# parity_frame_rx

===== src/rtl/parity_frame_rx.sv =====
// -----------------------------------------------------------------------------
// parity_frame_rx
//
// Serial front end for the 4-bit parity checker. It receives framed serial
// nibbles on a single line and presents them in parallel.
// Frame format, LSB first in time: start(0), A, B, C, D, P, stop(1).
// The line idles high. Parity is not evaluated here. Only framing faults are
// flagged.
//
// Parameters
//   BIT_CYCLES : clock cycles per serial bit (even, >= 4)
//   CNT_W      : width of the good-frame counter
//
// Ports
//   clk          in   1      system clock, rising edge
//   rst_n        in   1      synchronous active-low reset
//   rx           in   1      asynchronous serial line, idle high
//   A,B,C,D      out  1 ea   data bits of the last good frame, registered
//   P            out  1      parity bit of the last good frame, registered
//   frame_valid  out  1      1-cycle pulse when A..D/P have just been updated
//   framing_err  out  1      1-cycle pulse when the stop bit was sampled 0
//   frame_cnt    out  CNT_W  count of good frames, wraps
// -----------------------------------------------------------------------------
module parity_frame_rx #(
   parameter int BIT_CYCLES = 4,
   parameter int CNT_W      = 8
) (
   input  logic             clk,
   input  logic             rst_n,
   input  logic             rx,
   output logic             A,
   output logic             B,
   output logic             C,
   output logic             D,
   output logic             P,
   output logic             frame_valid,
   output logic             framing_err,
   output logic [CNT_W-1:0] frame_cnt
);

   localparam int BC_W = (BIT_CYCLES > 1) ? $clog2(BIT_CYCLES) : 1;
   // Last count of a full bit period. Sampling at this count lands mid-bit.
   localparam logic [BC_W-1:0] BC_LAST = BC_W'(BIT_CYCLES - 1);
   // Half a bit period after the start edge. This is where the start bit is re-checked.
   localparam logic [BC_W-1:0] BC_HALF = BC_W'(BIT_CYCLES / 2 - 1);

   typedef enum logic [2:0] {
      S_IDLE,
      S_START,
      S_DATA,
      S_PARITY,
      S_STOP,
      S_DONE,
      S_FERR,
      S_BREAK
   } state_t;

   // Two-flop synchronizer. Only rs is used downstream.
   logic sync1_q;
   logic sync2_q;
   logic rs;

   state_t           state_q, state_d;
   logic [BC_W-1:0]  bc_q, bc_d;
   logic [1:0]       idx_q, idx_d;
   logic [3:0]       data_q, data_d;     // data_q[0] = A ... data_q[3] = D
   logic             par_q, par_d;
   logic [4:0]       dout_q, dout_d;     // {A,B,C,D,P}
   logic             fv_q, fv_d;
   logic             fe_q, fe_d;
   logic [CNT_W-1:0] cnt_q, cnt_d;
   logic             mid_bit;

   assign rs      = sync2_q;
   assign mid_bit = (bc_q == BC_LAST);

   always_ff @(posedge clk) begin
      if (!rst_n) begin
         sync1_q <= 1'b1;
         sync2_q <= 1'b1;
         state_q <= S_IDLE;
         bc_q    <= '0;
         idx_q   <= '0;
         data_q  <= '0;
         par_q   <= 1'b0;
         dout_q  <= '0;
         fv_q    <= 1'b0;
         fe_q    <= 1'b0;
         cnt_q   <= '0;
      end else begin
         sync1_q <= rx;
         sync2_q <= sync1_q;
         state_q <= state_d;
         bc_q    <= bc_d;
         idx_q   <= idx_d;
         data_q  <= data_d;
         par_q   <= par_d;
         dout_q  <= dout_d;
         fv_q    <= fv_d;
         fe_q    <= fe_d;
         cnt_q   <= cnt_d;
      end
   end

   always_comb begin
      state_d = state_q;
      bc_d    = bc_q;
      idx_d   = idx_q;
      data_d  = data_q;
      par_d   = par_q;
      dout_d  = dout_q;
      fv_d    = 1'b0;
      fe_d    = 1'b0;
      cnt_d   = cnt_q;

      case (state_q)
         S_IDLE: begin
            bc_d = '0;
            if (!rs) begin
               state_d = S_START;
            end
         end

         S_START: begin
            if (bc_q == BC_HALF) begin
               bc_d  = '0;
               idx_d = '0;
               // A start bit that has gone away by mid-bit is treated as a glitch.
               state_d = rs ? S_IDLE : S_DATA;
            end else begin
               bc_d = bc_q + 1'b1;
            end
         end

         S_DATA: begin
            if (mid_bit) begin
               bc_d          = '0;
               data_d[idx_q] = rs;
               if (idx_q == 2'd3) begin
                  state_d = S_PARITY;
               end else begin
                  idx_d = idx_q + 1'b1;
               end
            end else begin
               bc_d = bc_q + 1'b1;
            end
         end

         S_PARITY: begin
            if (mid_bit) begin
               bc_d    = '0;
               par_d   = rs;
               state_d = S_STOP;
            end else begin
               bc_d = bc_q + 1'b1;
            end
         end

         S_STOP: begin
            if (mid_bit) begin
               bc_d    = '0;
               state_d = rs ? S_DONE : S_FERR;
            end else begin
               bc_d = bc_q + 1'b1;
            end
         end

         S_DONE: begin
            dout_d  = {data_q[0], data_q[1], data_q[2], data_q[3], par_q};
            fv_d    = 1'b1;
            cnt_d   = cnt_q + 1'b1;
            state_d = S_IDLE;
         end

         S_FERR: begin
            fe_d    = 1'b1;
            state_d = S_BREAK;
         end

         S_BREAK: begin
            // A line held low must return high before a new start can be seen.
            if (rs) begin
               state_d = S_IDLE;
            end
         end

         default: begin
            state_d = S_IDLE;
         end
      endcase
   end

   assign A           = dout_q[4];
   assign B           = dout_q[3];
   assign C           = dout_q[2];
   assign D           = dout_q[1];
   assign P           = dout_q[0];
   assign frame_valid = fv_q;
   assign framing_err = fe_q;
   assign frame_cnt   = cnt_q;

endmodule


===== config.mk =====
export PLATFORM = sky130hd
export DESIGN_NAME = parity_frame_rx
export DESIGN_NICKNAME = d
export VERILOG_FILES = /design/src/rtl/parity_frame_rx.sv
export SDC_FILE = /design/constraint.sdc
export NUM_CORES = 1
export LEC_CHECK = 0
export CORE_ASPECT_RATIO = 2
export CORE_MARGIN = 5
export CORE_UTILIZATION = 25
export DETAILED_ROUTE_END_ITERATION = 8
export PLACE_DENSITY = 0.47
export SYNTH_ARGS = -nofsm -noshare
export SYNTH_HDL_FRONTEND = slang
export SYNTH_SLANG_ARGS = --single-unit
export TNS_END_PERCENT = 100

===== constraint.sdc =====
create_clock -name clk -period 2.1 [get_ports clk]
set_clock_uncertainty 0.15 [all_clocks]
set_input_delay 0.315 -clock clk [delete_from_list [all_inputs] [get_ports clk]]
set_output_delay 0.315 -clock clk [all_outputs]
set_load 0.005 [all_outputs]

# sipo_deserializer

### src/rtl/sipo_deserializer.sv
// Serial-to-parallel receiver: collects WIDTH strobed bits (MSB- or LSB-first per frame) into a word.
// Latency: word appears on par_out/par_valid 1 cycle after the edge that samples its last bit.
// Backpressure: none on the serial side; a word completing while par_out is unconsumed is dropped and sets overrun.
module sipo_deserializer #(
    parameter int WIDTH = 4,
    parameter int CNT_W = $clog2(WIDTH + 1)
) (
    input  logic             clk,
    input  logic             reset,
    input  logic             ser_in,
    input  logic             ser_valid,
    input  logic             dir,
    input  logic             flush,
    input  logic             ovr_clr,
    output logic [WIDTH-1:0] par_out,
    output logic             par_valid,
    input  logic             par_ready,
    output logic             overrun,
    output logic             busy
);

    typedef enum logic {
        ST_IDLE  = 1'b0,
        ST_SHIFT = 1'b1
    } state_t;

    localparam logic [CNT_W-1:0] LAST_CNT = CNT_W'(WIDTH - 1);

    state_t             state_q, state_d;
    logic [CNT_W-1:0]   cnt_q, cnt_d;
    logic               dir_q, dir_d;
    logic [WIDTH-1:0]   sr_q, sr_d;
    logic [WIDTH-1:0]   par_out_q, par_out_d;
    logic               par_valid_q, par_valid_d;
    logic               overrun_q, overrun_d;
    logic               busy_q, busy_d;

    logic               accept;
    logic               dir_eff;
    logic [WIDTH-1:0]   sr_shift;
    logic               complete;
    logic               consume;
    logic               load;
    logic               drop;

    // Next-state logic: frame assembly, output handshake and sticky overrun.
    always_comb begin
        // Flush beats a simultaneous strobe, so the bit is simply not accepted.
        accept   = ser_valid & ~flush;
        // Direction is captured on the first bit; later changes are ignored.
        dir_eff  = (state_q == ST_IDLE) ? dir : dir_q;
        sr_shift = dir_eff ? {ser_in, sr_q[WIDTH-1:1]} : {sr_q[WIDTH-2:0], ser_in};
        complete = accept & (cnt_q == LAST_CNT);
        consume  = par_valid_q & par_ready;
        // A completing word may take the slot freed by a same-cycle consume.
        load     = complete & (~par_valid_q | consume);
        drop     = complete & par_valid_q & ~par_ready;

        sr_d        = sr_q;
        cnt_d       = cnt_q;
        dir_d       = dir_q;
        par_out_d   = par_out_q;
        par_valid_d = par_valid_q;
        overrun_d   = overrun_q;

        if (flush) begin
            cnt_d = '0;
        end else if (accept) begin
            sr_d  = sr_shift;
            cnt_d = complete ? '0 : cnt_q + CNT_W'(1);
            if (state_q == ST_IDLE) begin
                dir_d = dir;
            end
        end

        if (load) begin
            par_out_d   = sr_shift;
            par_valid_d = 1'b1;
        end else if (consume) begin
            par_valid_d = 1'b0;
        end

        // A new drop in the same cycle as a clear keeps the flag set.
        if (drop) begin
            overrun_d = 1'b1;
        end else if (ovr_clr) begin
            overrun_d = 1'b0;
        end

        state_d = (cnt_d != '0) ? ST_SHIFT : ST_IDLE;
        busy_d  = (cnt_d != '0);
    end

    // State registers with synchronous reset taking priority over everything.
    always_ff @(posedge clk) begin
        if (reset) begin
            state_q     <= ST_IDLE;
            cnt_q       <= '0;
            dir_q       <= 1'b0;
            sr_q        <= '0;
            par_out_q   <= '0;
            par_valid_q <= 1'b0;
            overrun_q   <= 1'b0;
            busy_q      <= 1'b0;
        end else begin
            state_q     <= state_d;
            cnt_q       <= cnt_d;
            dir_q       <= dir_d;
            sr_q        <= sr_d;
            par_out_q   <= par_out_d;
            par_valid_q <= par_valid_d;
            overrun_q   <= overrun_d;
            busy_q      <= busy_d;
        end
    end

    assign par_out   = par_out_q;
    assign par_valid = par_valid_q;
    assign overrun   = overrun_q;
    assign busy      = busy_q;

endmodule

### config.mk
export PLATFORM = sky130hd
export DESIGN_NAME = sipo_deserializer
export DESIGN_NICKNAME = d
export VERILOG_FILES = /design/src/rtl/sipo_deserializer.sv
export SDC_FILE = /design/constraint.sdc
export NUM_CORES = 1
export LEC_CHECK = 0
export CAP_MARGIN = 20
export CORE_AREA = 5 5 42 44
export CTS_BUF_LIST = sky130_fd_sc_hd__clkbuf_4
export CTS_CLUSTER_SIZE = 20
export DETAILED_ROUTE_END_ITERATION = 7
export DIE_AREA = 0 0 47 49
export GPL_TIMING_DRIVEN = 0
export PLACE_DENSITY = 0.78
export SETUP_SLACK_MARGIN = 0.02
export SYNTH_ARGS = -nofsm -noshare
export SYNTH_HDL_FRONTEND = slang
export SYNTH_SLANG_ARGS = --single-unit
export TNS_END_PERCENT = 20
### constraint.sdc
create_clock -name clk -period 2.7 [get_ports clk]
set_input_delay 0.54 -clock clk [delete_from_list [all_inputs] [get_ports clk]]
set_output_delay 0.54 -clock clk [all_outputs]
set_load 0.005 [all_outputs]
# rotary_param_ctrl

## config.mk

```make
export PLATFORM = sky130hd
export DESIGN_NAME = rotary_param_ctrl
export DESIGN_NICKNAME = d
export VERILOG_FILES = /design/src/rtl/rotary_pkg.sv /design/src/rtl/rise_detect.sv /design/src/rtl/rotary_param_ctrl.sv
export SDC_FILE = /design/constraint.sdc
export NUM_CORES = 1
export LEC_CHECK = 0
export CAP_MARGIN = 40
export CORE_AREA = 2 2 100 102
export CTS_BUF_LIST = sky130_fd_sc_hd__clkbuf_8
export CTS_CLUSTER_DIAMETER = 150
export DETAILED_ROUTE_END_ITERATION = 8
export DIE_AREA = 0 0 102 104
export HOLD_SLACK_MARGIN = 0.02
export PLACE_DENSITY = 0.79
export SKIP_LAST_GASP = 1
export SYNTH_ARGS = -nofsm -noshare
export SYNTH_HDL_FRONTEND = slang
export SYNTH_SLANG_ARGS = --single-unit
```

## constraint.sdc

```tcl
create_clock -name clk -period 8.6 [get_ports clk]
set_input_delay 1.29 -clock clk [delete_from_list [all_inputs] [get_ports clk]]
set_output_delay 1.29 -clock clk [all_outputs]
set_load 0.05 [all_outputs]
```

## src/rtl/rotary_pkg.sv

```systemverilog
// rotary_pkg: shared types for the rotary parameter controller
package rotary_pkg;
  typedef enum logic {ST_BROWSE, ST_EDIT} state_t;
  typedef logic [7:0] param_t;
endpackage

```

## src/rtl/rise_detect.sv

```systemverilog
// rise_detect: registers a level once and flags its rising edge
module rise_detect (
  input  logic clk,
  input  logic rst,
  input  logic d,
  output logic rise
);
  logic d_q, prev_q;
  always_ff @(posedge clk) begin
    if (rst) begin
      d_q <= 1'b0;
      prev_q <= 1'b0;
    end else begin
      d_q <= d;
      prev_q <= d_q;
    end
  end
  assign rise = d_q & ~prev_q;
endmodule

```

## src/rtl/rotary_param_ctrl.sv

```systemverilog
// rotary_param_ctrl: browse/edit UI over a bank of 8-bit parameters driven by encoder steps
module rotary_param_ctrl
  import rotary_pkg::*;
#(
  parameter int     NUM_PARAMS     = 4,
  parameter param_t RESET_VAL      = 8'd0,
  parameter param_t MAX_VAL        = 8'd255,
  parameter int     FAST_WINDOW    = 2_500_000,
  parameter param_t FAST_STEP      = 8'd8,
  parameter int     TIMEOUT_CYCLES = 250_000_000,
  localparam int    SEL_W          = $clog2(NUM_PARAMS)
) (
  input  logic                            clk,
  input  logic                            rst,
  input  logic                            rot_cw,
  input  logic                            rot_ccw,
  input  logic                            btn,
  output logic [SEL_W-1:0]                sel,
  output logic                            editing,
  output param_t [NUM_PARAMS-1:0]         params,
  output logic                            changed,
  output logic [SEL_W-1:0]                changed_idx
);
  localparam int GW = $clog2(FAST_WINDOW + 1);
  localparam int IW = $clog2(TIMEOUT_CYCLES);
  localparam logic [SEL_W-1:0] LAST = SEL_W'(NUM_PARAMS - 1);
  logic cw_ev, ccw_ev, btn_ev, rot_ok, any_ev;
  state_t state_q, state_d;
  logic [SEL_W-1:0] sel_q, sel_d, changed_idx_q, changed_idx_d;
  param_t [NUM_PARAMS-1:0] params_q, params_d;
  logic editing_q, changed_q, changed_d;
  logic [GW-1:0] gap_q, gap_d;
  logic [IW-1:0] idle_q, idle_d;
  param_t cur, step, nxt;
  logic [8:0] up, dn;
  rise_detect u_cw  (.clk(clk), .rst(rst), .d(rot_cw),  .rise(cw_ev));
  rise_detect u_ccw (.clk(clk), .rst(rst), .d(rot_ccw), .rise(ccw_ev));
  rise_detect u_btn (.clk(clk), .rst(rst), .d(btn),     .rise(btn_ev));
  assign rot_ok = cw_ev ^ ccw_ev;
  assign any_ev = cw_ev | ccw_ev | btn_ev;
  assign cur  = params_q[sel_q];
  assign step = (gap_q < GW'(FAST_WINDOW)) ? FAST_STEP : 8'd1;
  assign up   = {1'b0, cur} + {1'b0, step};
  assign dn   = {1'b0, cur} - {1'b0, step};
  // borrow into bit 8 means the decrement went below zero
  assign nxt  = cw_ev ? ((up > {1'b0, MAX_VAL}) ? MAX_VAL : up[7:0]) : (dn[8] ? 8'd0 : dn[7:0]);
  always_comb begin
    state_d = state_q;
    sel_d = sel_q;
    params_d = params_q;
    changed_d = 1'b0;
    changed_idx_d = changed_idx_q;
    gap_d = (gap_q == GW'(FAST_WINDOW)) ? gap_q : gap_q + 1'b1;
    idle_d = idle_q;
    if (state_q == ST_BROWSE) begin
      if (rot_ok) sel_d = cw_ev ? ((sel_q == LAST) ? '0 : sel_q + 1'b1) : ((sel_q == '0) ? LAST : sel_q - 1'b1);
      if (btn_ev) begin
        state_d = ST_EDIT;
        idle_d = '0;
      end
    end else begin
      if (rot_ok) begin
        gap_d = '0;
        params_d[sel_q] = nxt;
        changed_d = nxt != cur;
        changed_idx_d = sel_q;
      end
      if (any_ev) begin
        idle_d = '0;
        if (btn_ev) state_d = ST_BROWSE;
      end else if (idle_q == IW'(TIMEOUT_CYCLES - 1)) state_d = ST_BROWSE;
      else idle_d = idle_q + 1'b1;
    end
  end
  always_ff @(posedge clk) begin
    if (rst) begin
      state_q <= ST_BROWSE;
      sel_q <= '0;
      editing_q <= 1'b0;
      params_q <= {NUM_PARAMS{RESET_VAL}};
      changed_q <= 1'b0;
      changed_idx_q <= '0;
      gap_q <= GW'(FAST_WINDOW);
      idle_q <= '0;
    end else begin
      state_q <= state_d;
      sel_q <= sel_d;
      editing_q <= state_d == ST_EDIT;
      params_q <= params_d;
      changed_q <= changed_d;
      changed_idx_q <= changed_idx_d;
      gap_q <= gap_d;
      idle_q <= idle_d;
    end
  end
  assign sel = sel_q;
  assign editing = editing_q;
  assign params = params_q;
  assign changed = changed_q;
  assign changed_idx = changed_idx_q;
endmodule

```

sipo_deserializer/metal_density.png
The bar under the picture is 10 um long. 9 x 10 tiles, from white (low) to dark blue (high), scaled to the fullest tile. Values are wire area over tile area, all layers added.
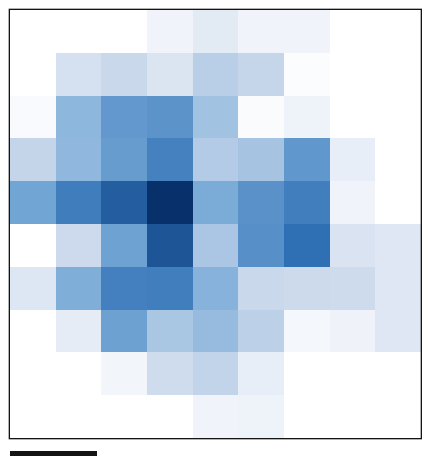
The emptiest ninth of the die: north-east. 30% of the tiles are nearly empty. The mean over all tiles is 0.089.

==> run_results.csv, sipo_deserializer <==
group,metric,value,unit
outcome,outcome,"complete, no violations",
critical_path,max_stage_delay,0.52,ns
final_timing,clock_skew,0.006346,ns
detailed_routing,wl_met2,581,um
layout,biggestCellCategory,"logic gates",
die,die_h,49,um
final_timing,hold_viol,0,
synthesis,ys_sh_adder,0.01927,
critical_path,worst_ep_required_time,2.16,ns
critical_path,crit_type,"reg -> out",
critical_path,timing.rr.start,"cnt_q[0]",
clocking,cts_tree,"yes",
place,place_hpwl,955.3,um
layout,clock_area_frac,0.03620,
power_and_ir_drop,seqPwrFrac,0.563,
clocking,cts-resized-gates,0,
final_timing,fin_crit_sh,0.6379,
clocking,clock-sinks,15,
power_and_ir_drop,power_density,498.6,mW/mm2
power_and_ir_drop,total_power,0.4136,mW
sipo_deserializer: worst register-to-register path, stage by stage (launching register included):
cell	delay (ns)
dfxtp_1	0.40
ha_1	0.24
and4bb_4	0.30
a21oi_1	0.07
a211oi_1	0.22
sipo_deserializer: worst min path at each step:
stage,cells past startpoint,to,start,slack [ns]
6_report,2,overrun,overrun,0.47
5_1_grt,2,overrun,overrun,0.51
2_1_floorplan,2,cnt_q[2],cnt_q[2],0.44
4_1_cts,2,overrun,overrun,0.48
3_3_place_gp,2,cnt_q[2],cnt_q[2],0.46
3_5_place_dp,2,overrun,overrun,0.46
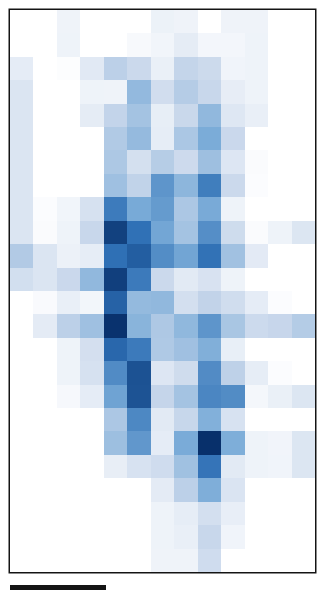
parity_frame_rx/metal_density.png
The bar under the picture is 20 um long. 13 x 24 tiles, from white (low) to dark blue (high), scaled to the fullest tile. Values are wire area over tile area, all layers added.
The densest ninth of the die: center. 9.9% of the tiles are over half the peak. The emptiest ninth of the die: south-west. The mean over all tiles is 0.065. The fullest tile reaches 0.37. 38% of the tiles are nearly empty.

==> run_results.csv, parity_frame_rx <==
group,metric,value,unit
outcome,outcome,"complete, no violations",
layout,post-route-util,0.3201,
final_timing,fin_crit_sh,0.8450,
place,place_hpwl,2.314,mm
synthesis,most_common_cell,"dfxtp_1",
critical_path,crit_slowest_cell,"dfxtp_1",
place,placed_area,0.001669,mm2
global_route,grt_use_total,0.09082,
detailed_routing,drt_first_pass_iters,4,
synthesis,top_cells_by_area,"dfxtp_1 40%, ha_1 6.9%, nand2_1 6.7%, a21boi_1 6.2%, xnor2_1 4.2%",
critical_path,crit_type,"reg -> reg",
synthesis,ys_sh_adder,0.06908,
final_timing,period_needed,1.774,ns
synthesis,yosys_warnings,0,
clocking,cts_tree,"yes",
layout,mostFrequentLayoutCells,"29 x dfxtp_1, 26 x nand2_1, 17 x clkdlybuf4s50_1",
synthesis,ys_types,37,
detailed_routing,drt_iter0_drc,40,
die,die_h,117.7,um
die,core,0.005660,mm2
detailed_routing,final_antenna_net_count,0,
## parity_frame_rx: registers in the layout, summed over array words and instances, names as in the netlist, 2 cells and up
register,count
dout_q,5
idx_q,2
bc_q,2
data_q,4
frame_cnt,8
state_q,3
## parity_frame_rx: report_power, final
part           internal [mW]  switching (mW)
Sequential             0.572          0.0538
Combinational         0.0873          0.0839
Clock                  0.464           0.236
## parity_frame_rx: cell type report
cell class	count	area (um2)	share of cell area
inverter	7	26.28	0.01450
tap	61	76.32	0.04213
clock buffer	7	142.6	0.07873
timing repair buffer	22	220.2	0.1215
multi-input combinational	114	765.7	0.4227
sequential	29	580.6	0.3204
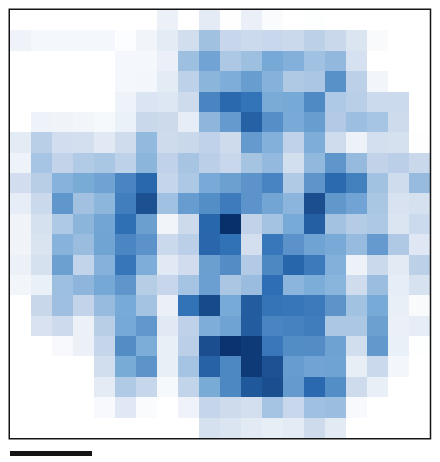
rotary_param_ctrl/metal_density.png
The bar under the picture is 20 um long. 20 x 21 tiles, from white (low) to dark blue (high), scaled to the fullest tile. Values are wire area over tile area, all layers added.
24% of the tiles are over half the peak. 19% of the tiles are nearly empty. The emptiest ninth of the die: north-west. The mean over all tiles is 0.17. The fullest tile reaches 0.56.

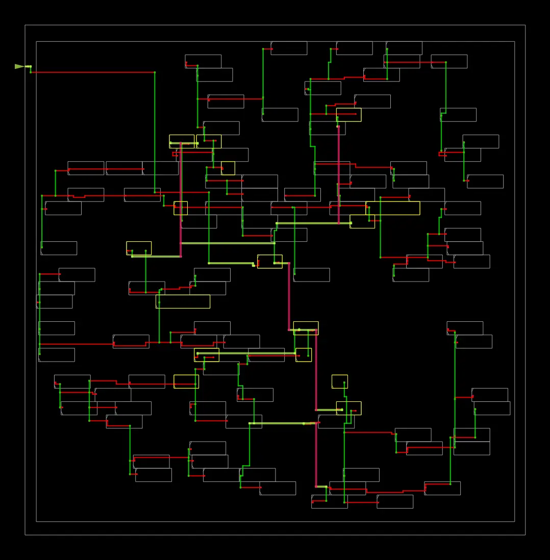
rotary_param_ctrl/clocks.png
Inserted Clock Buffers: 9
clock group total power: 0.338 mW
# clk buffers: 10
Flop Count: 94

==> run_results.csv, rotary_param_ctrl <==
group,metric,value,unit
outcome,outcome,"complete, no violations",
synthesis,top_cells_by_area,"dfxtp_1 39%, nor2_1 6.4%, xnor2_1 4.8%, nand2_1 4.5%, xor2_1 4.1%",
clocking,cts.path.max_buffers,2,
final_timing,tns,0,ns
critical_path,reg2reg_slack,4.82,ns
synthesis,synth_nets,585,
synthesis,yosys.area.top_type,"dfxtp_1",
layout,mostFrequentLayoutCells,"94 x dfxtp_1, 83 x nor2_1, 58 x nand2_1",
final_timing,hold_ws,0.4736,ns
critical_path,timing.rr.start,"sel[0]",
layout,nets,612,
power_and_ir_drop,power_density,179.9,mW/mm2
layout,clock_area_frac,0.04136,
min_path,whs_path_depth,1,
die,num_rows,36,
layout,inverters,17,
place,dp.cells,715,
layout,buf_share,0.08002,
final_timing,fin_crit_sh,0.4394,
layout,layoutNonFillerInstCount,731,
-- rotary_param_ctrl: power by group --
part           leakage (nW)  switching [mW]  total, mW  internal, mW
registers             0.761          0.0183      0.465         0.447
clock network         0.109           0.165      0.338         0.173
logic                  1.05           0.120      0.198        0.0780
total                  1.92           0.303       1.00         0.698
-- rotary_param_ctrl: layer usage --
layer	share of wire	track usage	vias to the layer above
li1	-	-	2036
met1	0.44	0.2628	2002
met2	0.49	0.3567	133
met3	0.047	0.04167	21
met4	0.018	0.07905	0
met5	0	0	-

# seq_monitor

===== config.mk =====
export PLATFORM = sky130hd
export DESIGN_NAME = seq_monitor
export DESIGN_NICKNAME = d
export VERILOG_FILES = /design/src/rtl/seq_monitor.sv
export SDC_FILE = /design/constraint.sdc
export NUM_CORES = 1
export LEC_CHECK = 0
export CORE_ASPECT_RATIO = 0.9
export CORE_UTILIZATION = 50
export DETAILED_ROUTE_END_ITERATION = 6
export PLACE_DENSITY = 0.84
export SYNTH_ARGS = -nofsm -noshare
export SYNTH_HDL_FRONTEND = slang
export SYNTH_SLANG_ARGS = --single-unit

===== constraint.sdc =====
create_clock -name clk -period 2.7 [get_ports clk]
set_input_delay 0.675 -clock clk [delete_from_list [all_inputs] [get_ports clk]]
set_output_delay 0.675 -clock clk [all_outputs]
set_load 0.02 [all_outputs]

===== src/rtl/seq_monitor.sv =====
// ---------------------------------------------------------------------------
// seq_monitor
//   Downstream checker for a 4-bit arbitrary-sequence counter. It locks onto
//   the legal cycle 0000 -> 1000 -> 0101 -> 1101 -> 0111 -> 0000. While locked
//   it flags any departure with a one-cycle err pulse and counts completed
//   laps (one lap per accepted 0111 sample).
//
//   Optional feature macro: SEQ_MON_ERRCNT_EN
//     When defined, adds err_cnt[7:0]. It counts err pulses and saturates
//     at 8'hFF.
//
// Parameters
//   LOCK_N  consecutive correct transitions in SYNC needed to lock (1..15)
//   LAP_W   width of the laps counter
//
// Ports
//   clk       in   system clock, posedge
//   rst       in   asynchronous active-low reset
//   count_in  in   [3:0] counter value under test
//   valid     in   sample strobe; count_in is only evaluated when high
//   locked    out  tracking the legal cycle
//   err       out  one-cycle pulse on a mismatch while locked
//   expected  out  [3:0] next legal value the monitor expects
//   laps      out  [LAP_W-1:0] laps completed while locked (wraps)
//   err_cnt   out  [7:0] saturating err pulse count (SEQ_MON_ERRCNT_EN only)
// ---------------------------------------------------------------------------
module seq_monitor #(
    parameter int LOCK_N = 2,
    parameter int LAP_W  = 8
) (
    input  logic             clk,
    input  logic             rst,
    input  logic [3:0]       count_in,
    input  logic             valid,
    output logic             locked,
    output logic             err,
    output logic [3:0]       expected,
    output logic [LAP_W-1:0] laps
`ifdef SEQ_MON_ERRCNT_EN
    ,
    output logic [7:0]       err_cnt
`endif
);

    typedef enum logic [1:0] {HUNT, SYNC, LOCKED} state_t;

    state_t     state;
    logic [3:0] match_cnt;
    logic [4:0] match_inc;
    logic       in_set;
    logic       hit;
    logic [3:0] succ;

    function automatic logic is_legal(input logic [3:0] v);
        return (v == 4'b0000) || (v == 4'b1000) || (v == 4'b0101) ||
               (v == 4'b1101) || (v == 4'b0111);
    endfunction

    // Successor in the legal cycle. Illegal codes map to 0000 but are never
    // loaded, because every caller checks is_legal first.
    function automatic logic [3:0] nxt(input logic [3:0] v);
        logic [3:0] r;
        r = 4'b0000;
        case (v)
            4'b0000: r = 4'b1000;
            4'b1000: r = 4'b0101;
            4'b0101: r = 4'b1101;
            4'b1101: r = 4'b0111;
            4'b0111: r = 4'b0000;
            default: r = 4'b0000;
        endcase
        return r;
    endfunction

    assign in_set    = is_legal(count_in);
    assign hit       = (count_in == expected);
    assign succ      = nxt(count_in);
    assign match_inc = {1'b0, match_cnt} + 5'd1;

    always_ff @(posedge clk or negedge rst) begin
        if (!rst) begin
            state     <= HUNT;
            locked    <= 1'b0;
            err       <= 1'b0;
            expected  <= 4'b0000;
            laps      <= '0;
            match_cnt <= 4'd0;
        end else begin
            // err is a pulse. Only the LOCKED-mismatch branch raises it.
            err <= 1'b0;
            if (valid) begin
                case (state)
                    HUNT: begin
                        if (in_set) begin
                            state     <= SYNC;
                            expected  <= succ;
                            match_cnt <= 4'd0;
                        end
                    end
                    SYNC: begin
                        if (hit) begin
                            expected  <= succ;
                            match_cnt <= match_inc[3:0];
                            if (match_inc == 5'(LOCK_N)) begin
                                state  <= LOCKED;
                                locked <= 1'b1;
                            end
                        end else if (in_set) begin
                            // Re-seed from the new legal value.
                            expected  <= succ;
                            match_cnt <= 4'd0;
                        end else begin
                            state <= HUNT;
                        end
                    end
                    LOCKED: begin
                        if (hit) begin
                            expected <= succ;
                            if (count_in == 4'b0111)
                                laps <= laps + {{(LAP_W-1){1'b0}}, 1'b1};
                        end else begin
                            // locked falls on the same edge that err rises.
                            err       <= 1'b1;
                            locked    <= 1'b0;
                            match_cnt <= 4'd0;
                            if (in_set) begin
                                state    <= SYNC;
                                expected <= succ;
                            end else begin
                                state <= HUNT;
                            end
                        end
                    end
                    default: state <= HUNT;
                endcase
            end
        end
    end

`ifdef SEQ_MON_ERRCNT_EN
    // Counts on the same edge that err is raised, so err_cnt and err agree.
    always_ff @(posedge clk or negedge rst) begin
        if (!rst)
            err_cnt <= 8'h00;
        else if (valid && state == LOCKED && !hit && err_cnt != 8'hFF)
            err_cnt <= err_cnt + 8'h01;
    end
`endif

endmodule


# miller_mod_decoder

## config.mk

```make
export PLATFORM = sky130hd
export DESIGN_NAME = miller_mod_decoder
export DESIGN_NICKNAME = d
export VERILOG_FILES = /design/src/rtl/miller_mod_decoder.sv
export SDC_FILE = /design/constraint.sdc
export NUM_CORES = 1
export LEC_CHECK = 0
export CORE_UTILIZATION = 40
export DETAILED_ROUTE_END_ITERATION = 7
export HOLD_SLACK_MARGIN = 0.12
export MAX_ROUTING_LAYER = met4
export PLACE_DENSITY = 0.67
export RECOVER_POWER = 50
export SYNTH_ARGS = -nofsm -noshare
export SYNTH_HDL_FRONTEND = slang
export SYNTH_SLANG_ARGS = --single-unit
```

## constraint.sdc

```tcl
create_clock -name in_clk -period 2.4 [get_ports in_clk]
set_input_delay 0.24 -clock in_clk [delete_from_list [all_inputs] [get_ports in_clk]]
set_output_delay 0.24 -clock in_clk [all_outputs]
set_load 0.03 [all_outputs]
```

## src/rtl/miller_mod_decoder.sv

```systemverilog
// Modified Miller decoder for ISO14443A PCD->PICC frames at 106 kb/s.
// Classifies X/Y/Z symbols from pause edges, assembles bytes with parity and detects EoF.
module miller_mod_decoder #(
  parameter int unsigned ETU_CLKS = 32,
  parameter int unsigned TOL      = 3,
  parameter int unsigned CW       = 6
) (
  input  logic       in_clk,
  input  logic       in_rst,
  input  logic       in_enable,
  input  logic       in_pause,
  output logic       out_bit,
  output logic       out_bit_valid,
  output logic [7:0] out_byte,
  output logic       out_byte_valid,
  output logic       out_parity_err,
  output logic [3:0] out_last_bits,
  output logic       out_y_detected,
  output logic       out_err,
  output logic       out_busy
);

  localparam int unsigned HALF = ETU_CLKS / 2;
  localparam logic [CW-1:0] CntMax = CW'(ETU_CLKS - 1);
  localparam logic [CW-1:0] CntTol = CW'(TOL);
  localparam logic [CW-1:0] XLo    = CW'(HALF - TOL);
  localparam logic [CW-1:0] XHi    = CW'(HALF + TOL);
  localparam logic [CW-1:0] XLoad  = CW'(HALF + 1);
  localparam logic [CW-1:0] CntOne = CW'(1);

  typedef enum logic {StIdle, StRun} state_e;

  state_e        state_q;
  logic          pause_d_q, en_d_q;
  logic [CW-1:0] cnt_q;
  logic          prev_q, sof_etu_q, edge_seen_q, edge_x_q;
  logic          pend_valid_q, pend_bit_q;
  logic [3:0]    idx_q;
  logic [7:0]    data_q;
  logic          par_pend_q, par_bit_q;

  logic pe, in_z_win, in_x_win, etu_end, edge_bad;
  logic sym_x, sym_z, sym_y, cls_err, cls_eof;

  always_comb begin
    pe       = in_pause & ~pause_d_q;
    in_z_win = (cnt_q <= CntTol);
    in_x_win = (cnt_q >= XLo) && (cnt_q <= XHi);
    etu_end  = (cnt_q == CntMax);
    edge_bad = pe & (edge_seen_q | ~(in_z_win | in_x_win));
    sym_y    = ~edge_seen_q;
    sym_x    = edge_seen_q & edge_x_q;
    sym_z    = edge_seen_q & ~edge_x_q;
    cls_err  = sym_z & prev_q;
    cls_eof  = sym_y & ~prev_q;
  end

  assign out_busy = (state_q == StRun);

  always_ff @(posedge in_clk) begin
    if (in_rst) begin
      state_q        <= StIdle;
      pause_d_q      <= 1'b0;
      en_d_q         <= 1'b0;
      cnt_q          <= '0;
      prev_q         <= 1'b0;
      sof_etu_q      <= 1'b0;
      edge_seen_q    <= 1'b0;
      edge_x_q       <= 1'b0;
      pend_valid_q   <= 1'b0;
      pend_bit_q     <= 1'b0;
      idx_q          <= '0;
      data_q         <= '0;
      par_pend_q     <= 1'b0;
      par_bit_q      <= 1'b0;
      out_bit        <= 1'b0;
      out_bit_valid  <= 1'b0;
      out_byte       <= '0;
      out_byte_valid <= 1'b0;
      out_parity_err <= 1'b0;
      out_last_bits  <= '0;
      out_y_detected <= 1'b0;
      out_err        <= 1'b0;
    end else begin
      pause_d_q      <= in_pause;
      en_d_q         <= in_enable;
      out_bit_valid  <= 1'b0;
      out_byte_valid <= 1'b0;
      out_y_detected <= 1'b0;
      out_err        <= 1'b0;
      case (state_q)
        StIdle: begin
          if (pe) cnt_q <= CntOne;
          else if (cnt_q != CntMax) cnt_q <= cnt_q + CntOne;
          // Start on the enable rising edge so a held enable after an error does not retrigger.
          if (in_enable && !en_d_q) begin
            if (cnt_q < XLo) begin
              state_q      <= StRun;
              prev_q       <= 1'b0;
              sof_etu_q    <= 1'b1;
              edge_seen_q  <= 1'b1;
              edge_x_q     <= 1'b0;
              pend_valid_q <= 1'b0;
              idx_q        <= '0;
              data_q       <= '0;
              par_pend_q   <= 1'b0;
            end else begin
              out_err <= 1'b1;
            end
          end
        end
        StRun: begin
          cnt_q <= etu_end ? '0 : cnt_q + CntOne;
          if (!in_enable) begin
            state_q    <= StIdle;
            par_pend_q <= 1'b0;
          end else if (edge_bad) begin
            out_err    <= 1'b1;
            state_q    <= StIdle;
            cnt_q      <= CntOne;
            par_pend_q <= 1'b0;
          end else begin
            if (par_pend_q) begin
              out_byte_valid <= 1'b1;
              out_byte       <= data_q;
              out_last_bits  <= '0;
              out_parity_err <= ~(^data_q ^ par_bit_q);
              par_pend_q     <= 1'b0;
              data_q         <= '0;
            end
            if (pe) begin
              edge_seen_q <= 1'b1;
              edge_x_q    <= in_x_win;
              cnt_q       <= in_x_win ? XLoad : CntOne;
            end
            if (etu_end) begin
              edge_seen_q <= 1'b0;
              edge_x_q    <= 1'b0;
              sof_etu_q   <= 1'b0;
              // The SoF symbol's own ETU carries no data.
              if (!sof_etu_q) begin
                if (cls_err) begin
                  out_err <= 1'b1;
                  state_q <= StIdle;
                end else if (cls_eof) begin
                  out_y_detected <= 1'b1;
                  if (idx_q != 4'd0) begin
                    out_byte_valid <= 1'b1;
                    out_byte       <= data_q;
                    out_last_bits  <= idx_q;
                    out_parity_err <= 1'b0;
                  end
                  state_q <= StIdle;
                end else begin
                  prev_q       <= sym_x;
                  pend_bit_q   <= sym_x;
                  pend_valid_q <= 1'b1;
                  if (pend_valid_q) begin
                    out_bit       <= pend_bit_q;
                    out_bit_valid <= 1'b1;
                    if (!idx_q[3]) begin
                      data_q[idx_q[2:0]] <= pend_bit_q;
                      idx_q              <= idx_q + 4'd1;
                    end else begin
                      par_pend_q <= 1'b1;
                      par_bit_q  <= pend_bit_q;
                      idx_q      <= '0;
                    end
                  end
                end
              end
            end
          end
        end
        default: state_q <= StIdle;
      endcase
    end
  end

endmodule

```

# dsp_op_sched

<file path="src/rtl/dsp_op_sched.sv">
// Two-requester scheduler for one DSP multiplier/accumulator with credit flow control and a result FIFO.
// Define DSP_SCHED_RR_EN for round-robin arbitration in OPEN; otherwise requester 0 has fixed priority.
module dsp_op_sched #(
  parameter int unsigned LAT        = 3,
  parameter int unsigned FIFO_DEPTH = 4
) (
  input  logic             clk,
  input  logic             rst_n,
  input  logic [1:0]       req_valid,
  output logic [1:0]       req_ready,
  input  logic [1:0][1:0]  req_op,
  input  logic [1:0][24:0] req_a,
  input  logic [1:0][17:0] req_b,
  output logic [29:0]      dsp_a,
  output logic [17:0]      dsp_b,
  output logic [4:0]       dsp_inmode,
  output logic [3:0]       dsp_alumode,
  output logic [6:0]       dsp_opmode,
  input  logic [47:0]      dsp_p,
  output logic             res_valid,
  input  logic             res_ready,
  output logic [47:0]      res_p,
  output logic             res_id
);

  localparam int unsigned CW = $clog2(FIFO_DEPTH + 1);
  localparam int unsigned AW = (FIFO_DEPTH > 1) ? $clog2(FIFO_DEPTH) : 1;
  localparam logic [AW-1:0] LastIdx = AW'(FIFO_DEPTH - 1);

  localparam logic [1:0] OpMul     = 2'd0;
  localparam logic [1:0] OpMacInit = 2'd1;
  localparam logic [1:0] OpMac     = 2'd2;
  localparam logic [1:0] OpMacLast = 2'd3;

  localparam logic [6:0] OpmodeMul  = 7'h05;
  localparam logic [6:0] OpmodeMac  = 7'h25;
  localparam logic [6:0] OpmodeHold = 7'h20;

  typedef enum logic [1:0] {StOpen, StLock0, StLock1} state_e;

  state_e          state_q, state_d;
  logic            init_q;
  logic [CW-1:0]   credit_q, credit_d;
  logic [LAT-1:0]  tag_v_q, tag_id_q;
  logic [29:0]     dsp_a_q;
  logic [17:0]     dsp_b_q;
  logic [6:0]      dsp_opmode_q;
  logic [AW-1:0]   wr_ptr_q, rd_ptr_q;
  logic [CW-1:0]   fifo_cnt_q, fifo_cnt_d;
  logic [48:0]     mem_q [FIFO_DEPTH];
`ifdef DSP_SCHED_RR_EN
  logic            prio_q;
`endif

  logic       v0, v1, sel, accept, wr, pop;
  logic [1:0] sel_op;

  always_comb begin
    v0 = req_valid[0] & (state_q != StLock1);
    v1 = req_valid[1] & (state_q != StLock0);
`ifdef DSP_SCHED_RR_EN
    sel = (v0 & v1) ? prio_q : ~v0;
`else
    sel = ~v0;
`endif
    // init_q keeps the first cycle after reset release closed to new ops
    accept    = init_q & (credit_q < CW'(FIFO_DEPTH)) & (v0 | v1);
    req_ready = accept ? (sel ? 2'b10 : 2'b01) : 2'b00;
    sel_op    = req_op[sel];
    wr        = tag_v_q[LAT-1];
    pop       = res_valid & res_ready;
  end

  always_comb begin
    state_d = state_q;
    if (accept) begin
      case (state_q)
        StOpen: begin
          if (sel_op == OpMacInit || sel_op == OpMac) state_d = sel ? StLock1 : StLock0;
        end
        StLock0, StLock1: begin
          if (sel_op == OpMacLast) state_d = StOpen;
        end
        default: state_d = StOpen;
      endcase
    end
  end

  always_comb begin
    credit_d = credit_q;
    if (accept && !pop)      credit_d = credit_q + 1'b1;
    else if (!accept && pop) credit_d = credit_q - 1'b1;
    fifo_cnt_d = fifo_cnt_q;
    if (wr && !pop)          fifo_cnt_d = fifo_cnt_q + 1'b1;
    else if (!wr && pop)     fifo_cnt_d = fifo_cnt_q - 1'b1;
  end

  always_ff @(posedge clk or negedge rst_n) begin
    if (!rst_n) begin
      state_q      <= StOpen;
      init_q       <= 1'b0;
      credit_q     <= '0;
      tag_v_q      <= '0;
      tag_id_q     <= '0;
      dsp_a_q      <= '0;
      dsp_b_q      <= '0;
      dsp_opmode_q <= OpmodeHold;
      wr_ptr_q     <= '0;
      rd_ptr_q     <= '0;
      fifo_cnt_q   <= '0;
`ifdef DSP_SCHED_RR_EN
      prio_q       <= 1'b0;
`endif
    end else begin
      state_q    <= state_d;
      init_q     <= 1'b1;
      credit_q   <= credit_d;
      fifo_cnt_q <= fifo_cnt_d;
      for (int k = LAT - 1; k > 0; k--) begin
        tag_v_q[k]  <= tag_v_q[k-1];
        tag_id_q[k] <= tag_id_q[k-1];
      end
      tag_v_q[0]  <= accept;
      tag_id_q[0] <= sel;
      if (accept) begin
        dsp_a_q      <= {{5{req_a[sel][24]}}, req_a[sel]};
        dsp_b_q      <= req_b[sel];
        dsp_opmode_q <= (sel_op == OpMul || sel_op == OpMacInit) ? OpmodeMul : OpmodeMac;
`ifdef DSP_SCHED_RR_EN
        prio_q       <= ~sel;
`endif
      end else begin
        dsp_a_q      <= '0;
        dsp_b_q      <= '0;
        dsp_opmode_q <= OpmodeHold;
      end
      if (wr)  wr_ptr_q <= (wr_ptr_q == LastIdx) ? '0 : wr_ptr_q + 1'b1;
      if (pop) rd_ptr_q <= (rd_ptr_q == LastIdx) ? '0 : rd_ptr_q + 1'b1;
    end
  end

  // Storage needs no reset: reads are masked while the FIFO is empty
  always_ff @(posedge clk) begin
    if (wr) mem_q[wr_ptr_q] <= {tag_id_q[LAT-1], dsp_p};
  end

  always_comb begin
    dsp_a       = dsp_a_q;
    dsp_b       = dsp_b_q;
    dsp_opmode  = dsp_opmode_q;
    dsp_inmode  = 5'b00000;
    dsp_alumode = 4'b0000;
    res_valid   = (fifo_cnt_q != '0);
    {res_id, res_p} = res_valid ? mem_q[rd_ptr_q] : 49'd0;
  end

endmodule

</file>
<file path="config.mk">
export PLATFORM = sky130hd
export DESIGN_NAME = dsp_op_sched
export DESIGN_NICKNAME = d
export VERILOG_FILES = /design/src/rtl/dsp_op_sched.sv
export SDC_FILE = /design/constraint.sdc
export NUM_CORES = 1
export LEC_CHECK = 0
export CORE_ASPECT_RATIO = 1.5
export CORE_MARGIN = 8
export CORE_UTILIZATION = 35
export DETAILED_ROUTE_END_ITERATION = 8
export PLACE_DENSITY_LB_ADDON = 0.25
export SYNTH_ARGS = -nofsm -noshare
export SYNTH_HDL_FRONTEND = slang
export SYNTH_SLANG_ARGS = --single-unit
</file>
<file path="constraint.sdc">
create_clock -name clk -period 3.2 [get_ports clk]
set_input_delay 0.64 -clock clk [delete_from_list [all_inputs] [get_ports clk]]
set_output_delay 0.64 -clock clk [all_outputs]
set_load 0.05 [all_outputs]
</file>
# alu_mul_seq

$ cat config.mk
export PLATFORM = sky130hd
export DESIGN_NAME = alu_mul_seq
export DESIGN_NICKNAME = d
export VERILOG_FILES = /design/src/rtl/alu_mul_seq.sv
export SDC_FILE = /design/constraint.sdc
export NUM_CORES = 1
export LEC_CHECK = 0
export CAP_MARGIN = 25
export CORE_UTILIZATION = 40
export CTS_CLUSTER_DIAMETER = 80
export DETAILED_ROUTE_END_ITERATION = 6
export MAX_ROUTING_LAYER = met4
export PLACE_DENSITY = 0.69
export SYNTH_ARGS = -nofsm -noshare
export SYNTH_HDL_FRONTEND = slang
export SYNTH_SLANG_ARGS = --single-unit
$ cat constraint.sdc
create_clock -name i_clk -period 2.8 [get_ports i_clk]
set_input_delay 0.56 -clock i_clk [delete_from_list [all_inputs] [get_ports i_clk]]
set_output_delay 0.56 -clock i_clk [all_outputs]
set_load 0.01 [all_outputs]
$ cat src/rtl/alu_mul_seq.sv
// ---------------------------------------------------------------------------------------------
// alu_mul_seq
//
// Multi-cycle unsigned multiplier sequencer. While a multiply is in flight it owns the shared
// execute-stage ALU and computes a * b mod 2^W by shift-and-add. It issues one ALU operation
// per cycle: a shift-left of the multiplicand by the current bit index, then an add of that
// partial product into the running product.
//
// Optional feature (compile-time macro MUL_SEQ_EARLY_EXIT_EN):
//   When defined, the scan stops as soon as no set multiplier bits remain at or above the
//   current index. Results are identical; only latency changes.
//
// Ports:
//   i_clk         in  1          clock, rising edge
//   i_rst_n       in  1          asynchronous active-low reset
//   i_start       in  1          request a multiply (sampled only when o_busy = 0)
//   i_a           in  W          multiplicand, latched at accept
//   i_b           in  W          multiplier, latched at accept
//   o_busy        out 1          multiply in progress (SCAN / SHIFT / ADD)
//   o_done        out 1          one-cycle pulse; o_result valid from this cycle onward
//   o_result      out W          product mod 2^W, held until the next o_done
//   o_alu_op      out AluOpWidth operation to the shared ALU
//   o_alu_a       out W          ALU operand 1
//   o_alu_b       out W          ALU operand 2
//   i_alu_result  in  W          ALU output, combinational from o_alu_op / o_alu_a / o_alu_b
// ---------------------------------------------------------------------------------------------

`ifndef RegWidth
`define RegWidth 16
`endif
`ifndef AluOpWidth
`define AluOpWidth 4
`endif
`ifndef ALU_OP_ADD
`define ALU_OP_ADD 0
`endif
`ifndef ALU_OP_SL
`define ALU_OP_SL 2
`endif

module alu_mul_seq #(
    parameter int unsigned W = `RegWidth
) (
    input  logic                   i_clk,
    input  logic                   i_rst_n,
    input  logic                   i_start,
    input  logic [W-1:0]           i_a,
    input  logic [W-1:0]           i_b,
    output logic                   o_busy,
    output logic                   o_done,
    output logic [W-1:0]           o_result,
    output logic [`AluOpWidth-1:0] o_alu_op,
    output logic [W-1:0]           o_alu_a,
    output logic [W-1:0]           o_alu_b,
    input  logic [W-1:0]           i_alu_result
);

    localparam int unsigned IdxW = (W > 1) ? $clog2(W) : 1;
    localparam logic [IdxW-1:0] IdxLast = IdxW'(W - 1);
    localparam logic [IdxW-1:0] IdxOne  = IdxW'(1);

    localparam logic [`AluOpWidth-1:0] OpAdd = `AluOpWidth'(`ALU_OP_ADD);
    localparam logic [`AluOpWidth-1:0] OpSl  = `AluOpWidth'(`ALU_OP_SL);

    typedef enum logic [2:0] {
        StIdle,
        StScan,
        StShift,
        StAdd,
        StDone
    } state_e;

    state_e          r_state;
    state_e          w_state_d;
    logic [W-1:0]    r_m;
    logic [W-1:0]    w_m_d;
    logic [W-1:0]    r_q;
    logic [W-1:0]    w_q_d;
    logic [W-1:0]    r_prod;
    logic [W-1:0]    w_prod_d;
    logic [W-1:0]    r_tmp;
    logic [W-1:0]    w_tmp_d;
    logic [IdxW-1:0] r_idx;
    logic [IdxW-1:0] w_idx_d;
    logic [W-1:0]    r_result;
    logic [W-1:0]    w_result_d;

    logic            w_cur_bit;
    assign w_cur_bit = r_q[r_idx];

`ifdef MUL_SEQ_EARLY_EXIT_EN
    // No set multiplier bits remain at or above the current index.
    logic w_upper_zero;
    assign w_upper_zero = ((r_q >> r_idx) == '0);
`endif

    // -----------------------------------------------------------------------------------------
    // State register
    // -----------------------------------------------------------------------------------------
    always_ff @(posedge i_clk or negedge i_rst_n) begin
        if (!i_rst_n) begin
            r_state  <= StIdle;
            r_m      <= '0;
            r_q      <= '0;
            r_prod   <= '0;
            r_tmp    <= '0;
            r_idx    <= '0;
            r_result <= '0;
        end else begin
            r_state  <= w_state_d;
            r_m      <= w_m_d;
            r_q      <= w_q_d;
            r_prod   <= w_prod_d;
            r_tmp    <= w_tmp_d;
            r_idx    <= w_idx_d;
            r_result <= w_result_d;
        end
    end

    // -----------------------------------------------------------------------------------------
    // Next-state and ALU drive
    // -----------------------------------------------------------------------------------------
    always_comb begin
        w_state_d  = r_state;
        w_m_d      = r_m;
        w_q_d      = r_q;
        w_prod_d   = r_prod;
        w_tmp_d    = r_tmp;
        w_idx_d    = r_idx;
        w_result_d = r_result;
        o_alu_op   = OpAdd;
        o_alu_a    = '0;
        o_alu_b    = '0;

        unique case (r_state)
            StIdle, StDone: begin
                // A start in the DONE cycle is accepted; done still pulses this cycle.
                if (i_start) begin
                    w_m_d     = i_a;
                    w_q_d     = i_b;
                    w_prod_d  = '0;
                    w_idx_d   = '0;
                    w_state_d = StScan;
                end else begin
                    w_state_d = StIdle;
                end
            end

            StScan: begin
                if (w_cur_bit) begin
                    w_state_d = StShift;
                end
`ifdef MUL_SEQ_EARLY_EXIT_EN
                else if (w_upper_zero) begin
                    w_state_d = StDone;
                end
`endif
                else if (r_idx == IdxLast) begin
                    w_state_d = StDone;
                end else begin
                    w_idx_d = r_idx + IdxOne;
                end
            end

            StShift: begin
                // Partial product m << idx.
                o_alu_op  = OpSl;
                o_alu_a   = r_m;
                o_alu_b   = W'(r_idx);
                w_tmp_d   = i_alu_result;
                w_state_d = StAdd;
            end

            StAdd: begin
                o_alu_op = OpAdd;
                o_alu_a  = r_prod;
                o_alu_b  = r_tmp;
                w_prod_d = i_alu_result;
                if (r_idx == IdxLast) begin
                    w_state_d = StDone;
                end else begin
                    w_idx_d   = r_idx + IdxOne;
                    w_state_d = StScan;
                end
            end

            default: begin
                w_state_d = StIdle;
            end
        endcase

        // Result is captured on entry to DONE, so it changes only in the DONE cycle.
        if (w_state_d == StDone) begin
            w_result_d = w_prod_d;
        end
    end

    assign o_busy   = (r_state == StScan) || (r_state == StShift) || (r_state == StAdd);
    assign o_done   = (r_state == StDone);
    assign o_result = r_result;

endmodule

# io_slot_client

--- config.mk ---
export PLATFORM = sky130hd
export DESIGN_NAME = io_slot_client
export DESIGN_NICKNAME = d
export VERILOG_FILES = /design/src/rtl/gc.sv /design/src/rtl/io_slot_client.sv
export SDC_FILE = /design/constraint.sdc
export NUM_CORES = 1
export LEC_CHECK = 0
export CORE_MARGIN = 3
export CORE_UTILIZATION = 45
export DETAILED_ROUTE_END_ITERATION = 8
export GPL_ROUTABILITY_DRIVEN = 1
export PLACE_DENSITY_LB_ADDON = 0.1
export SETUP_SLACK_MARGIN = 0.3
export SYNTH_ARGS = -nofsm -noshare
export SYNTH_HDL_FRONTEND = slang
export SYNTH_SLANG_ARGS = --single-unit
--- constraint.sdc ---
create_clock -name clk -period 2.35 [get_ports clk]
set_input_delay 0.47 -clock clk [delete_from_list [all_inputs] [get_ports clk]]
set_output_delay 0.47 -clock clk [all_outputs]
set_load 0.01 [all_outputs]
--- src/rtl/gc.sv ---
// Shared IO direction encoding used by the arbiter and its slot clients.
package gc;
  localparam logic IO_IN  = 1'b1;
  localparam logic IO_OUT = 1'b0;
endpackage

--- src/rtl/io_slot_client.sv ---
// Per-device request queue feeding one IO arbiter slot; presents the head
// request to the arbiter and retires it on the slot's grant.
module io_slot_client #(
  parameter int WORD_SIZE = 8,
  parameter int DEPTH     = 4
) (
  input  logic                 clk,
  input  logic                 rst_n,
  input  logic                 req_valid,
  output logic                 req_ready,
  input  logic                 req_write,
  input  logic [WORD_SIZE-1:0] req_addr,
  input  logic [WORD_SIZE-1:0] req_wdata,
  output logic                 rsp_valid,
  output logic                 rsp_write,
  output logic [WORD_SIZE-1:0] rsp_rdata,
  input  logic                 slot_valid,
  input  logic [WORD_SIZE-1:0] slot_rdata,
  output logic [WORD_SIZE-1:0] arb_addr,
  output logic [WORD_SIZE-1:0] arb_wdata,
  output logic                 arb_dir,
  output logic                 busy
);

  localparam int AW = $clog2(DEPTH);
  localparam logic [AW:0] FULL_CNT = (AW+1)'(DEPTH);

  logic                 r_mem_write [DEPTH];
  logic [WORD_SIZE-1:0] r_mem_addr  [DEPTH];
  logic [WORD_SIZE-1:0] r_mem_wdata [DEPTH];
  logic [AW-1:0]        r_wr_ptr;
  logic [AW-1:0]        r_rd_ptr;
  logic [AW:0]          r_count;
  logic                 r_rsp_valid;
  logic                 r_rsp_write;
  logic [WORD_SIZE-1:0] r_rsp_rdata;

  logic w_push;
  logic w_pop;
  logic w_busy;

  // Ready and busy depend on occupancy only, so no loop through device or arbiter.
  assign w_busy    = (r_count != '0);
  assign req_ready = (r_count != FULL_CNT);
  assign busy      = w_busy;
  assign w_push    = req_valid & req_ready;
  assign w_pop     = slot_valid & w_busy;

  always_ff @(posedge clk or negedge rst_n) begin
    if (!rst_n) begin
      for (int i = 0; i < DEPTH; i++) begin
        r_mem_write[i] <= 1'b0;
        r_mem_addr[i]  <= '0;
        r_mem_wdata[i] <= '0;
      end
    end else if (w_push) begin
      r_mem_write[r_wr_ptr] <= req_write;
      r_mem_addr[r_wr_ptr]  <= req_addr;
      r_mem_wdata[r_wr_ptr] <= req_wdata;
    end
  end

  always_ff @(posedge clk or negedge rst_n) begin
    if (!rst_n) begin
      r_wr_ptr <= '0;
      r_rd_ptr <= '0;
      r_count  <= '0;
    end else begin
      if (w_push) r_wr_ptr <= r_wr_ptr + AW'(1);
      if (w_pop)  r_rd_ptr <= r_rd_ptr + AW'(1);
      case ({w_push, w_pop})
        2'b10:   r_count <= r_count + (AW+1)'(1);
        2'b01:   r_count <= r_count - (AW+1)'(1);
        default: r_count <= r_count;
      endcase
    end
  end

  always_ff @(posedge clk or negedge rst_n) begin
    if (!rst_n) begin
      r_rsp_valid <= 1'b0;
      r_rsp_write <= 1'b0;
      r_rsp_rdata <= '0;
    end else begin
      r_rsp_valid <= w_pop;
      if (w_pop) begin
        r_rsp_write <= r_mem_write[r_rd_ptr];
        r_rsp_rdata <= r_mem_write[r_rd_ptr] ? '0 : slot_rdata;
      end
    end
  end

  assign rsp_valid = r_rsp_valid;
  assign rsp_write = r_rsp_write;
  assign rsp_rdata = r_rsp_rdata;

  // Stale storage behind rd_ptr must not leak out while empty.
  assign arb_addr  = w_busy ? r_mem_addr[r_rd_ptr]  : '0;
  assign arb_wdata = w_busy ? r_mem_wdata[r_rd_ptr] : '0;
  assign arb_dir   = (w_busy && r_mem_write[r_rd_ptr]) ? gc::IO_IN : gc::IO_OUT;

endmodule


==> gallery <==
Close-up of the layout.
shot_01.png
Region (58, 93) to (98, 133) um. Cells in gray, sequential cells in the stronger gray; small squares are vias.
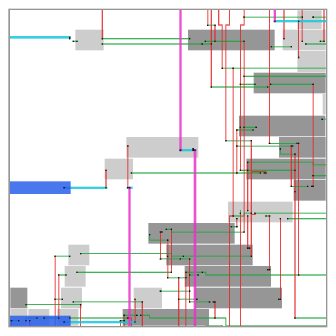
shot_02.png
Region (31, 31) to (71, 71) um. Cells in gray, sequential cells in the stronger gray; small squares are vias.
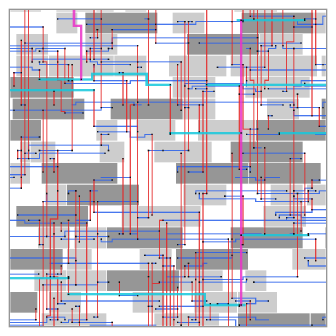
shot_03.png
Region (29, 29) to (69, 69) um. Cells in gray, sequential cells in the stronger gray; small squares are vias.
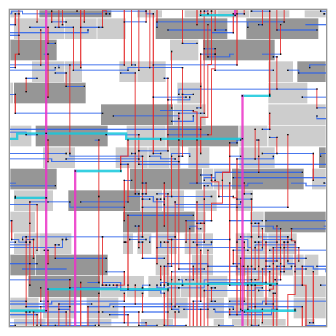
shot_04.png
Region (20, 20) to (60, 60) um. Cells in gray, sequential cells in the stronger gray; small squares are vias.
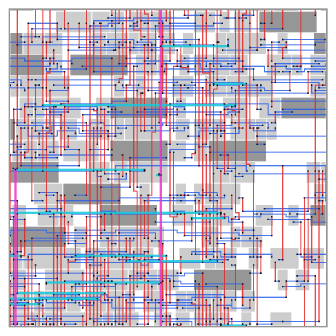
shot_04.png comes from miller_mod_decoder.
shot_01.png comes from dsp_op_sched.
shot_02.png comes from io_slot_client.
shot_03.png comes from alu_mul_seq.

alu_mul_seq/clocks.png
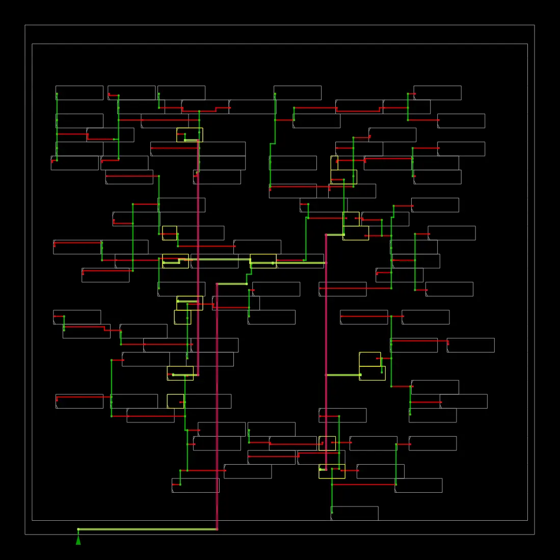
worst skew pair latency: 0.36 ns
# clk buffers: 10
Inserted Clock Buffers: 9
Flop Count: 87

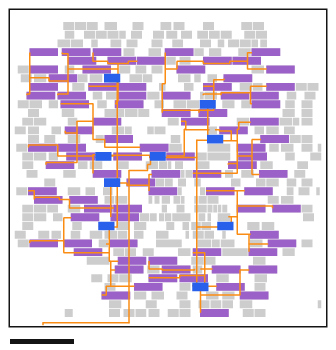
alu_mul_seq/clk_routes.png
The bar under the picture is 20 um long.
Key: blue = clock drivers [count 9]; orange = clock wires [length 963 um]; purple = flip-flops [count 87]
Position of the flops: all over the die.

==> run_results.csv, alu_mul_seq <==
group,metric,value,unit
outcome,outcome,"complete, no violations",
detailed_routing,final_antenna_net_count,0,
layout,seq_area_frac,0.4275,
detailed_routing,dr_wl_met3,283,um
place,placed_area,0.004911,mm2
detailed_routing,drt_first_pass_iters,4,
global_route,groute.layer.met2.usage,0.3045,
global_route,top_usage_layer,"met2",
critical_path,critical_path_depth,4,
flow_run,drv_cap,0,
layout,comb_area,0.001478,mm2
critical_path,timing.rr.start,"r_idx[0]",
final_timing,hold_viol,0,
die,dieWidth,98.86,um
layout,buffers_excl_clock,110,
synthesis,yosys.area.top_type,"dfrtp_1",
final_timing,fin_crit_sh,0.9437,
critical_path,reg2reg_slack,0.54,ns
global_route,grt_use_total,0.1909,
synthesis,ys_sh_mux,0.2184,
[alu_mul_seq: layout by cell type (no fill, tap or decap), types with 2 or more instances in the layout]
master,count
mux4_2,2
clkdlybuf4s50_1,100
inv_1,2
mux2_1,10
nand4_1,2
a22o_1,36
clkbuf_8,9
clkinv_4,2
inv_6,2
mux2i_1,2
and2_1,13
nand2_1,4
dfrtp_1,87
o21ai_0,3
mux2_2,57
conb_1,3
buf_4,7
buf_12,3
nor2b_1,2
a21oi_1,2
nor2_1,5
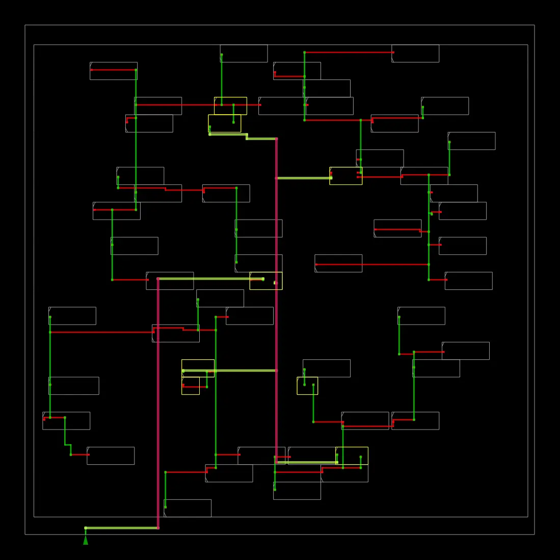
miller_mod_decoder/clocks.png
worst clock skew: 0.008679 ns
# clk buffers: 6
Flop Count: 47
Inserted Clock Buffers: 5
CTS sink cnt: 47

==> run_results.csv, miller_mod_decoder <==
group,metric,value,unit
final_timing,hold_ws,0.4958,ns
die,taps,72,
final_timing,finalMaxSlewViolations,0,
detailed_routing,drc,0,
clocking,cts_max_level,2,
critical_path,reg2reg_slack,0.14,ns
power_and_ir_drop,power_density,514.5,mW/mm2
final_timing,finalSetupViolCount,0,
final_timing,worst_slew_pin_slew,0.8560,ns
synthesis,edf_count,0,
clocking,post-cts-setup-buffer-count,0,
power_and_ir_drop,swShare,0.2573,
final_timing,slew_headroom,0.4293,
global_route,grt_pass1_vias,1902,
outcome,outcome,"complete, no violations",
[miller_mod_decoder: cells in the mapped netlist, types with 3 or more instances]
cell type and instances:
nor3_1 7, nand3_1 5, clkbuf_1 11, and2_1 3, o31ai_1 4, nand2_1 15, nor4_1 7, o21ai_0 12
buf_2 3, dfxtp_1 47, ha_1 5, a211oi_1 3, mux2i_1 10, nand4_1 3, nor3b_1 6, nand2b_1 7
a21oi_1 12, or3_1 4, nor2b_1 4, nor2_1 36, a32oi_1 5, o22ai_1 5, nand3b_1 6, inv_1 14
xnor2_1 7
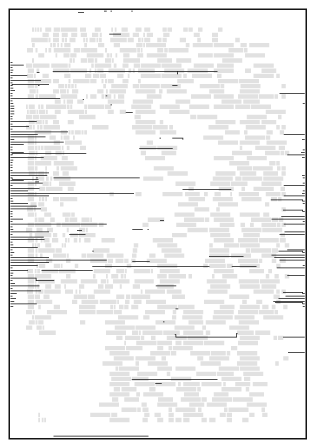
dsp_op_sched/layer_met3.png
Cells faint in the background.
The layer carries 1690 um of wire. The wires run mostly horizontal. The layer holds 7.0% of the routed length. 150 nets have wire on it.

==> run_results.csv, dsp_op_sched <==
group,metric,value,unit
synthesis,ys_chip_area,0.01036,mm2
clocking,cts-resized-gates,15,
layout,fin_area,0.01388,mm2
detailed_routing,drt_first_pass_iters,4,
synthesis,common_cells,"196 x edfxtp_1, 94 x nand2_1, 62 x dfrtp_1, 53 x and2_1, 48 x mux4_2",
final_timing,period_needed,3.044,ns
layout,diodes,1,
layout,inverters,8,
global_route,groute.layer.met2.usage,0.2462,
layout,layoutNonFillerInstCount,1268,
synthesis,synthArstFlopShare,0.2432,
synthesis,synth_area_per_cell,17.15,um2
power_and_ir_drop,power_density,930.4,mW/mm2
place,dp.cells,1219,
layout,mostFrequentLayoutCells,"196 x edfxtp_1, 194 x clkdlybuf4s50_1, 94 x nand2_1",
die,num_rows,77,
power_and_ir_drop,power-top-group,"combinational cells",
layout,area.sequential,0.007471,mm2
layout,buffers_excl_clock,264,
detailed_routing,drt_iter0_drc,228,
die,taps,395,
global_route,antenna_found_initial,3,
outcome,outcome,"complete, no violations",
==> dsp_op_sched: worst paths after layout <==
| kind | start | end | cells past startpoint |
|---|---|---|---|
| worst max-delay path | fifo_cnt_q[0] | res_p[45] | 3 |
| worst min-delay path | rst_n | dsp_b[1] | 1 |
| worst max register to register | state_q[0] | credit_q[2] | 12 |
| worst min register to register | tag_v_q[1] | tag_v_q[2] | 0 |
| max in group asynchronous | rst_n | dsp_a[19] | 2 |
| min in group clk | tag_v_q[1] | tag_v_q[2] | 0 |
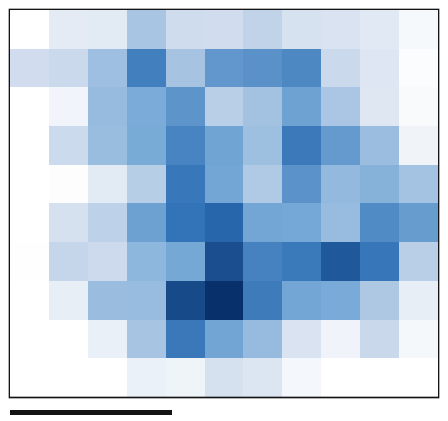
seq_monitor/metal_density.png
The bar under the picture is 20 um long. 11 x 10 tiles, from white (low) to dark blue (high), scaled to the fullest tile. Values are wire area over tile area, all layers added.
29% of the tiles are over half the peak. 16% of the tiles are nearly empty. The emptiest ninth of the die: south-west.

==> run_results.csv, seq_monitor <==
group,metric,value,unit
synthesis,ys_chip_area,0.001166,mm2
flow_run,drv_cap,0,
layout,area.sequential,500.5,um2
synthesis,ys.flops,20,
critical_path,cp.arrival,2.60,ns
power_and_ir_drop,clkPwrFrac,0.284,
synthesis,common_cells,"20 x dfrtp_1, 7 x ha_1, 7 x xor2_1",
die,dieWidth,52.91,um
synthesis,topCombFamilyByArea,"simple AND/OR/NAND/NOR gates",
global_route,grt_use_total,0.2121,
outcome,outcome,"complete, no violations",
layout,comb_area,626.9,um2
final_timing,clock_skew,0.002352,ns
clocking,clock-sinks,20,
clocking,cts_max_level,1,
global_route,grt_overflow,0,
detailed_routing,wl_per_cell,14.31,um
detailed_routing,final_antenna_net_count,0,
min_path,hold_class,"reg -> reg",
power_and_ir_drop,power-top-group,"sequential cells",
## seq_monitor: metrics by stage
step	std cells	hold WS, ns	utilization
2_1_floorplan	111	0.3794	-
3_3_place_gp	163	0.4610	0.6583
3_5_place_dp	163	0.4896	0.6583
4_1_cts	167	0.5090	0.6823
5_1_grt	167	0.5234	0.6823
6_report	167	0.5075	0.6823
## seq_monitor: registers in the layout, indices dropped and copies added (netlist names)
register / cells
err: 1
expected: 4
laps: 8
locked: 1
match_cnt: 4
state: 2
## seq_monitor: metal layers
metal  wire (um)  global-route usage
met1        1104              0.2778
met2        1190              0.3646
met3          76             0.02857
met4          18             0.07895
met5           0                   0
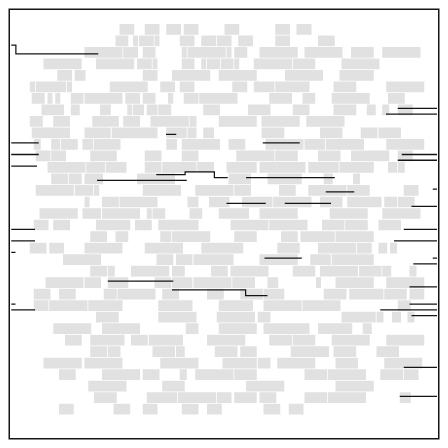
io_slot_client/layer_met3.png
Cells faint in the background.
The layer carries 316 um of wire. The longest straight run is 20.9 um. The layer holds 4.0% of the routed length. The wires run mostly horizontal. 29 nets have wire on it.

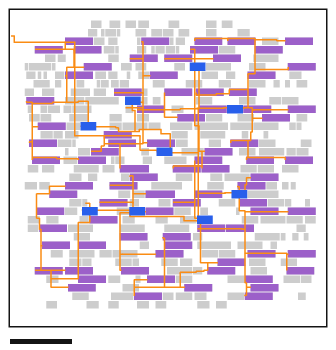
io_slot_client/clk_routes.png
The bar under the picture is 20 um long.
Key: purple = flip-flops [count 85]; orange = clock wires [length 1070 um]; blue = clock drivers [count 9]
There are 10 routed clock nets.

==> run_results.csv, io_slot_client <==
group,metric,value,unit
critical_path,critPathTopFamily,"buffers and inverters",
detailed_routing,highest_layer,"met4",
die,dieWidth,101.1,um
synthesis,edf_count,0,
power_and_ir_drop,power-top-group,"combinational cells",
synthesis,yosys-stat-cells,247,
power_and_ir_drop,p_int,5.514,mW
power_and_ir_drop,swShare,0.2998,
detailed_routing,vias,2235,
critical_path,cp.buffers_inverters,4,
detailed_routing,wl_met1,3.652,mm
final_timing,period_needed,2.290,ns
synthesis,yosys_warnings,0,
flow_run,drv_cap,0,
global_route,antenna_found_initial,0,
power_and_ir_drop,power_frac_comb,0.513,
critical_path,cp_cell_sequence,"buf_6 > buf_12 > buf_16 > mux4_2 > and2_1 > buf_2",
power_and_ir_drop,clock_net_power,1.23,mW
synthesis,synth_nets,282,
outcome,outcome,"complete, no violations",
clocking,cts_tree,"yes",
global_route,grt_start_max_net_pins,44,
io_slot_client: logic make-up after synthesis:
group	share of synthesized area
mux	0.3270
fa+ha+maj	0.02028
buf+inv	0.04026
compound gates	0.01721
simple gates	0.05993
flops	0.5224
xor+xnor	0.01291
io_slot_client: timing repair:
item,4_1_cts,5_1_grt
pin swaps,8,0
cloned,2,0
endpoints found under the setup margin,19,21
gates resized,93,3
buffers inserted,5,0
io_slot_client: metal layers:
metal | GRT usage | up-vias
met4 | 0.03988 | 0
met5 | 0 | -
li1 | - | 1031
met1 | 0.2329 | 1154
met3 | 0.04498 | 8
met2 | 0.2636 | 42

# alu_share_arbiter

alu_share_arbiter/clk_routes.png
The bar under the picture is 50 um long.
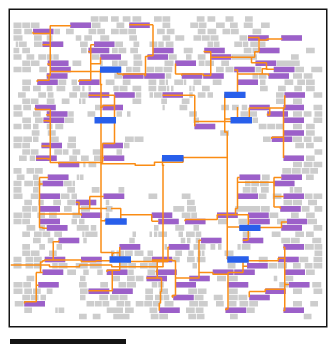

## config.mk

```make
export PLATFORM = sky130hd
export DESIGN_NAME = alu_share_arbiter
export DESIGN_NICKNAME = d
export VERILOG_FILES = /design/src/rtl/alu_share_arbiter.sv
export SDC_FILE = /design/constraint.sdc
export NUM_CORES = 1
export LEC_CHECK = 0
export CORE_UTILIZATION = 25
export CTS_BUF_LIST = sky130_fd_sc_hd__clkbuf_8 sky130_fd_sc_hd__clkbuf_16
export CTS_CLUSTER_DIAMETER = 50
export CTS_CLUSTER_SIZE = 14
export DETAILED_ROUTE_END_ITERATION = 7
export GPL_TIMING_DRIVEN = 0
export PLACE_DENSITY = 0.56
export SETUP_SLACK_MARGIN = 0.4
export SYNTH_ARGS = -nofsm -noshare
export SYNTH_HDL_FRONTEND = slang
export SYNTH_SLANG_ARGS = --single-unit
```

## constraint.sdc

```tcl
create_clock -name clk -period 2.3 [get_ports clk]
set_clock_uncertainty 0.05 [all_clocks]
set_input_delay 0.46 -clock clk [delete_from_list [all_inputs] [get_ports clk]]
set_output_delay 0.46 -clock clk [all_outputs]
set_load 0.1 [all_outputs]
```

## src/rtl/alu_share_arbiter.sv

```systemverilog
// alu_share_arbiter: shares one combinational 32-bit ALU among NUM_REQ requesters.
// Round-robin grant in IDLE, operands registered for one EXEC cycle, registered
// result held in RESP until the consumer handshakes. One operation in flight.
// Optional build macro ALU_ARB_OPCHK_EN: opcodes 5..7 are still accepted, but the
// ALU sees opcode 0 and the response carries result 0 with resp_err set.
module alu_share_arbiter #(
    parameter int NUM_REQ = 2,
    parameter int ID_W    = 2
) (
    input  logic                   clk,
    input  logic                   rst_n,
    input  logic [NUM_REQ-1:0]     req_valid,
    output logic [NUM_REQ-1:0]     req_ready,
    input  logic [32*NUM_REQ-1:0]  req_a,
    input  logic [32*NUM_REQ-1:0]  req_b,
    input  logic [3*NUM_REQ-1:0]   req_op,
    output logic [31:0]            alu_a,
    output logic [31:0]            alu_b,
    output logic [2:0]             alu_op,
    input  logic [31:0]            alu_result,
    output logic                   resp_valid,
    input  logic                   resp_ready,
    output logic [ID_W-1:0]        resp_id,
    output logic [31:0]            resp_result,
    output logic                   resp_err
);

    typedef enum logic [1:0] {
        IDLE = 2'd0,
        EXEC = 2'd1,
        RESP = 2'd2
    } state_t;

    state_t            state_q, state_d;
    logic [ID_W-1:0]   rr_ptr_q, rr_ptr_d;
    logic [31:0]       a_q, a_d;
    logic [31:0]       b_q, b_d;
    logic [2:0]        op_q, op_d;
    logic [ID_W-1:0]   id_q, id_d;
    logic              resp_valid_q, resp_valid_d;
    logic [ID_W-1:0]   resp_id_q, resp_id_d;
    logic [31:0]       resp_result_q, resp_result_d;
    logic              resp_err_q, resp_err_d;

    logic              gnt_found;
    logic [ID_W-1:0]   gnt_id;
    logic [31:0]       sel_a;
    logic [31:0]       sel_b;
    logic [2:0]        sel_op;
    logic              op_illegal;

    // Round-robin search: first valid at or above rr_ptr, else first valid from 0 (wrap).
    always_comb begin
        gnt_found = 1'b0;
        gnt_id    = '0;
        for (int i = 0; i < NUM_REQ; i++) begin
            if (!gnt_found && req_valid[i] && (ID_W'(i) >= rr_ptr_q)) begin
                gnt_found = 1'b1;
                gnt_id    = ID_W'(i);
            end
        end
        for (int i = 0; i < NUM_REQ; i++) begin
            if (!gnt_found && req_valid[i]) begin
                gnt_found = 1'b1;
                gnt_id    = ID_W'(i);
            end
        end
    end

    // Operand mux for the granted requester and the one-hot ready (only in IDLE, never in reset).
    always_comb begin
        sel_a     = '0;
        sel_b     = '0;
        sel_op    = '0;
        req_ready = '0;
        for (int i = 0; i < NUM_REQ; i++) begin
            if (ID_W'(i) == gnt_id) begin
                sel_a  = req_a[32*i +: 32];
                sel_b  = req_b[32*i +: 32];
                sel_op = req_op[3*i +: 3];
                req_ready[i] = rst_n && (state_q == IDLE) && gnt_found;
            end
        end
    end

    // Opcode check; the ALU inputs come straight from registers so they never glitch.
    always_comb begin
`ifdef ALU_ARB_OPCHK_EN
        op_illegal = (op_q > 3'd4);
        alu_op     = op_illegal ? 3'd0 : op_q;
`else
        op_illegal = 1'b0;
        alu_op     = op_q;
`endif
        alu_a = a_q;
        alu_b = b_q;
    end

    // Next-state and register updates for the IDLE -> EXEC -> RESP handshake sequence.
    always_comb begin
        state_d       = state_q;
        rr_ptr_d      = rr_ptr_q;
        a_d           = a_q;
        b_d           = b_q;
        op_d          = op_q;
        id_d          = id_q;
        resp_valid_d  = resp_valid_q;
        resp_id_d     = resp_id_q;
        resp_result_d = resp_result_q;
        resp_err_d    = resp_err_q;
        case (state_q)
            IDLE: begin
                if (gnt_found) begin
                    a_d     = sel_a;
                    b_d     = sel_b;
                    op_d    = sel_op;
                    id_d    = gnt_id;
                    rr_ptr_d = (gnt_id == ID_W'(NUM_REQ - 1)) ? '0 : gnt_id + ID_W'(1);
                    state_d = EXEC;
                end
            end
            EXEC: begin
                resp_result_d = op_illegal ? 32'd0 : alu_result;
                resp_err_d    = op_illegal;
                resp_id_d     = id_q;
                resp_valid_d  = 1'b1;
                state_d       = RESP;
            end
            RESP: begin
                if (resp_ready) begin
                    resp_valid_d = 1'b0;
                    state_d      = IDLE;
                end
            end
            default: begin
                state_d      = IDLE;
                resp_valid_d = 1'b0;
            end
        endcase
    end

    // State and datapath registers; reset discards any in-flight operation.
    always_ff @(posedge clk or negedge rst_n) begin
        if (!rst_n) begin
            state_q       <= IDLE;
            rr_ptr_q      <= '0;
            a_q           <= '0;
            b_q           <= '0;
            op_q          <= '0;
            id_q          <= '0;
            resp_valid_q  <= 1'b0;
            resp_id_q     <= '0;
            resp_result_q <= '0;
            resp_err_q    <= 1'b0;
        end else begin
            state_q       <= state_d;
            rr_ptr_q      <= rr_ptr_d;
            a_q           <= a_d;
            b_q           <= b_d;
            op_q          <= op_d;
            id_q          <= id_d;
            resp_valid_q  <= resp_valid_d;
            resp_id_q     <= resp_id_d;
            resp_result_q <= resp_result_d;
            resp_err_q    <= resp_err_d;
        end
    end

    assign resp_valid  = resp_valid_q;
    assign resp_id     = resp_id_q;
    assign resp_result = resp_result_q;
    assign resp_err    = resp_err_q;

endmodule

```

# mem_bus_arbiter

**src/rtl/mem_bus_arbiter.sv**
```systemverilog
// mem_bus_arbiter: shares one unified memory bus between instruction fetch
// (read-only) and the MEM stage (load/store). Each access is a registered
// bus command held until bus_rdy. MEM has priority, but IF is guaranteed a
// grant after at most STARVE_LIMIT consecutive MEM grants while it waits.
module mem_bus_arbiter #(
  parameter int STARVE_LIMIT = 4
) (
  input  logic        clk,
  input  logic        rst,        // asynchronous, active-low

  input  logic        if_req,
  input  logic [31:0] if_addr,
  output logic [31:0] if_dout,
  output logic        if_done,
  output logic        if_stall,

  input  logic [1:0]  mem_cmd,
  input  logic [31:0] mem_addr,
  input  logic [31:0] mem_din,
  output logic [31:0] mem_dout,
  output logic        mem_done,
  output logic        mem_stall,

  output logic [1:0]  bus_cmd,
  output logic [31:0] bus_addr,
  output logic [31:0] bus_din,
  input  logic [31:0] bus_dout,
  input  logic        bus_rdy
);

  // Bus command encodings shared with the rest of the pipeline.
  localparam logic [1:0] BUS_NONE  = 2'b00;
  localparam logic [1:0] BUS_LOAD  = 2'b01;
  localparam logic [1:0] BUS_STORE = 2'b10;
  localparam logic [1:0] BUS_NA    = 2'b11;

  // The streak counter must be able to hold STARVE_LIMIT itself.
  localparam int STREAK_W = (STARVE_LIMIT < 1) ? 1 : $clog2(STARVE_LIMIT + 1);
  localparam logic [STREAK_W-1:0] STREAK_MAX  = STREAK_W'(STARVE_LIMIT);
  localparam logic [STREAK_W-1:0] STREAK_ZERO = {STREAK_W{1'b0}};
  localparam logic [STREAK_W-1:0] STREAK_ONE  = STREAK_W'(1);

  typedef enum logic [1:0] {
    S_IDLE     = 2'b00,
    S_BUSY_IF  = 2'b01,
    S_BUSY_MEM = 2'b10
  } state_t;

  state_t              state_q;
  logic [STREAK_W-1:0] streak_q;
  logic [1:0]          bus_cmd_q;
  logic [31:0]         bus_addr_q;
  logic [31:0]         bus_din_q;

  logic mem_req_s;
  logic if_forced_s;
  logic mem_grant_s;
  logic if_grant_s;

  // Arbitration decision for the current IDLE cycle; BUS_NA counts as no request.
  always_comb begin
    mem_req_s   = (mem_cmd == BUS_LOAD) || (mem_cmd == BUS_STORE);
    if_forced_s = if_req && (streak_q == STREAK_MAX);
    if (state_q == S_IDLE) begin
      mem_grant_s = mem_req_s && !if_forced_s;
      if_grant_s  = if_req && !mem_grant_s;
    end else begin
      mem_grant_s = 1'b0;
      if_grant_s  = 1'b0;
    end
  end

  // Bus FSM: grants from IDLE, holds the registered command until bus_rdy,
  // and tracks how many MEM grants in a row have made IF wait.
  always_ff @(posedge clk or negedge rst) begin
    if (!rst) begin
      state_q    <= S_IDLE;
      streak_q   <= STREAK_ZERO;
      bus_cmd_q  <= BUS_NONE;
      bus_addr_q <= 32'h0000_0000;
      bus_din_q  <= 32'h0000_0000;
    end else begin
      case (state_q)
        S_IDLE: begin
          if (mem_grant_s) begin
            state_q    <= S_BUSY_MEM;
            bus_cmd_q  <= mem_cmd;
            bus_addr_q <= mem_addr;
            bus_din_q  <= mem_din;
            if (!if_req) begin
              streak_q <= STREAK_ZERO;
            end else if (streak_q != STREAK_MAX) begin
              streak_q <= streak_q + STREAK_ONE;
            end else begin
              streak_q <= streak_q;
            end
          end else if (if_grant_s) begin
            state_q    <= S_BUSY_IF;
            bus_cmd_q  <= BUS_LOAD;
            bus_addr_q <= if_addr;
            bus_din_q  <= 32'h0000_0000;
            streak_q   <= STREAK_ZERO;
          end else begin
            // Nothing to grant; bus_rdy seen here is spurious and ignored.
            state_q   <= S_IDLE;
            bus_cmd_q <= BUS_NONE;
            streak_q  <= STREAK_ZERO;
          end
        end
        S_BUSY_IF, S_BUSY_MEM: begin
          // Address and data stay put through wait states and after completion.
          if (bus_rdy) begin
            state_q   <= S_IDLE;
            bus_cmd_q <= BUS_NONE;
          end else begin
            state_q   <= state_q;
            bus_cmd_q <= bus_cmd_q;
          end
        end
        default: begin
          state_q   <= S_IDLE;
          bus_cmd_q <= BUS_NONE;
        end
      endcase
    end
  end

  // Completion strobes, stalls and read-data routing are combinational.
  always_comb begin
    if_done   = (state_q == S_BUSY_IF)  && bus_rdy;
    mem_done  = (state_q == S_BUSY_MEM) && bus_rdy;
    if_stall  = if_req && !if_done;
    mem_stall = mem_req_s && !mem_done;
    if_dout   = bus_dout;
    mem_dout  = bus_dout;
  end

  assign bus_cmd  = bus_cmd_q;
  assign bus_addr = bus_addr_q;
  assign bus_din  = bus_din_q;

endmodule

```
**config.mk**
```make
export PLATFORM = sky130hd
export DESIGN_NAME = mem_bus_arbiter
export DESIGN_NICKNAME = d
export VERILOG_FILES = /design/src/rtl/mem_bus_arbiter.sv
export SDC_FILE = /design/constraint.sdc
export NUM_CORES = 1
export LEC_CHECK = 0
export CORE_MARGIN = 2
export CORE_UTILIZATION = 34
export DETAILED_ROUTE_END_ITERATION = 6
export GPL_ROUTABILITY_DRIVEN = 1
export GPL_TIMING_DRIVEN = 0
export PLACE_DENSITY = 0.91
export SYNTH_ARGS = -nofsm -noshare
export SYNTH_HDL_FRONTEND = slang
export SYNTH_SLANG_ARGS = --single-unit
```
**constraint.sdc**
```tcl
create_clock -name clk -period 2 [get_ports clk]
set_input_delay 0.3 -clock clk [delete_from_list [all_inputs] [get_ports clk]]
set_output_delay 0.3 -clock clk [all_outputs]
set_load 0.01 [all_outputs]
```
# reg_bank

**src/rtl/reg_bank.sv**
```systemverilog
// 32-entry register bank: one-hot write port, two registered read ports,
// sticky multi-hot write detection and optional same-cycle write forwarding.
module reg_bank #(
  parameter int DATA_W   = 32,
  parameter bit ZERO_REG = 1'b1,
  parameter bit BYPASS   = 1'b1
) (
  input  logic              clk,
  input  logic              rst_n,
  input  logic [31:0]       we_onehot,
  input  logic [DATA_W-1:0] w_data,
  input  logic              rd_en,
  input  logic [4:0]        ra_addr,
  input  logic [4:0]        rb_addr,
  output logic [DATA_W-1:0] ra_data,
  output logic [DATA_W-1:0] rb_data,
  output logic              rd_valid,
  output logic              we_err
);

  logic [DATA_W-1:0] regs_q [32];
  logic [31:0]       entry_we;
  logic              we_legal;
  logic              we_multi;

  logic [DATA_W-1:0] ra_data_q, ra_data_d;
  logic [DATA_W-1:0] rb_data_q, rb_data_d;
  logic              rd_valid_q;
  logic              we_err_q, we_err_d;

  // Exactly one bit set: non-zero and clearing the lowest set bit leaves nothing.
  assign we_legal = (we_onehot != 32'd0) && ((we_onehot & (we_onehot - 32'd1)) == 32'd0);
  assign we_multi = (we_onehot != 32'd0) && !we_legal;

  genvar gi;
  generate
    for (gi = 0; gi < 32; gi++) begin : g_entry
      localparam bit TIED = ZERO_REG && (gi == 0);
      assign entry_we[gi] = we_legal & we_onehot[gi] & ~TIED;

      always_ff @(posedge clk or negedge rst_n) begin
        if (!rst_n) begin
          regs_q[gi] <= '0;
        end else if (entry_we[gi]) begin
          regs_q[gi] <= w_data;
        end
      end
    end
  endgenerate

  // entry_we already excludes suppressed writes, so it doubles as the bypass hit.
  always_comb begin
    ra_data_d = ra_data_q;
    rb_data_d = rb_data_q;
    we_err_d  = we_err_q | we_multi;
    if (rd_en) begin
      ra_data_d = (BYPASS && entry_we[ra_addr]) ? w_data : regs_q[ra_addr];
      rb_data_d = (BYPASS && entry_we[rb_addr]) ? w_data : regs_q[rb_addr];
    end
  end

  always_ff @(posedge clk or negedge rst_n) begin
    if (!rst_n) begin
      ra_data_q  <= '0;
      rb_data_q  <= '0;
      rd_valid_q <= 1'b0;
      we_err_q   <= 1'b0;
    end else begin
      ra_data_q  <= ra_data_d;
      rb_data_q  <= rb_data_d;
      rd_valid_q <= rd_en;
      we_err_q   <= we_err_d;
    end
  end

  assign ra_data  = ra_data_q;
  assign rb_data  = rb_data_q;
  assign rd_valid = rd_valid_q;
  assign we_err   = we_err_q;

endmodule

```
**config.mk**
```make
export PLATFORM = sky130hd
export DESIGN_NAME = reg_bank
export DESIGN_NICKNAME = d
export VERILOG_FILES = /design/src/rtl/reg_bank.sv
export SDC_FILE = /design/constraint.sdc
export NUM_CORES = 2
export LEC_CHECK = 0
export CELL_PAD_IN_SITES_DETAIL_PLACEMENT = 1
export CELL_PAD_IN_SITES_GLOBAL_PLACEMENT = 2
export CORE_MARGIN = 5
export CORE_UTILIZATION = 43
export DETAILED_ROUTE_END_ITERATION = 8
export GPL_TIMING_DRIVEN = 1
export PLACE_DENSITY_LB_ADDON = 0.1
export REMOVE_ABC_BUFFERS = 1
export SYNTH_ARGS = -nofsm -noshare
export SYNTH_HDL_FRONTEND = slang
export SYNTH_SLANG_ARGS = --single-unit
```
**constraint.sdc**
```tcl
create_clock -name clk -period 2.1 [get_ports clk]
set_input_delay 0.21 -clock clk [delete_from_list [all_inputs] [get_ports clk]]
set_output_delay 0.21 -clock clk [all_outputs]
set_load 0.05 [all_outputs]
```
# seg_scan

===== src/rtl/seg_scan_pkg.sv =====
// seg_scan_pkg: shared 7-segment character codes and glyph table.
// Glyphs are active-low {g,f,e,d,c,b,a}; codes without a glyph decode to a dash.
package seg_scan_pkg;

    typedef enum logic {BLANK, SHOW} slot_t;

    localparam logic [4:0] CH_A     = 5'd10;
    localparam logic [4:0] CH_B     = 5'd11;
    localparam logic [4:0] CH_C     = 5'd12;
    localparam logic [4:0] CH_D     = 5'd13;
    localparam logic [4:0] CH_E     = 5'd14;
    localparam logic [4:0] CH_F     = 5'd15;
    localparam logic [4:0] CH_G     = 5'd16;
    localparam logic [4:0] CH_H     = 5'd17;
    localparam logic [4:0] CH_J     = 5'd18;
    localparam logic [4:0] CH_L     = 5'd19;
    localparam logic [4:0] CH_N     = 5'd20;
    localparam logic [4:0] CH_O     = 5'd21;
    localparam logic [4:0] CH_P     = 5'd22;
    localparam logic [4:0] CH_R     = 5'd23;
    localparam logic [4:0] CH_T     = 5'd24;
    localparam logic [4:0] CH_U     = 5'd25;
    localparam logic [4:0] CH_Y     = 5'd26;
    localparam logic [4:0] CH_UNDER = 5'd27;
    localparam logic [4:0] CH_DASH  = 5'd28;
    localparam logic [4:0] CH_BLANK = 5'd31;

    function automatic logic [6:0] glyph(input logic [4:0] code);
        case (code)
            5'd0:     return 7'h40;
            5'd1:     return 7'h79;
            5'd2:     return 7'h24;
            5'd3:     return 7'h30;
            5'd4:     return 7'h19;
            5'd5:     return 7'h12;
            5'd6:     return 7'h02;
            5'd7:     return 7'h78;
            5'd8:     return 7'h00;
            5'd9:     return 7'h10;
            CH_A:     return 7'h08;
            CH_B:     return 7'h03;
            CH_C:     return 7'h46;
            CH_D:     return 7'h21;
            CH_E:     return 7'h06;
            CH_F:     return 7'h0E;
            CH_G:     return 7'h42;
            CH_H:     return 7'h09;
            CH_J:     return 7'h61;
            CH_L:     return 7'h47;
            CH_N:     return 7'h2B;
            CH_O:     return 7'h23;
            CH_P:     return 7'h0C;
            CH_R:     return 7'h2F;
            CH_T:     return 7'h07;
            CH_U:     return 7'h41;
            CH_Y:     return 7'h11;
            CH_UNDER: return 7'h77;
            CH_BLANK: return 7'h7F;
            default:  return 7'h3F;
        endcase
    endfunction

endpackage


===== src/rtl/seg_font.sv =====
// seg_font: combinational 5-bit character code to active-low 7-segment pattern.
module seg_font
    import seg_scan_pkg::*;
(
    input  logic [4:0] code,
    output logic [6:0] pat
);

    always_comb pat = glyph(code);

endmodule


===== src/rtl/seg_scan.sv =====
// seg_scan: 4-digit multiplexed 7-segment scanner with per-slot blanking
// and a per-frame snapshot of the character codes so a frame never tears.
module seg_scan
    import seg_scan_pkg::*;
#(
    parameter int SCAN_DIV  = 24000,
    parameter int BLANK_CYC = 2400
) (
    input  logic        clk,
    input  logic        rst,
    input  logic [19:0] data,
    output logic [3:0]  an,
    output logic [6:0]  seg,
    output logic        dp,
    output logic        frame_done
);

    localparam int CW = $clog2(SCAN_DIV);

    if (SCAN_DIV < 2 || BLANK_CYC < 1 || BLANK_CYC >= SCAN_DIV) begin : g_bad_params
        $error("seg_scan: need SCAN_DIV>=2 and 1<=BLANK_CYC<SCAN_DIV");
    end

    logic [CW-1:0]   cnt;
    logic [1:0]      dig;
    logic [3:0][4:0] snap;
    slot_t           state;
    logic [6:0]      pat;
    logic            last;

    assign last = cnt == CW'(SCAN_DIV - 1);
    assign dp   = 1'b1;

    seg_font u_font (.code(snap[dig]), .pat(pat));

    // state tracks cnt>=BLANK_CYC one step ahead so the output stage needs no compare
    always_ff @(posedge clk or posedge rst) begin
        if (rst) begin
            cnt        <= '0;
            dig        <= 2'd3;
            snap       <= {4{CH_BLANK}};
            state      <= BLANK;
            an         <= 4'hF;
            seg        <= 7'h7F;
            frame_done <= 1'b0;
        end else begin
            cnt        <= last ? '0 : cnt + 1'b1;
            dig        <= last ? dig - 1'b1 : dig;
            state      <= last ? BLANK : (cnt == CW'(BLANK_CYC - 1) ? SHOW : state);
            snap       <= (dig == 2'd3 && cnt == '0) ? data : snap;
            an         <= state == SHOW ? ~(4'b0001 << dig) : 4'hF;
            seg        <= state == SHOW ? pat : 7'h7F;
            frame_done <= last && dig == 2'd0;
        end
    end

endmodule


===== config.mk =====
export PLATFORM = sky130hd
export DESIGN_NAME = seg_scan
export DESIGN_NICKNAME = d
export VERILOG_FILES = /design/src/rtl/seg_scan_pkg.sv /design/src/rtl/seg_font.sv /design/src/rtl/seg_scan.sv
export SDC_FILE = /design/constraint.sdc
export NUM_CORES = 1
export LEC_CHECK = 0
export CAP_MARGIN = 20
export CELL_PAD_IN_SITES_DETAIL_PLACEMENT = 0
export CELL_PAD_IN_SITES_GLOBAL_PLACEMENT = 1
export CORE_AREA = 2 2 83 85
export DETAILED_ROUTE_END_ITERATION = 16
export DIE_AREA = 0 0 85 87
export PLACE_DENSITY = 0.78
export REMOVE_ABC_BUFFERS = 1
export SETUP_SLACK_MARGIN = 0.15
export SYNTH_ARGS = -nofsm -noshare
export SYNTH_HDL_FRONTEND = slang
export SYNTH_SLANG_ARGS = --single-unit

===== constraint.sdc =====
create_clock -name clk -period 3.2 [get_ports clk]
set_input_delay 0.96 -clock clk [delete_from_list [all_inputs] [get_ports clk]]
set_output_delay 0.96 -clock clk [all_outputs]
set_load 0.03 [all_outputs]

seg_scan/clocks.png
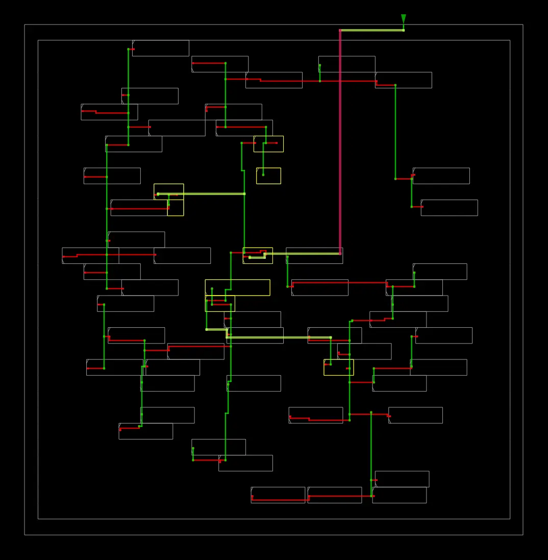
worst clock skew: 0.01181 ns
worst skew pair latency: 0.31 ns
Flop Count: 50
Inserted Clock Buffers: 5

==> run_results.csv, seg_scan <==
group,metric,value,unit
outcome,outcome,"complete, no violations",
layout,comb_area,0.001394,mm2
critical_path,critPathTopFamily,"flip-flops",
die,chipArea,0.007395,mm2
synthesis,yosys_warnings,0,
synthesis,topCombFamilyByArea,"multiplexers",
clocking,cts-resized-gates,0,
critical_path,cp_cell_sequence,"mux4_2 > inv_1 > ha_1 > nand2_1 > o32a_1 > a31oi_1",
layout,nets,309,
layout,inverters,8,
detailed_routing,avgViaCountPerCell,5.197,
critical_path,worst_ep_required_time,3.44,ns
min_path,whs_endpoint,"cnt[0]",
synthesis,synth_cells,241,
die,taps,80,
global_route,grt_use_total,0.1477,
global_route,top_usage_layer,"met2",
global_route,antenna_found_initial,0,
[seg_scan: metrics by stage]
stage               area, um2  instances  hold WS (ns)  setup WS, ns
floorplan                2716        230        0.4536        0.9306
global placement         3177        347        0.4756        0.7506
detailed placement       3177        347        0.4815        0.7123
CTS                      3294        355        0.4964        0.6942
global route             3294        355        0.5108        0.5088
finish                   3294        355        0.4896        0.7042
[seg_scan: registers in the layout, indices dropped and copies added (netlist names)]
signal,cells
state,1
snap,20
dig,2
frame_done,1
seg,7
cnt,15
an,4
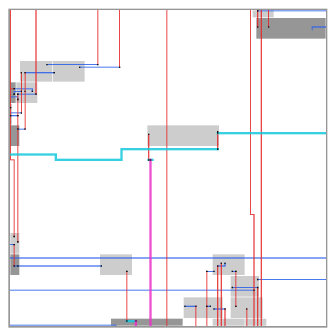
alu_share_arbiter/detail.png
Region (48, 48) to (88, 88) um. Cells in gray, sequential cells in the stronger gray; small squares are vias.
Key: red = metal 2; magenta = metal 4; cyan = metal 3; blue = metal 1
Netlist names of flops here include alu_b (1). 10 logic cells have their middle in the window. Sequential cells in the window: 1. Most frequent: clkdlybuf4s15_2 (3).

About alu_share_arbiter/clk_routes.png:
Key: purple = flip-flops [count 105]; orange = clock wires [length 1420 um]; blue = clock drivers [count 9]
There are 10 routed clock nets. Position of the flops: all over the die.

==> run_results.csv, alu_share_arbiter <==
group,metric,value,unit
critical_path,crit_top_cell,"buf_8",
layout,clock_area_frac,0.03945,
final_timing,hold_viol,0,
final_timing,rsz0062_at_grt,"true",
synthesis,yosys.area.top_type,"dfrtp_1",
outcome,outcome,"complete, no violations",
die,dieWidth,135.8,um
critical_path,critPathLaunch,"rr_ptr_q[0]",
critical_path,startpoint_type,"register",
layout,buf_share,0.3945,
synthesis,topCombFamilyByArea,"AND-OR/OR-AND gates",
clocking,cts.path.max_buffers,2,
place,place_hpwl,11.78,mm
==> alu_share_arbiter: worst paths after layout <==
check	end	cells after the start	slack, ns
setup / recovery	req_ready[1]	7	0.11
hold / removal	resp_result[3]	1	0.01
setup reg to reg	alu_b[12]	6	0.49
hold reg to reg	resp_id[0]	1	0.46
max in group asynchronous	rr_ptr_q[0]	2	1.55
min in group clk	resp_id[0]	1	0.46
==> alu_share_arbiter: stage by stage <==
step | cells | utilization
after floorplan | 330 | -
after global placement | 828 | 0.4319
after detailed placement | 829 | 0.4333
after CTS | 853 | 0.4657
after global routing | 854 | 0.4678
final | 854 | 0.4678
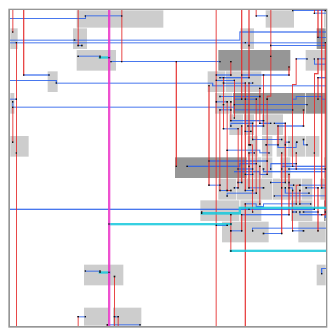
mem_bus_arbiter/detail.png
Region (33, 33) to (73, 73) um. Cells in gray, sequential cells in the stronger gray; small squares are vias.
Key: magenta = metal 4; red = metal 2; cyan = metal 3; blue = metal 1
Most frequent: inv_1 (4). Sequential cells in the window: 3. 36 logic cells have their middle in the window. Netlist names of flops here include streak_q (3).

==> run_results.csv, mem_bus_arbiter <==
group,metric,value,unit
outcome,outcome,"complete, no violations",
layout,inverters,6,
layout,lay_top_count,"clkdlybuf4s50_1",
global_route,top_usage_layer,"met2",
clocking,cts.hold.buffers_added,0,
synthesis,postSynthSeqShare,0.4991,
clocking,numCtsBuffers,9,
place,placed_area,0.006080,mm2
detailed_routing,final_antenna_net_count,0,
detailed_routing,drt_iter0_drc,220,
flow_run,warning_count,29,
global_route,grt_start_max_net_pins,72,
layout,buffers_excl_clock,323,
synthesis,yosys.area.top_type,"dfrtp_1",
detailed_routing,wl_met1,4.726,mm
place,place_hpwl,9.524,mm
clocking,path_clk_slew,0.08,ns
final_timing,finalMaxSlewViolations,0,
-- mem_bus_arbiter: registers in the layout, summed over array words and instances (netlist names) --
register / cells
state_q: 2
streak_q: 3
bus_addr: 32
bus_din: 32
bus_cmd: 2
-- mem_bus_arbiter: repair_timing --
action                                  CTS  global route
gates resized                            12            11
hold endpoints to repair                  0             0
gates cloned                              0             0
buffers inserted                          1             0
pin swaps                                 1             0
endpoints found under the setup margin   35            33
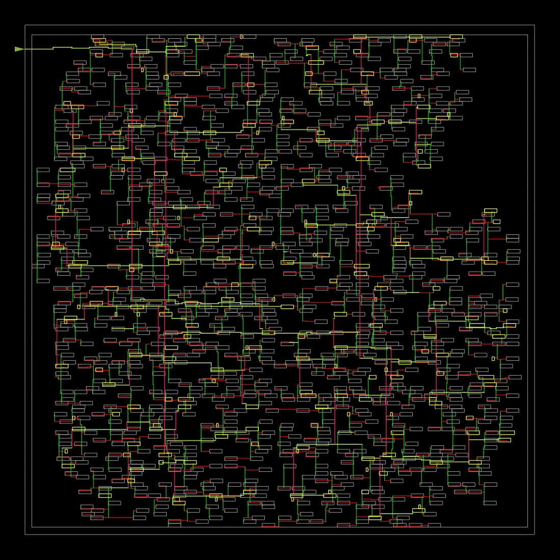
reg_bank/clocks.png
worst skew pair latency: 0.75 ns
Flop Count: 1058
worst clock skew: 0.01926 ns

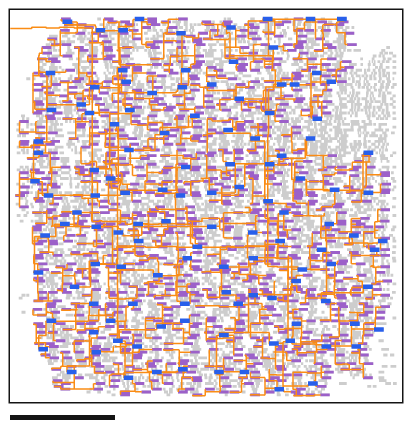
reg_bank/clk_routes.png
The bar under the picture is 100 um long.
Key: purple = flip-flops [count 1058]; blue = clock drivers [count 121]; orange = clock wires [length 15100 um]
There are 122 routed clock nets.

==> run_results.csv, reg_bank <==
group,metric,value,unit
critical_path,critPathTopFamily,"simple AND/OR/NAND/NOR gates",
clocking,clock-sinks,1058,
synthesis,common_cells,"1058 x dfrtp_1, 817 x mux2_1, 586 x mux4_2, 245 x mux2_2, 232 x clkbuf_1",
critical_path,r2r-end,"ra_data[24]",
outcome,outcome,"complete, but fails checks",
clocking,cts-resized-gates,191,
outcome,violations,"setup timing",
final_timing,fin_ws,-1.132,ns
synthesis,top_cells_by_area,"dfrtp_1 46%, mux4_2 23%, mux2_1 16%, mux2_2 4.8%, clkbuf_1 1.5%",
clocking,numCtsBuffers,121,
final_timing,hold_ws,0.1210,ns
layout,layoutNonFillerInstCount,6196,
synthesis,yosys.area_share.aoi,0.03565,
final_timing,worst_slew_pin_slew,0.7267,ns
final_timing,finalSetupViolCount,1095,
place,dp.cells,5909,
==> reg_bank: how the worst min path moves through the flow <==
| stage | endpoint | slack, ns |
|---|---|---|
| 2_1_floorplan | ra_data[0] | -0.09 |
| 3_3_place_gp | ra_data[28] | 0.12 |
| 3_5_place_dp | ra_data[28] | 0.13 |
| 4_1_cts | ra_data[28] | 0.07 |
| 5_1_grt | rd_valid | 0.12 |
| 6_report | ra_data[28] | 0.12 |

# pmp_join16_resolver

pmp_join16_resolver/detail.png
Region (31, 43) to (71, 83) um. Cells in gray, sequential cells in the stronger gray; small squares are vias.
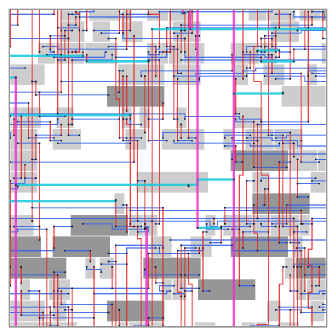

===== config.mk =====
export PLATFORM = sky130hd
export DESIGN_NAME = pmp_join16_resolver
export DESIGN_NICKNAME = d
export VERILOG_FILES = /design/src/rtl/pmp_join16_resolver.sv
export SDC_FILE = /design/constraint.sdc
export NUM_CORES = 1
export LEC_CHECK = 0
export CAP_MARGIN = 0
export CORE_ASPECT_RATIO = 1.25
export CORE_MARGIN = 2
export CORE_UTILIZATION = 30
export CTS_CLUSTER_DIAMETER = 200
export DETAILED_ROUTE_END_ITERATION = 8
export DONT_BUFFER_PORTS = 1
export PLACE_DENSITY = 0.47
export RECOVER_POWER = 50
export SETUP_SLACK_MARGIN = 0.3
export SYNTH_ARGS = -nofsm -noshare
export SYNTH_HDL_FRONTEND = slang
export SYNTH_SLANG_ARGS = --single-unit

===== constraint.sdc =====
create_clock -name clk -period 2.8 [get_ports clk]
set_input_delay 0.56 -clock clk [delete_from_list [all_inputs] [get_ports clk]]
set_output_delay 0.56 -clock clk [all_outputs]
set_load 0.1 [all_outputs]

===== src/rtl/pmp_join16_resolver.sv =====
// 16-way join of per-entry PMP comparator results with lowest-index priority
// resolution; presents an allow/fault verdict over valid/ready and frees upstream.
module pmp_join16_resolver #(
  parameter int N_ENTRY = 16
) (
  input  logic               clk,
  input  logic               rstn,
  input  logic [N_ENTRY-1:0] i_drive,
  input  logic [N_ENTRY-1:0] i_match,
  input  logic [N_ENTRY-1:0] i_perm_ok,
  input  logic [N_ENTRY-1:0] i_locked,
  input  logic               i_priv_m,
  output logic               o_valid,
  input  logic               i_ready,
  output logic               o_fault,
  output logic               o_hit,
  output logic [3:0]         o_hit_idx,
  output logic               o_free,
  output logic               o_proto_err
);

  typedef enum logic [1:0] {IDLE, COLLECT, RESOLVE, HOLD} state_t;

  state_t             state, state_nxt;
  logic [N_ENTRY-1:0] arrived, arrived_nxt, fresh, dup;
  logic [N_ENTRY-1:0] match_q, perm_q, lock_q;
  logic               priv_q;
  logic               capture, err, handshake;
  logic               found;
  logic [3:0]         idx;
  logic               fault_c;

  always_ff @(posedge clk) begin
    if (!rstn) state <= IDLE;
    else       state <= state_nxt;
  end

  always_comb begin
    fresh       = i_drive & ~arrived;
    dup         = i_drive & arrived;
    arrived_nxt = arrived | fresh;
    state_nxt   = state;
    capture     = 1'b0;
    err         = 1'b0;
    handshake   = 1'b0;
    case (state)
      IDLE: begin
        if (|i_drive) begin
          capture   = 1'b1;
          state_nxt = (arrived_nxt == '1) ? RESOLVE : COLLECT;
        end
      end
      COLLECT: begin
        capture = 1'b1;
        err     = |dup;
        if (arrived_nxt == '1) state_nxt = RESOLVE;
      end
      RESOLVE: begin
        err       = |i_drive;
        state_nxt = HOLD;
      end
      HOLD: begin
        err = |i_drive;
        if (i_ready) begin
          handshake = 1'b1;
          state_nxt = IDLE;
        end
      end
      default: state_nxt = IDLE;
    endcase
  end

  // Lowest matching index wins.
  always_comb begin
    found = 1'b0;
    idx   = '0;
    for (int unsigned i = 0; i < N_ENTRY; i++) begin
      if (match_q[i] && !found) begin
        found = 1'b1;
        idx   = 4'(i);
      end
    end
    fault_c = found ? (~perm_q[idx] & (~priv_q | lock_q[idx])) : ~priv_q;
  end

  always_ff @(posedge clk) begin
    if (!rstn) begin
      arrived     <= '0;
      match_q     <= '0;
      perm_q      <= '0;
      lock_q      <= '0;
      priv_q      <= 1'b0;
      o_fault     <= 1'b0;
      o_hit       <= 1'b0;
      o_hit_idx   <= '0;
      o_free      <= 1'b0;
      o_proto_err <= 1'b0;
    end else begin
      o_free      <= handshake;
      o_proto_err <= err;
      if (capture) begin
        arrived <= arrived_nxt;
        match_q <= (match_q & ~fresh) | (i_match   & fresh);
        perm_q  <= (perm_q  & ~fresh) | (i_perm_ok & fresh);
        lock_q  <= (lock_q  & ~fresh) | (i_locked  & fresh);
        if (state == IDLE) priv_q <= i_priv_m;
      end
      if (handshake) arrived <= '0;
      if (state == RESOLVE) begin
        o_hit     <= found;
        o_hit_idx <= idx;
        o_fault   <= fault_c;
      end
    end
  end

  assign o_valid = (state == HOLD);

endmodule


# motor_puertas

<file path="src/rtl/motor_puertas.sv">
// +--------------------------------------------------------------------------+
// | motor_puertas                                                            |
// | Door actuator/timer: drives the door motor, tracks door position and     |
// | dwell time. Option macro: MOTOR_PUERTAS_REVERSA_EN (sensor reverses a    |
// | closing door).                                                           |
// | Revision: 1.0                                                            |
// +--------------------------------------------------------------------------+
`default_nettype none

module motor_puertas #(
  parameter int T_RECORRIDO = 4,
  parameter int T_ESPERA    = 10,
  parameter int CW          = 8
) (
  input  logic       clk,
  input  logic       rst_n,
  input  logic [1:0] salida_puertas,
  input  logic       sensor,
  output logic [1:0] puertas,
  output logic       timeout,
  output logic [1:0] motor
);

  typedef enum logic [1:0] {
    CERRADA  = 2'b00,
    ABRIENDO = 2'b10,
    ABIERTA  = 2'b01,
    CERRANDO = 2'b11
  } state_t;

  localparam logic [CW-1:0] c_T_REC  = CW'(T_RECORRIDO);
  localparam logic [CW-1:0] c_T_ESP  = CW'(T_ESPERA);
  localparam logic [CW-1:0] c_ZERO   = '0;
  localparam logic [CW-1:0] c_ONE    = CW'(1);
  localparam logic [1:0]    c_M_OPEN  = 2'b01;
  localparam logic [1:0]    c_M_CLOSE = 2'b10;
  localparam logic [1:0]    c_M_STOP  = 2'b00;

  state_t        r_state;
  state_t        w_state_next;
  logic [CW-1:0] r_pos;
  logic [CW-1:0] w_pos_next;
  logic [CW-1:0] r_espera;
  logic [CW-1:0] w_espera_next;
  logic [1:0]    r_motor;
  logic          r_timeout;
  logic          w_cmd_open;
  logic          w_cmd_close;
  logic          w_sensor_rev;
  logic [1:0]    w_motor_next;
  logic          w_timeout_next;

  assign w_cmd_open  = (salida_puertas == 2'b01);
  assign w_cmd_close = (salida_puertas == 2'b10);

`ifdef MOTOR_PUERTAS_REVERSA_EN
  assign w_sensor_rev = sensor;
`else
  assign w_sensor_rev = 1'b0;
`endif

  always_comb begin
    w_state_next  = r_state;
    w_pos_next    = r_pos;
    w_espera_next = c_ZERO;
    case (r_state)
      CERRADA: begin
        w_pos_next = c_ZERO;
        if (w_cmd_open) begin
          w_state_next = ABRIENDO;
        end
      end
      ABRIENDO: begin
        // Opening always completes; close commands have no effect here.
        w_pos_next = r_pos + c_ONE;
        if ((r_pos + c_ONE) == c_T_REC) begin
          w_state_next = ABIERTA;
        end
      end
      ABIERTA: begin
        if (sensor || w_cmd_open) begin
          w_espera_next = c_ZERO;
        end else if (w_cmd_close) begin
          w_state_next = CERRANDO;
        end else if (r_espera != c_T_ESP) begin
          w_espera_next = r_espera + c_ONE;
        end else begin
          w_espera_next = r_espera;
        end
      end
      CERRANDO: begin
        // Reversal keeps the current position so reopening is partial.
        if (w_sensor_rev || w_cmd_open) begin
          w_state_next = ABRIENDO;
        end else begin
          w_pos_next = r_pos - c_ONE;
          if ((r_pos - c_ONE) == c_ZERO) begin
            w_state_next = CERRADA;
          end
        end
      end
      default: begin
        w_state_next = CERRADA;
        w_pos_next   = c_ZERO;
      end
    endcase
  end

  always_comb begin
    w_motor_next = c_M_STOP;
    if (w_state_next == ABRIENDO) begin
      w_motor_next = c_M_OPEN;
    end else if (w_state_next == CERRANDO) begin
      w_motor_next = c_M_CLOSE;
    end
    w_timeout_next = (w_state_next == ABIERTA) && (w_espera_next == c_T_ESP);
  end

  // Outputs are registered from the next-state values so they line up with r_state.
  always_ff @(posedge clk or negedge rst_n) begin
    if (!rst_n) begin
      r_state   <= CERRADA;
      r_pos     <= c_ZERO;
      r_espera  <= c_ZERO;
      r_motor   <= c_M_STOP;
      r_timeout <= 1'b0;
    end else begin
      r_state   <= w_state_next;
      r_pos     <= w_pos_next;
      r_espera  <= w_espera_next;
      r_motor   <= w_motor_next;
      r_timeout <= w_timeout_next;
    end
  end

  assign puertas = r_state;
  assign motor   = r_motor;
  assign timeout = r_timeout;

endmodule

`default_nettype wire

</file>
<file path="config.mk">
export PLATFORM = sky130hd
export DESIGN_NAME = motor_puertas
export DESIGN_NICKNAME = d
export VERILOG_FILES = /design/src/rtl/motor_puertas.sv
export SDC_FILE = /design/constraint.sdc
export NUM_CORES = 1
export LEC_CHECK = 0
export CORE_MARGIN = 3
export CORE_UTILIZATION = 58
export CTS_CLUSTER_DIAMETER = 30
export DETAILED_ROUTE_END_ITERATION = 10
export PLACE_DENSITY = 0.9
export SLEW_MARGIN = 30
export SYNTH_ARGS = -nofsm -noshare
export SYNTH_HDL_FRONTEND = slang
export SYNTH_SLANG_ARGS = --single-unit
</file>
<file path="constraint.sdc">
create_clock -name clk -period 2.22 [get_ports clk]
set_clock_uncertainty 0.05 [all_clocks]
set_input_delay 0.444 -clock clk [delete_from_list [all_inputs] [get_ports clk]]
set_output_delay 0.444 -clock clk [all_outputs]
set_load 0.02 [all_outputs]
</file>
motor_puertas/clk_routes.png
The bar under the picture is 20 um long.
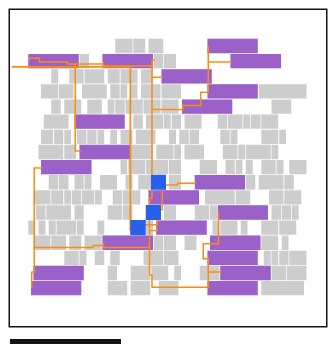
Key: purple = flip-flops [count 21]; blue = clock drivers [count 3]; orange = clock wires [length 260 um]
There are 4 routed clock nets.

==> run_results.csv, motor_puertas <==
group,metric,value,unit
global_route,antenna_found_initial,0,
synthesis,yosys-stat-cells,173,
global_route,grt_pass1_wl,5.816,mm
power_and_ir_drop,power_frac_comb,0.439,
layout,comb_area,888.4,um2
power_and_ir_drop,clock_net_power,0.185,mW
global_route,grt_pass1_vias,1304,
layout,clock_area_frac,0.01681,
outcome,outcome,"complete, no violations",
clocking,clock-sinks,21,
power_and_ir_drop,p_int,0.7862,mW
layout,biggestCellCategory,"logic gates",
critical_path,cp.buffers_inverters,1,
place,place_hpwl,2.516,mm
layout,drive_gt1_frac,0.1111,
global_route,grt_start_max_net_pins,32,
die,io_pins,10,
detailed_routing,drt_first_pass_iters,5,
layout,nets,191,
synthesis,yosys.area_share.aoi,0.1622,
critical_path,critical_path_depth,1,
critical_path,max_stage_delay,0.69,ns
min_path,hold_class,"in -> async",
detailed_routing,final_antenna_net_count,0,
## motor_puertas: routing by layer
| layer | track usage | vias to the layer above |
|---|---|---|
| li1 | - | 627 |
| met1 | 0.2633 | 644 |
| met2 | 0.4076 | 60 |
| met3 | 0.02989 | 6 |
| met4 | 0.08609 | 0 |
| met5 | 0 | - |
## motor_puertas: registers in the layout, summed over array words and instances (netlist names)
signal    count
motor         2
r_pos         8
puertas       2
timeout       1
r_espera      8
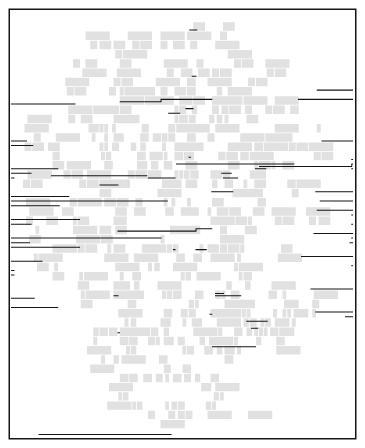
pmp_join16_resolver/layer_met3.png
Cells faint in the background.
The layer holds 6.0% of the routed length. The wires run mostly horizontal. The layer carries 629 um of wire. 53 nets have wire on it.

## Picture notes: pmp_join16_resolver/detail.png
Key: magenta = metal 4; red = metal 2; cyan = metal 3; blue = metal 1
85 logic cells have their middle in the window. Sequential cells in the window: 12. Netlist names of flops here include arrived (4). Most frequent: mux2i_1 (16), dfxtp_1 (12), nor2_1 (8).

==> run_results.csv, pmp_join16_resolver <==
group,metric,value,unit
outcome,outcome,"complete, no violations",
synthesis,ys_sh_mux,0.1943,
synthesis,synthArstFlopShare,0,
critical_path,max_stage_delay,0.53,ns
place,dp.cells,533,
final_timing,worst_slew_pin_slew,1.336,ns
critical_path,crit_end,"o_fault",
critical_path,crit_type,"reg -> reg",
synthesis,yosys-stat-cells,376,
synthesis,synth_area_per_cell,9.487,um2
detailed_routing,drc,0,
die,chipArea,0.01278,mm2
detailed_routing,wl_per_cell,18.79,um
detailed_routing,drt_iter0_drc,154,
layout,drive_gt1_frac,0.1033,
critical_path,critPathTopFamily,"AND-OR/OR-AND gates",
final_timing,slew_headroom,0.1093,
die,die_h,125.9,um
place,portBuffers,0,
synthesis,flop_cell,"dfxtp_1",
critical_path,reg2reg_slack,0.35,ns
power_and_ir_drop,power_frac_comb,0.428,
[pmp_join16_resolver: cell type report]
cell class | instances | share of cell area
Multi-Input combinational cell | 280 | 0.4860
Clock inverter | 4 | 0.006331
Inverter | 7 | 0.006331
Tap cell | 161 | 0.04854
Sequential cell | 75 | 0.3636
Clock buffer | 12 | 0.05939
Timing Repair Buffer | 19 | 0.02985
[pmp_join16_resolver: repair_timing]
item | 4_1_cts | 5_1_grt
gates resized | 7 | 6
endpoints found under the hold margin | 0 | 0
setup endpoints to repair | 1 | 1
pin swaps | 3 | 6
hold buffers | 0 | 0
buffers inserted | 1 | 8


==> screenshots <==
Metal 3.
Cells faint in the background.
image #1
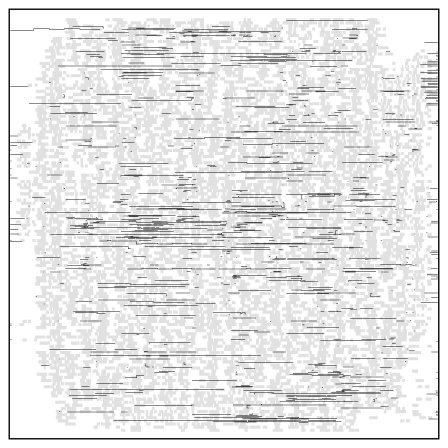
image #2
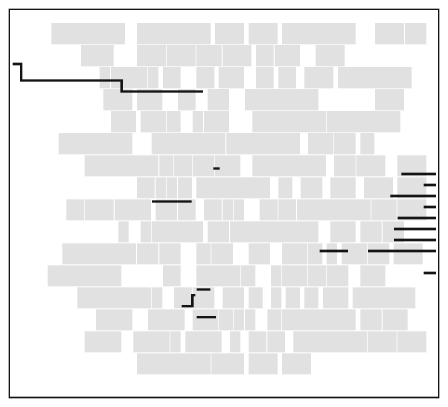
image #3
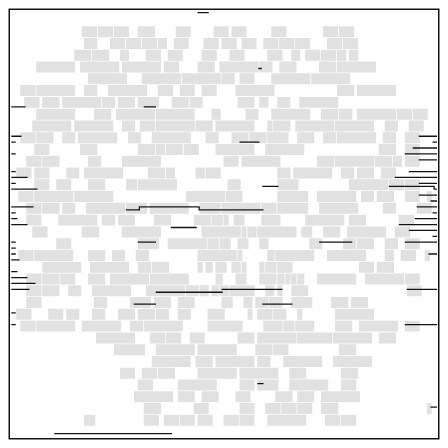
image #4
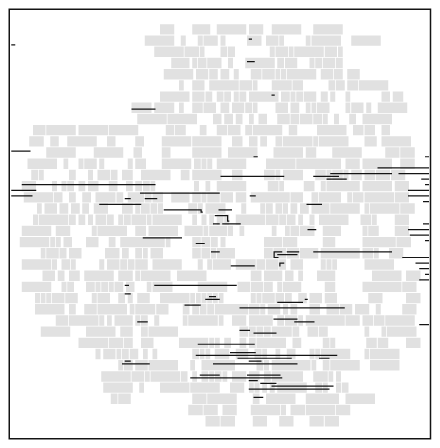
image #5
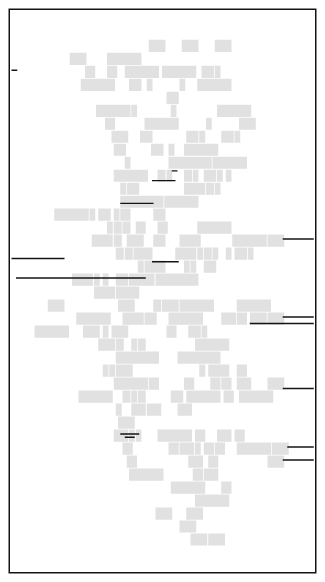
image #6
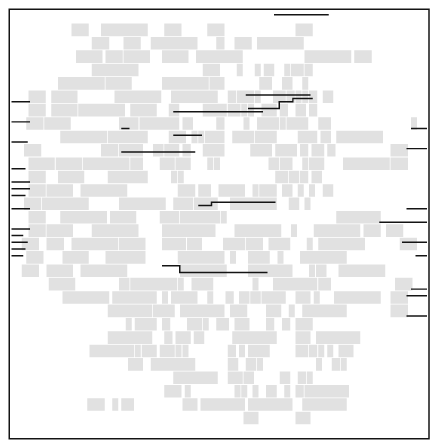
image #1 -> reg_bank
image #2 -> seq_monitor
image #4 -> rotary_param_ctrl
image #3 -> alu_mul_seq
image #5 -> parity_frame_rx
image #6 -> seg_scan


## Gallery

Routed metal, one color a layer.
panel A
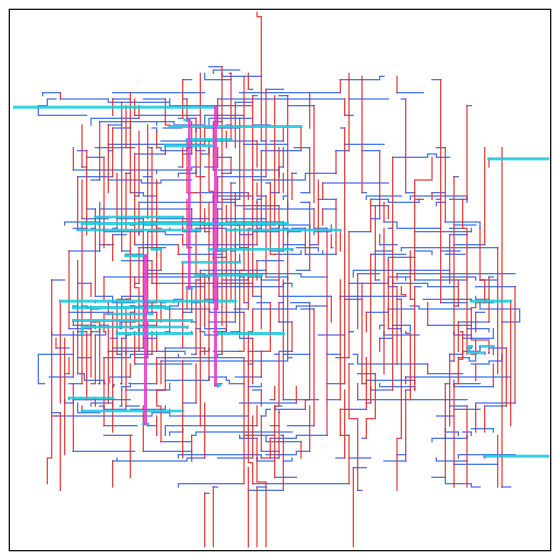
panel B
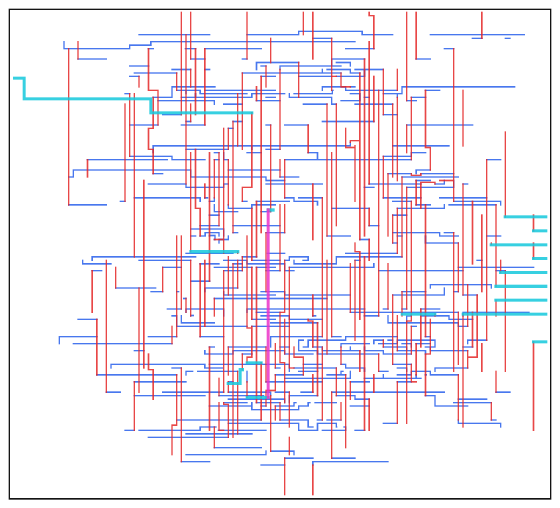
panel C
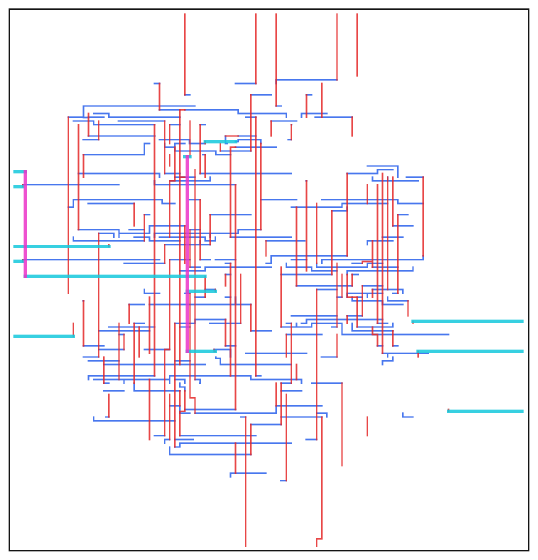
motor_puertas -> panel A
seq_monitor -> panel B
sipo_deserializer -> panel C

No activity file was given, so power comes from the tool's default toggle rates.
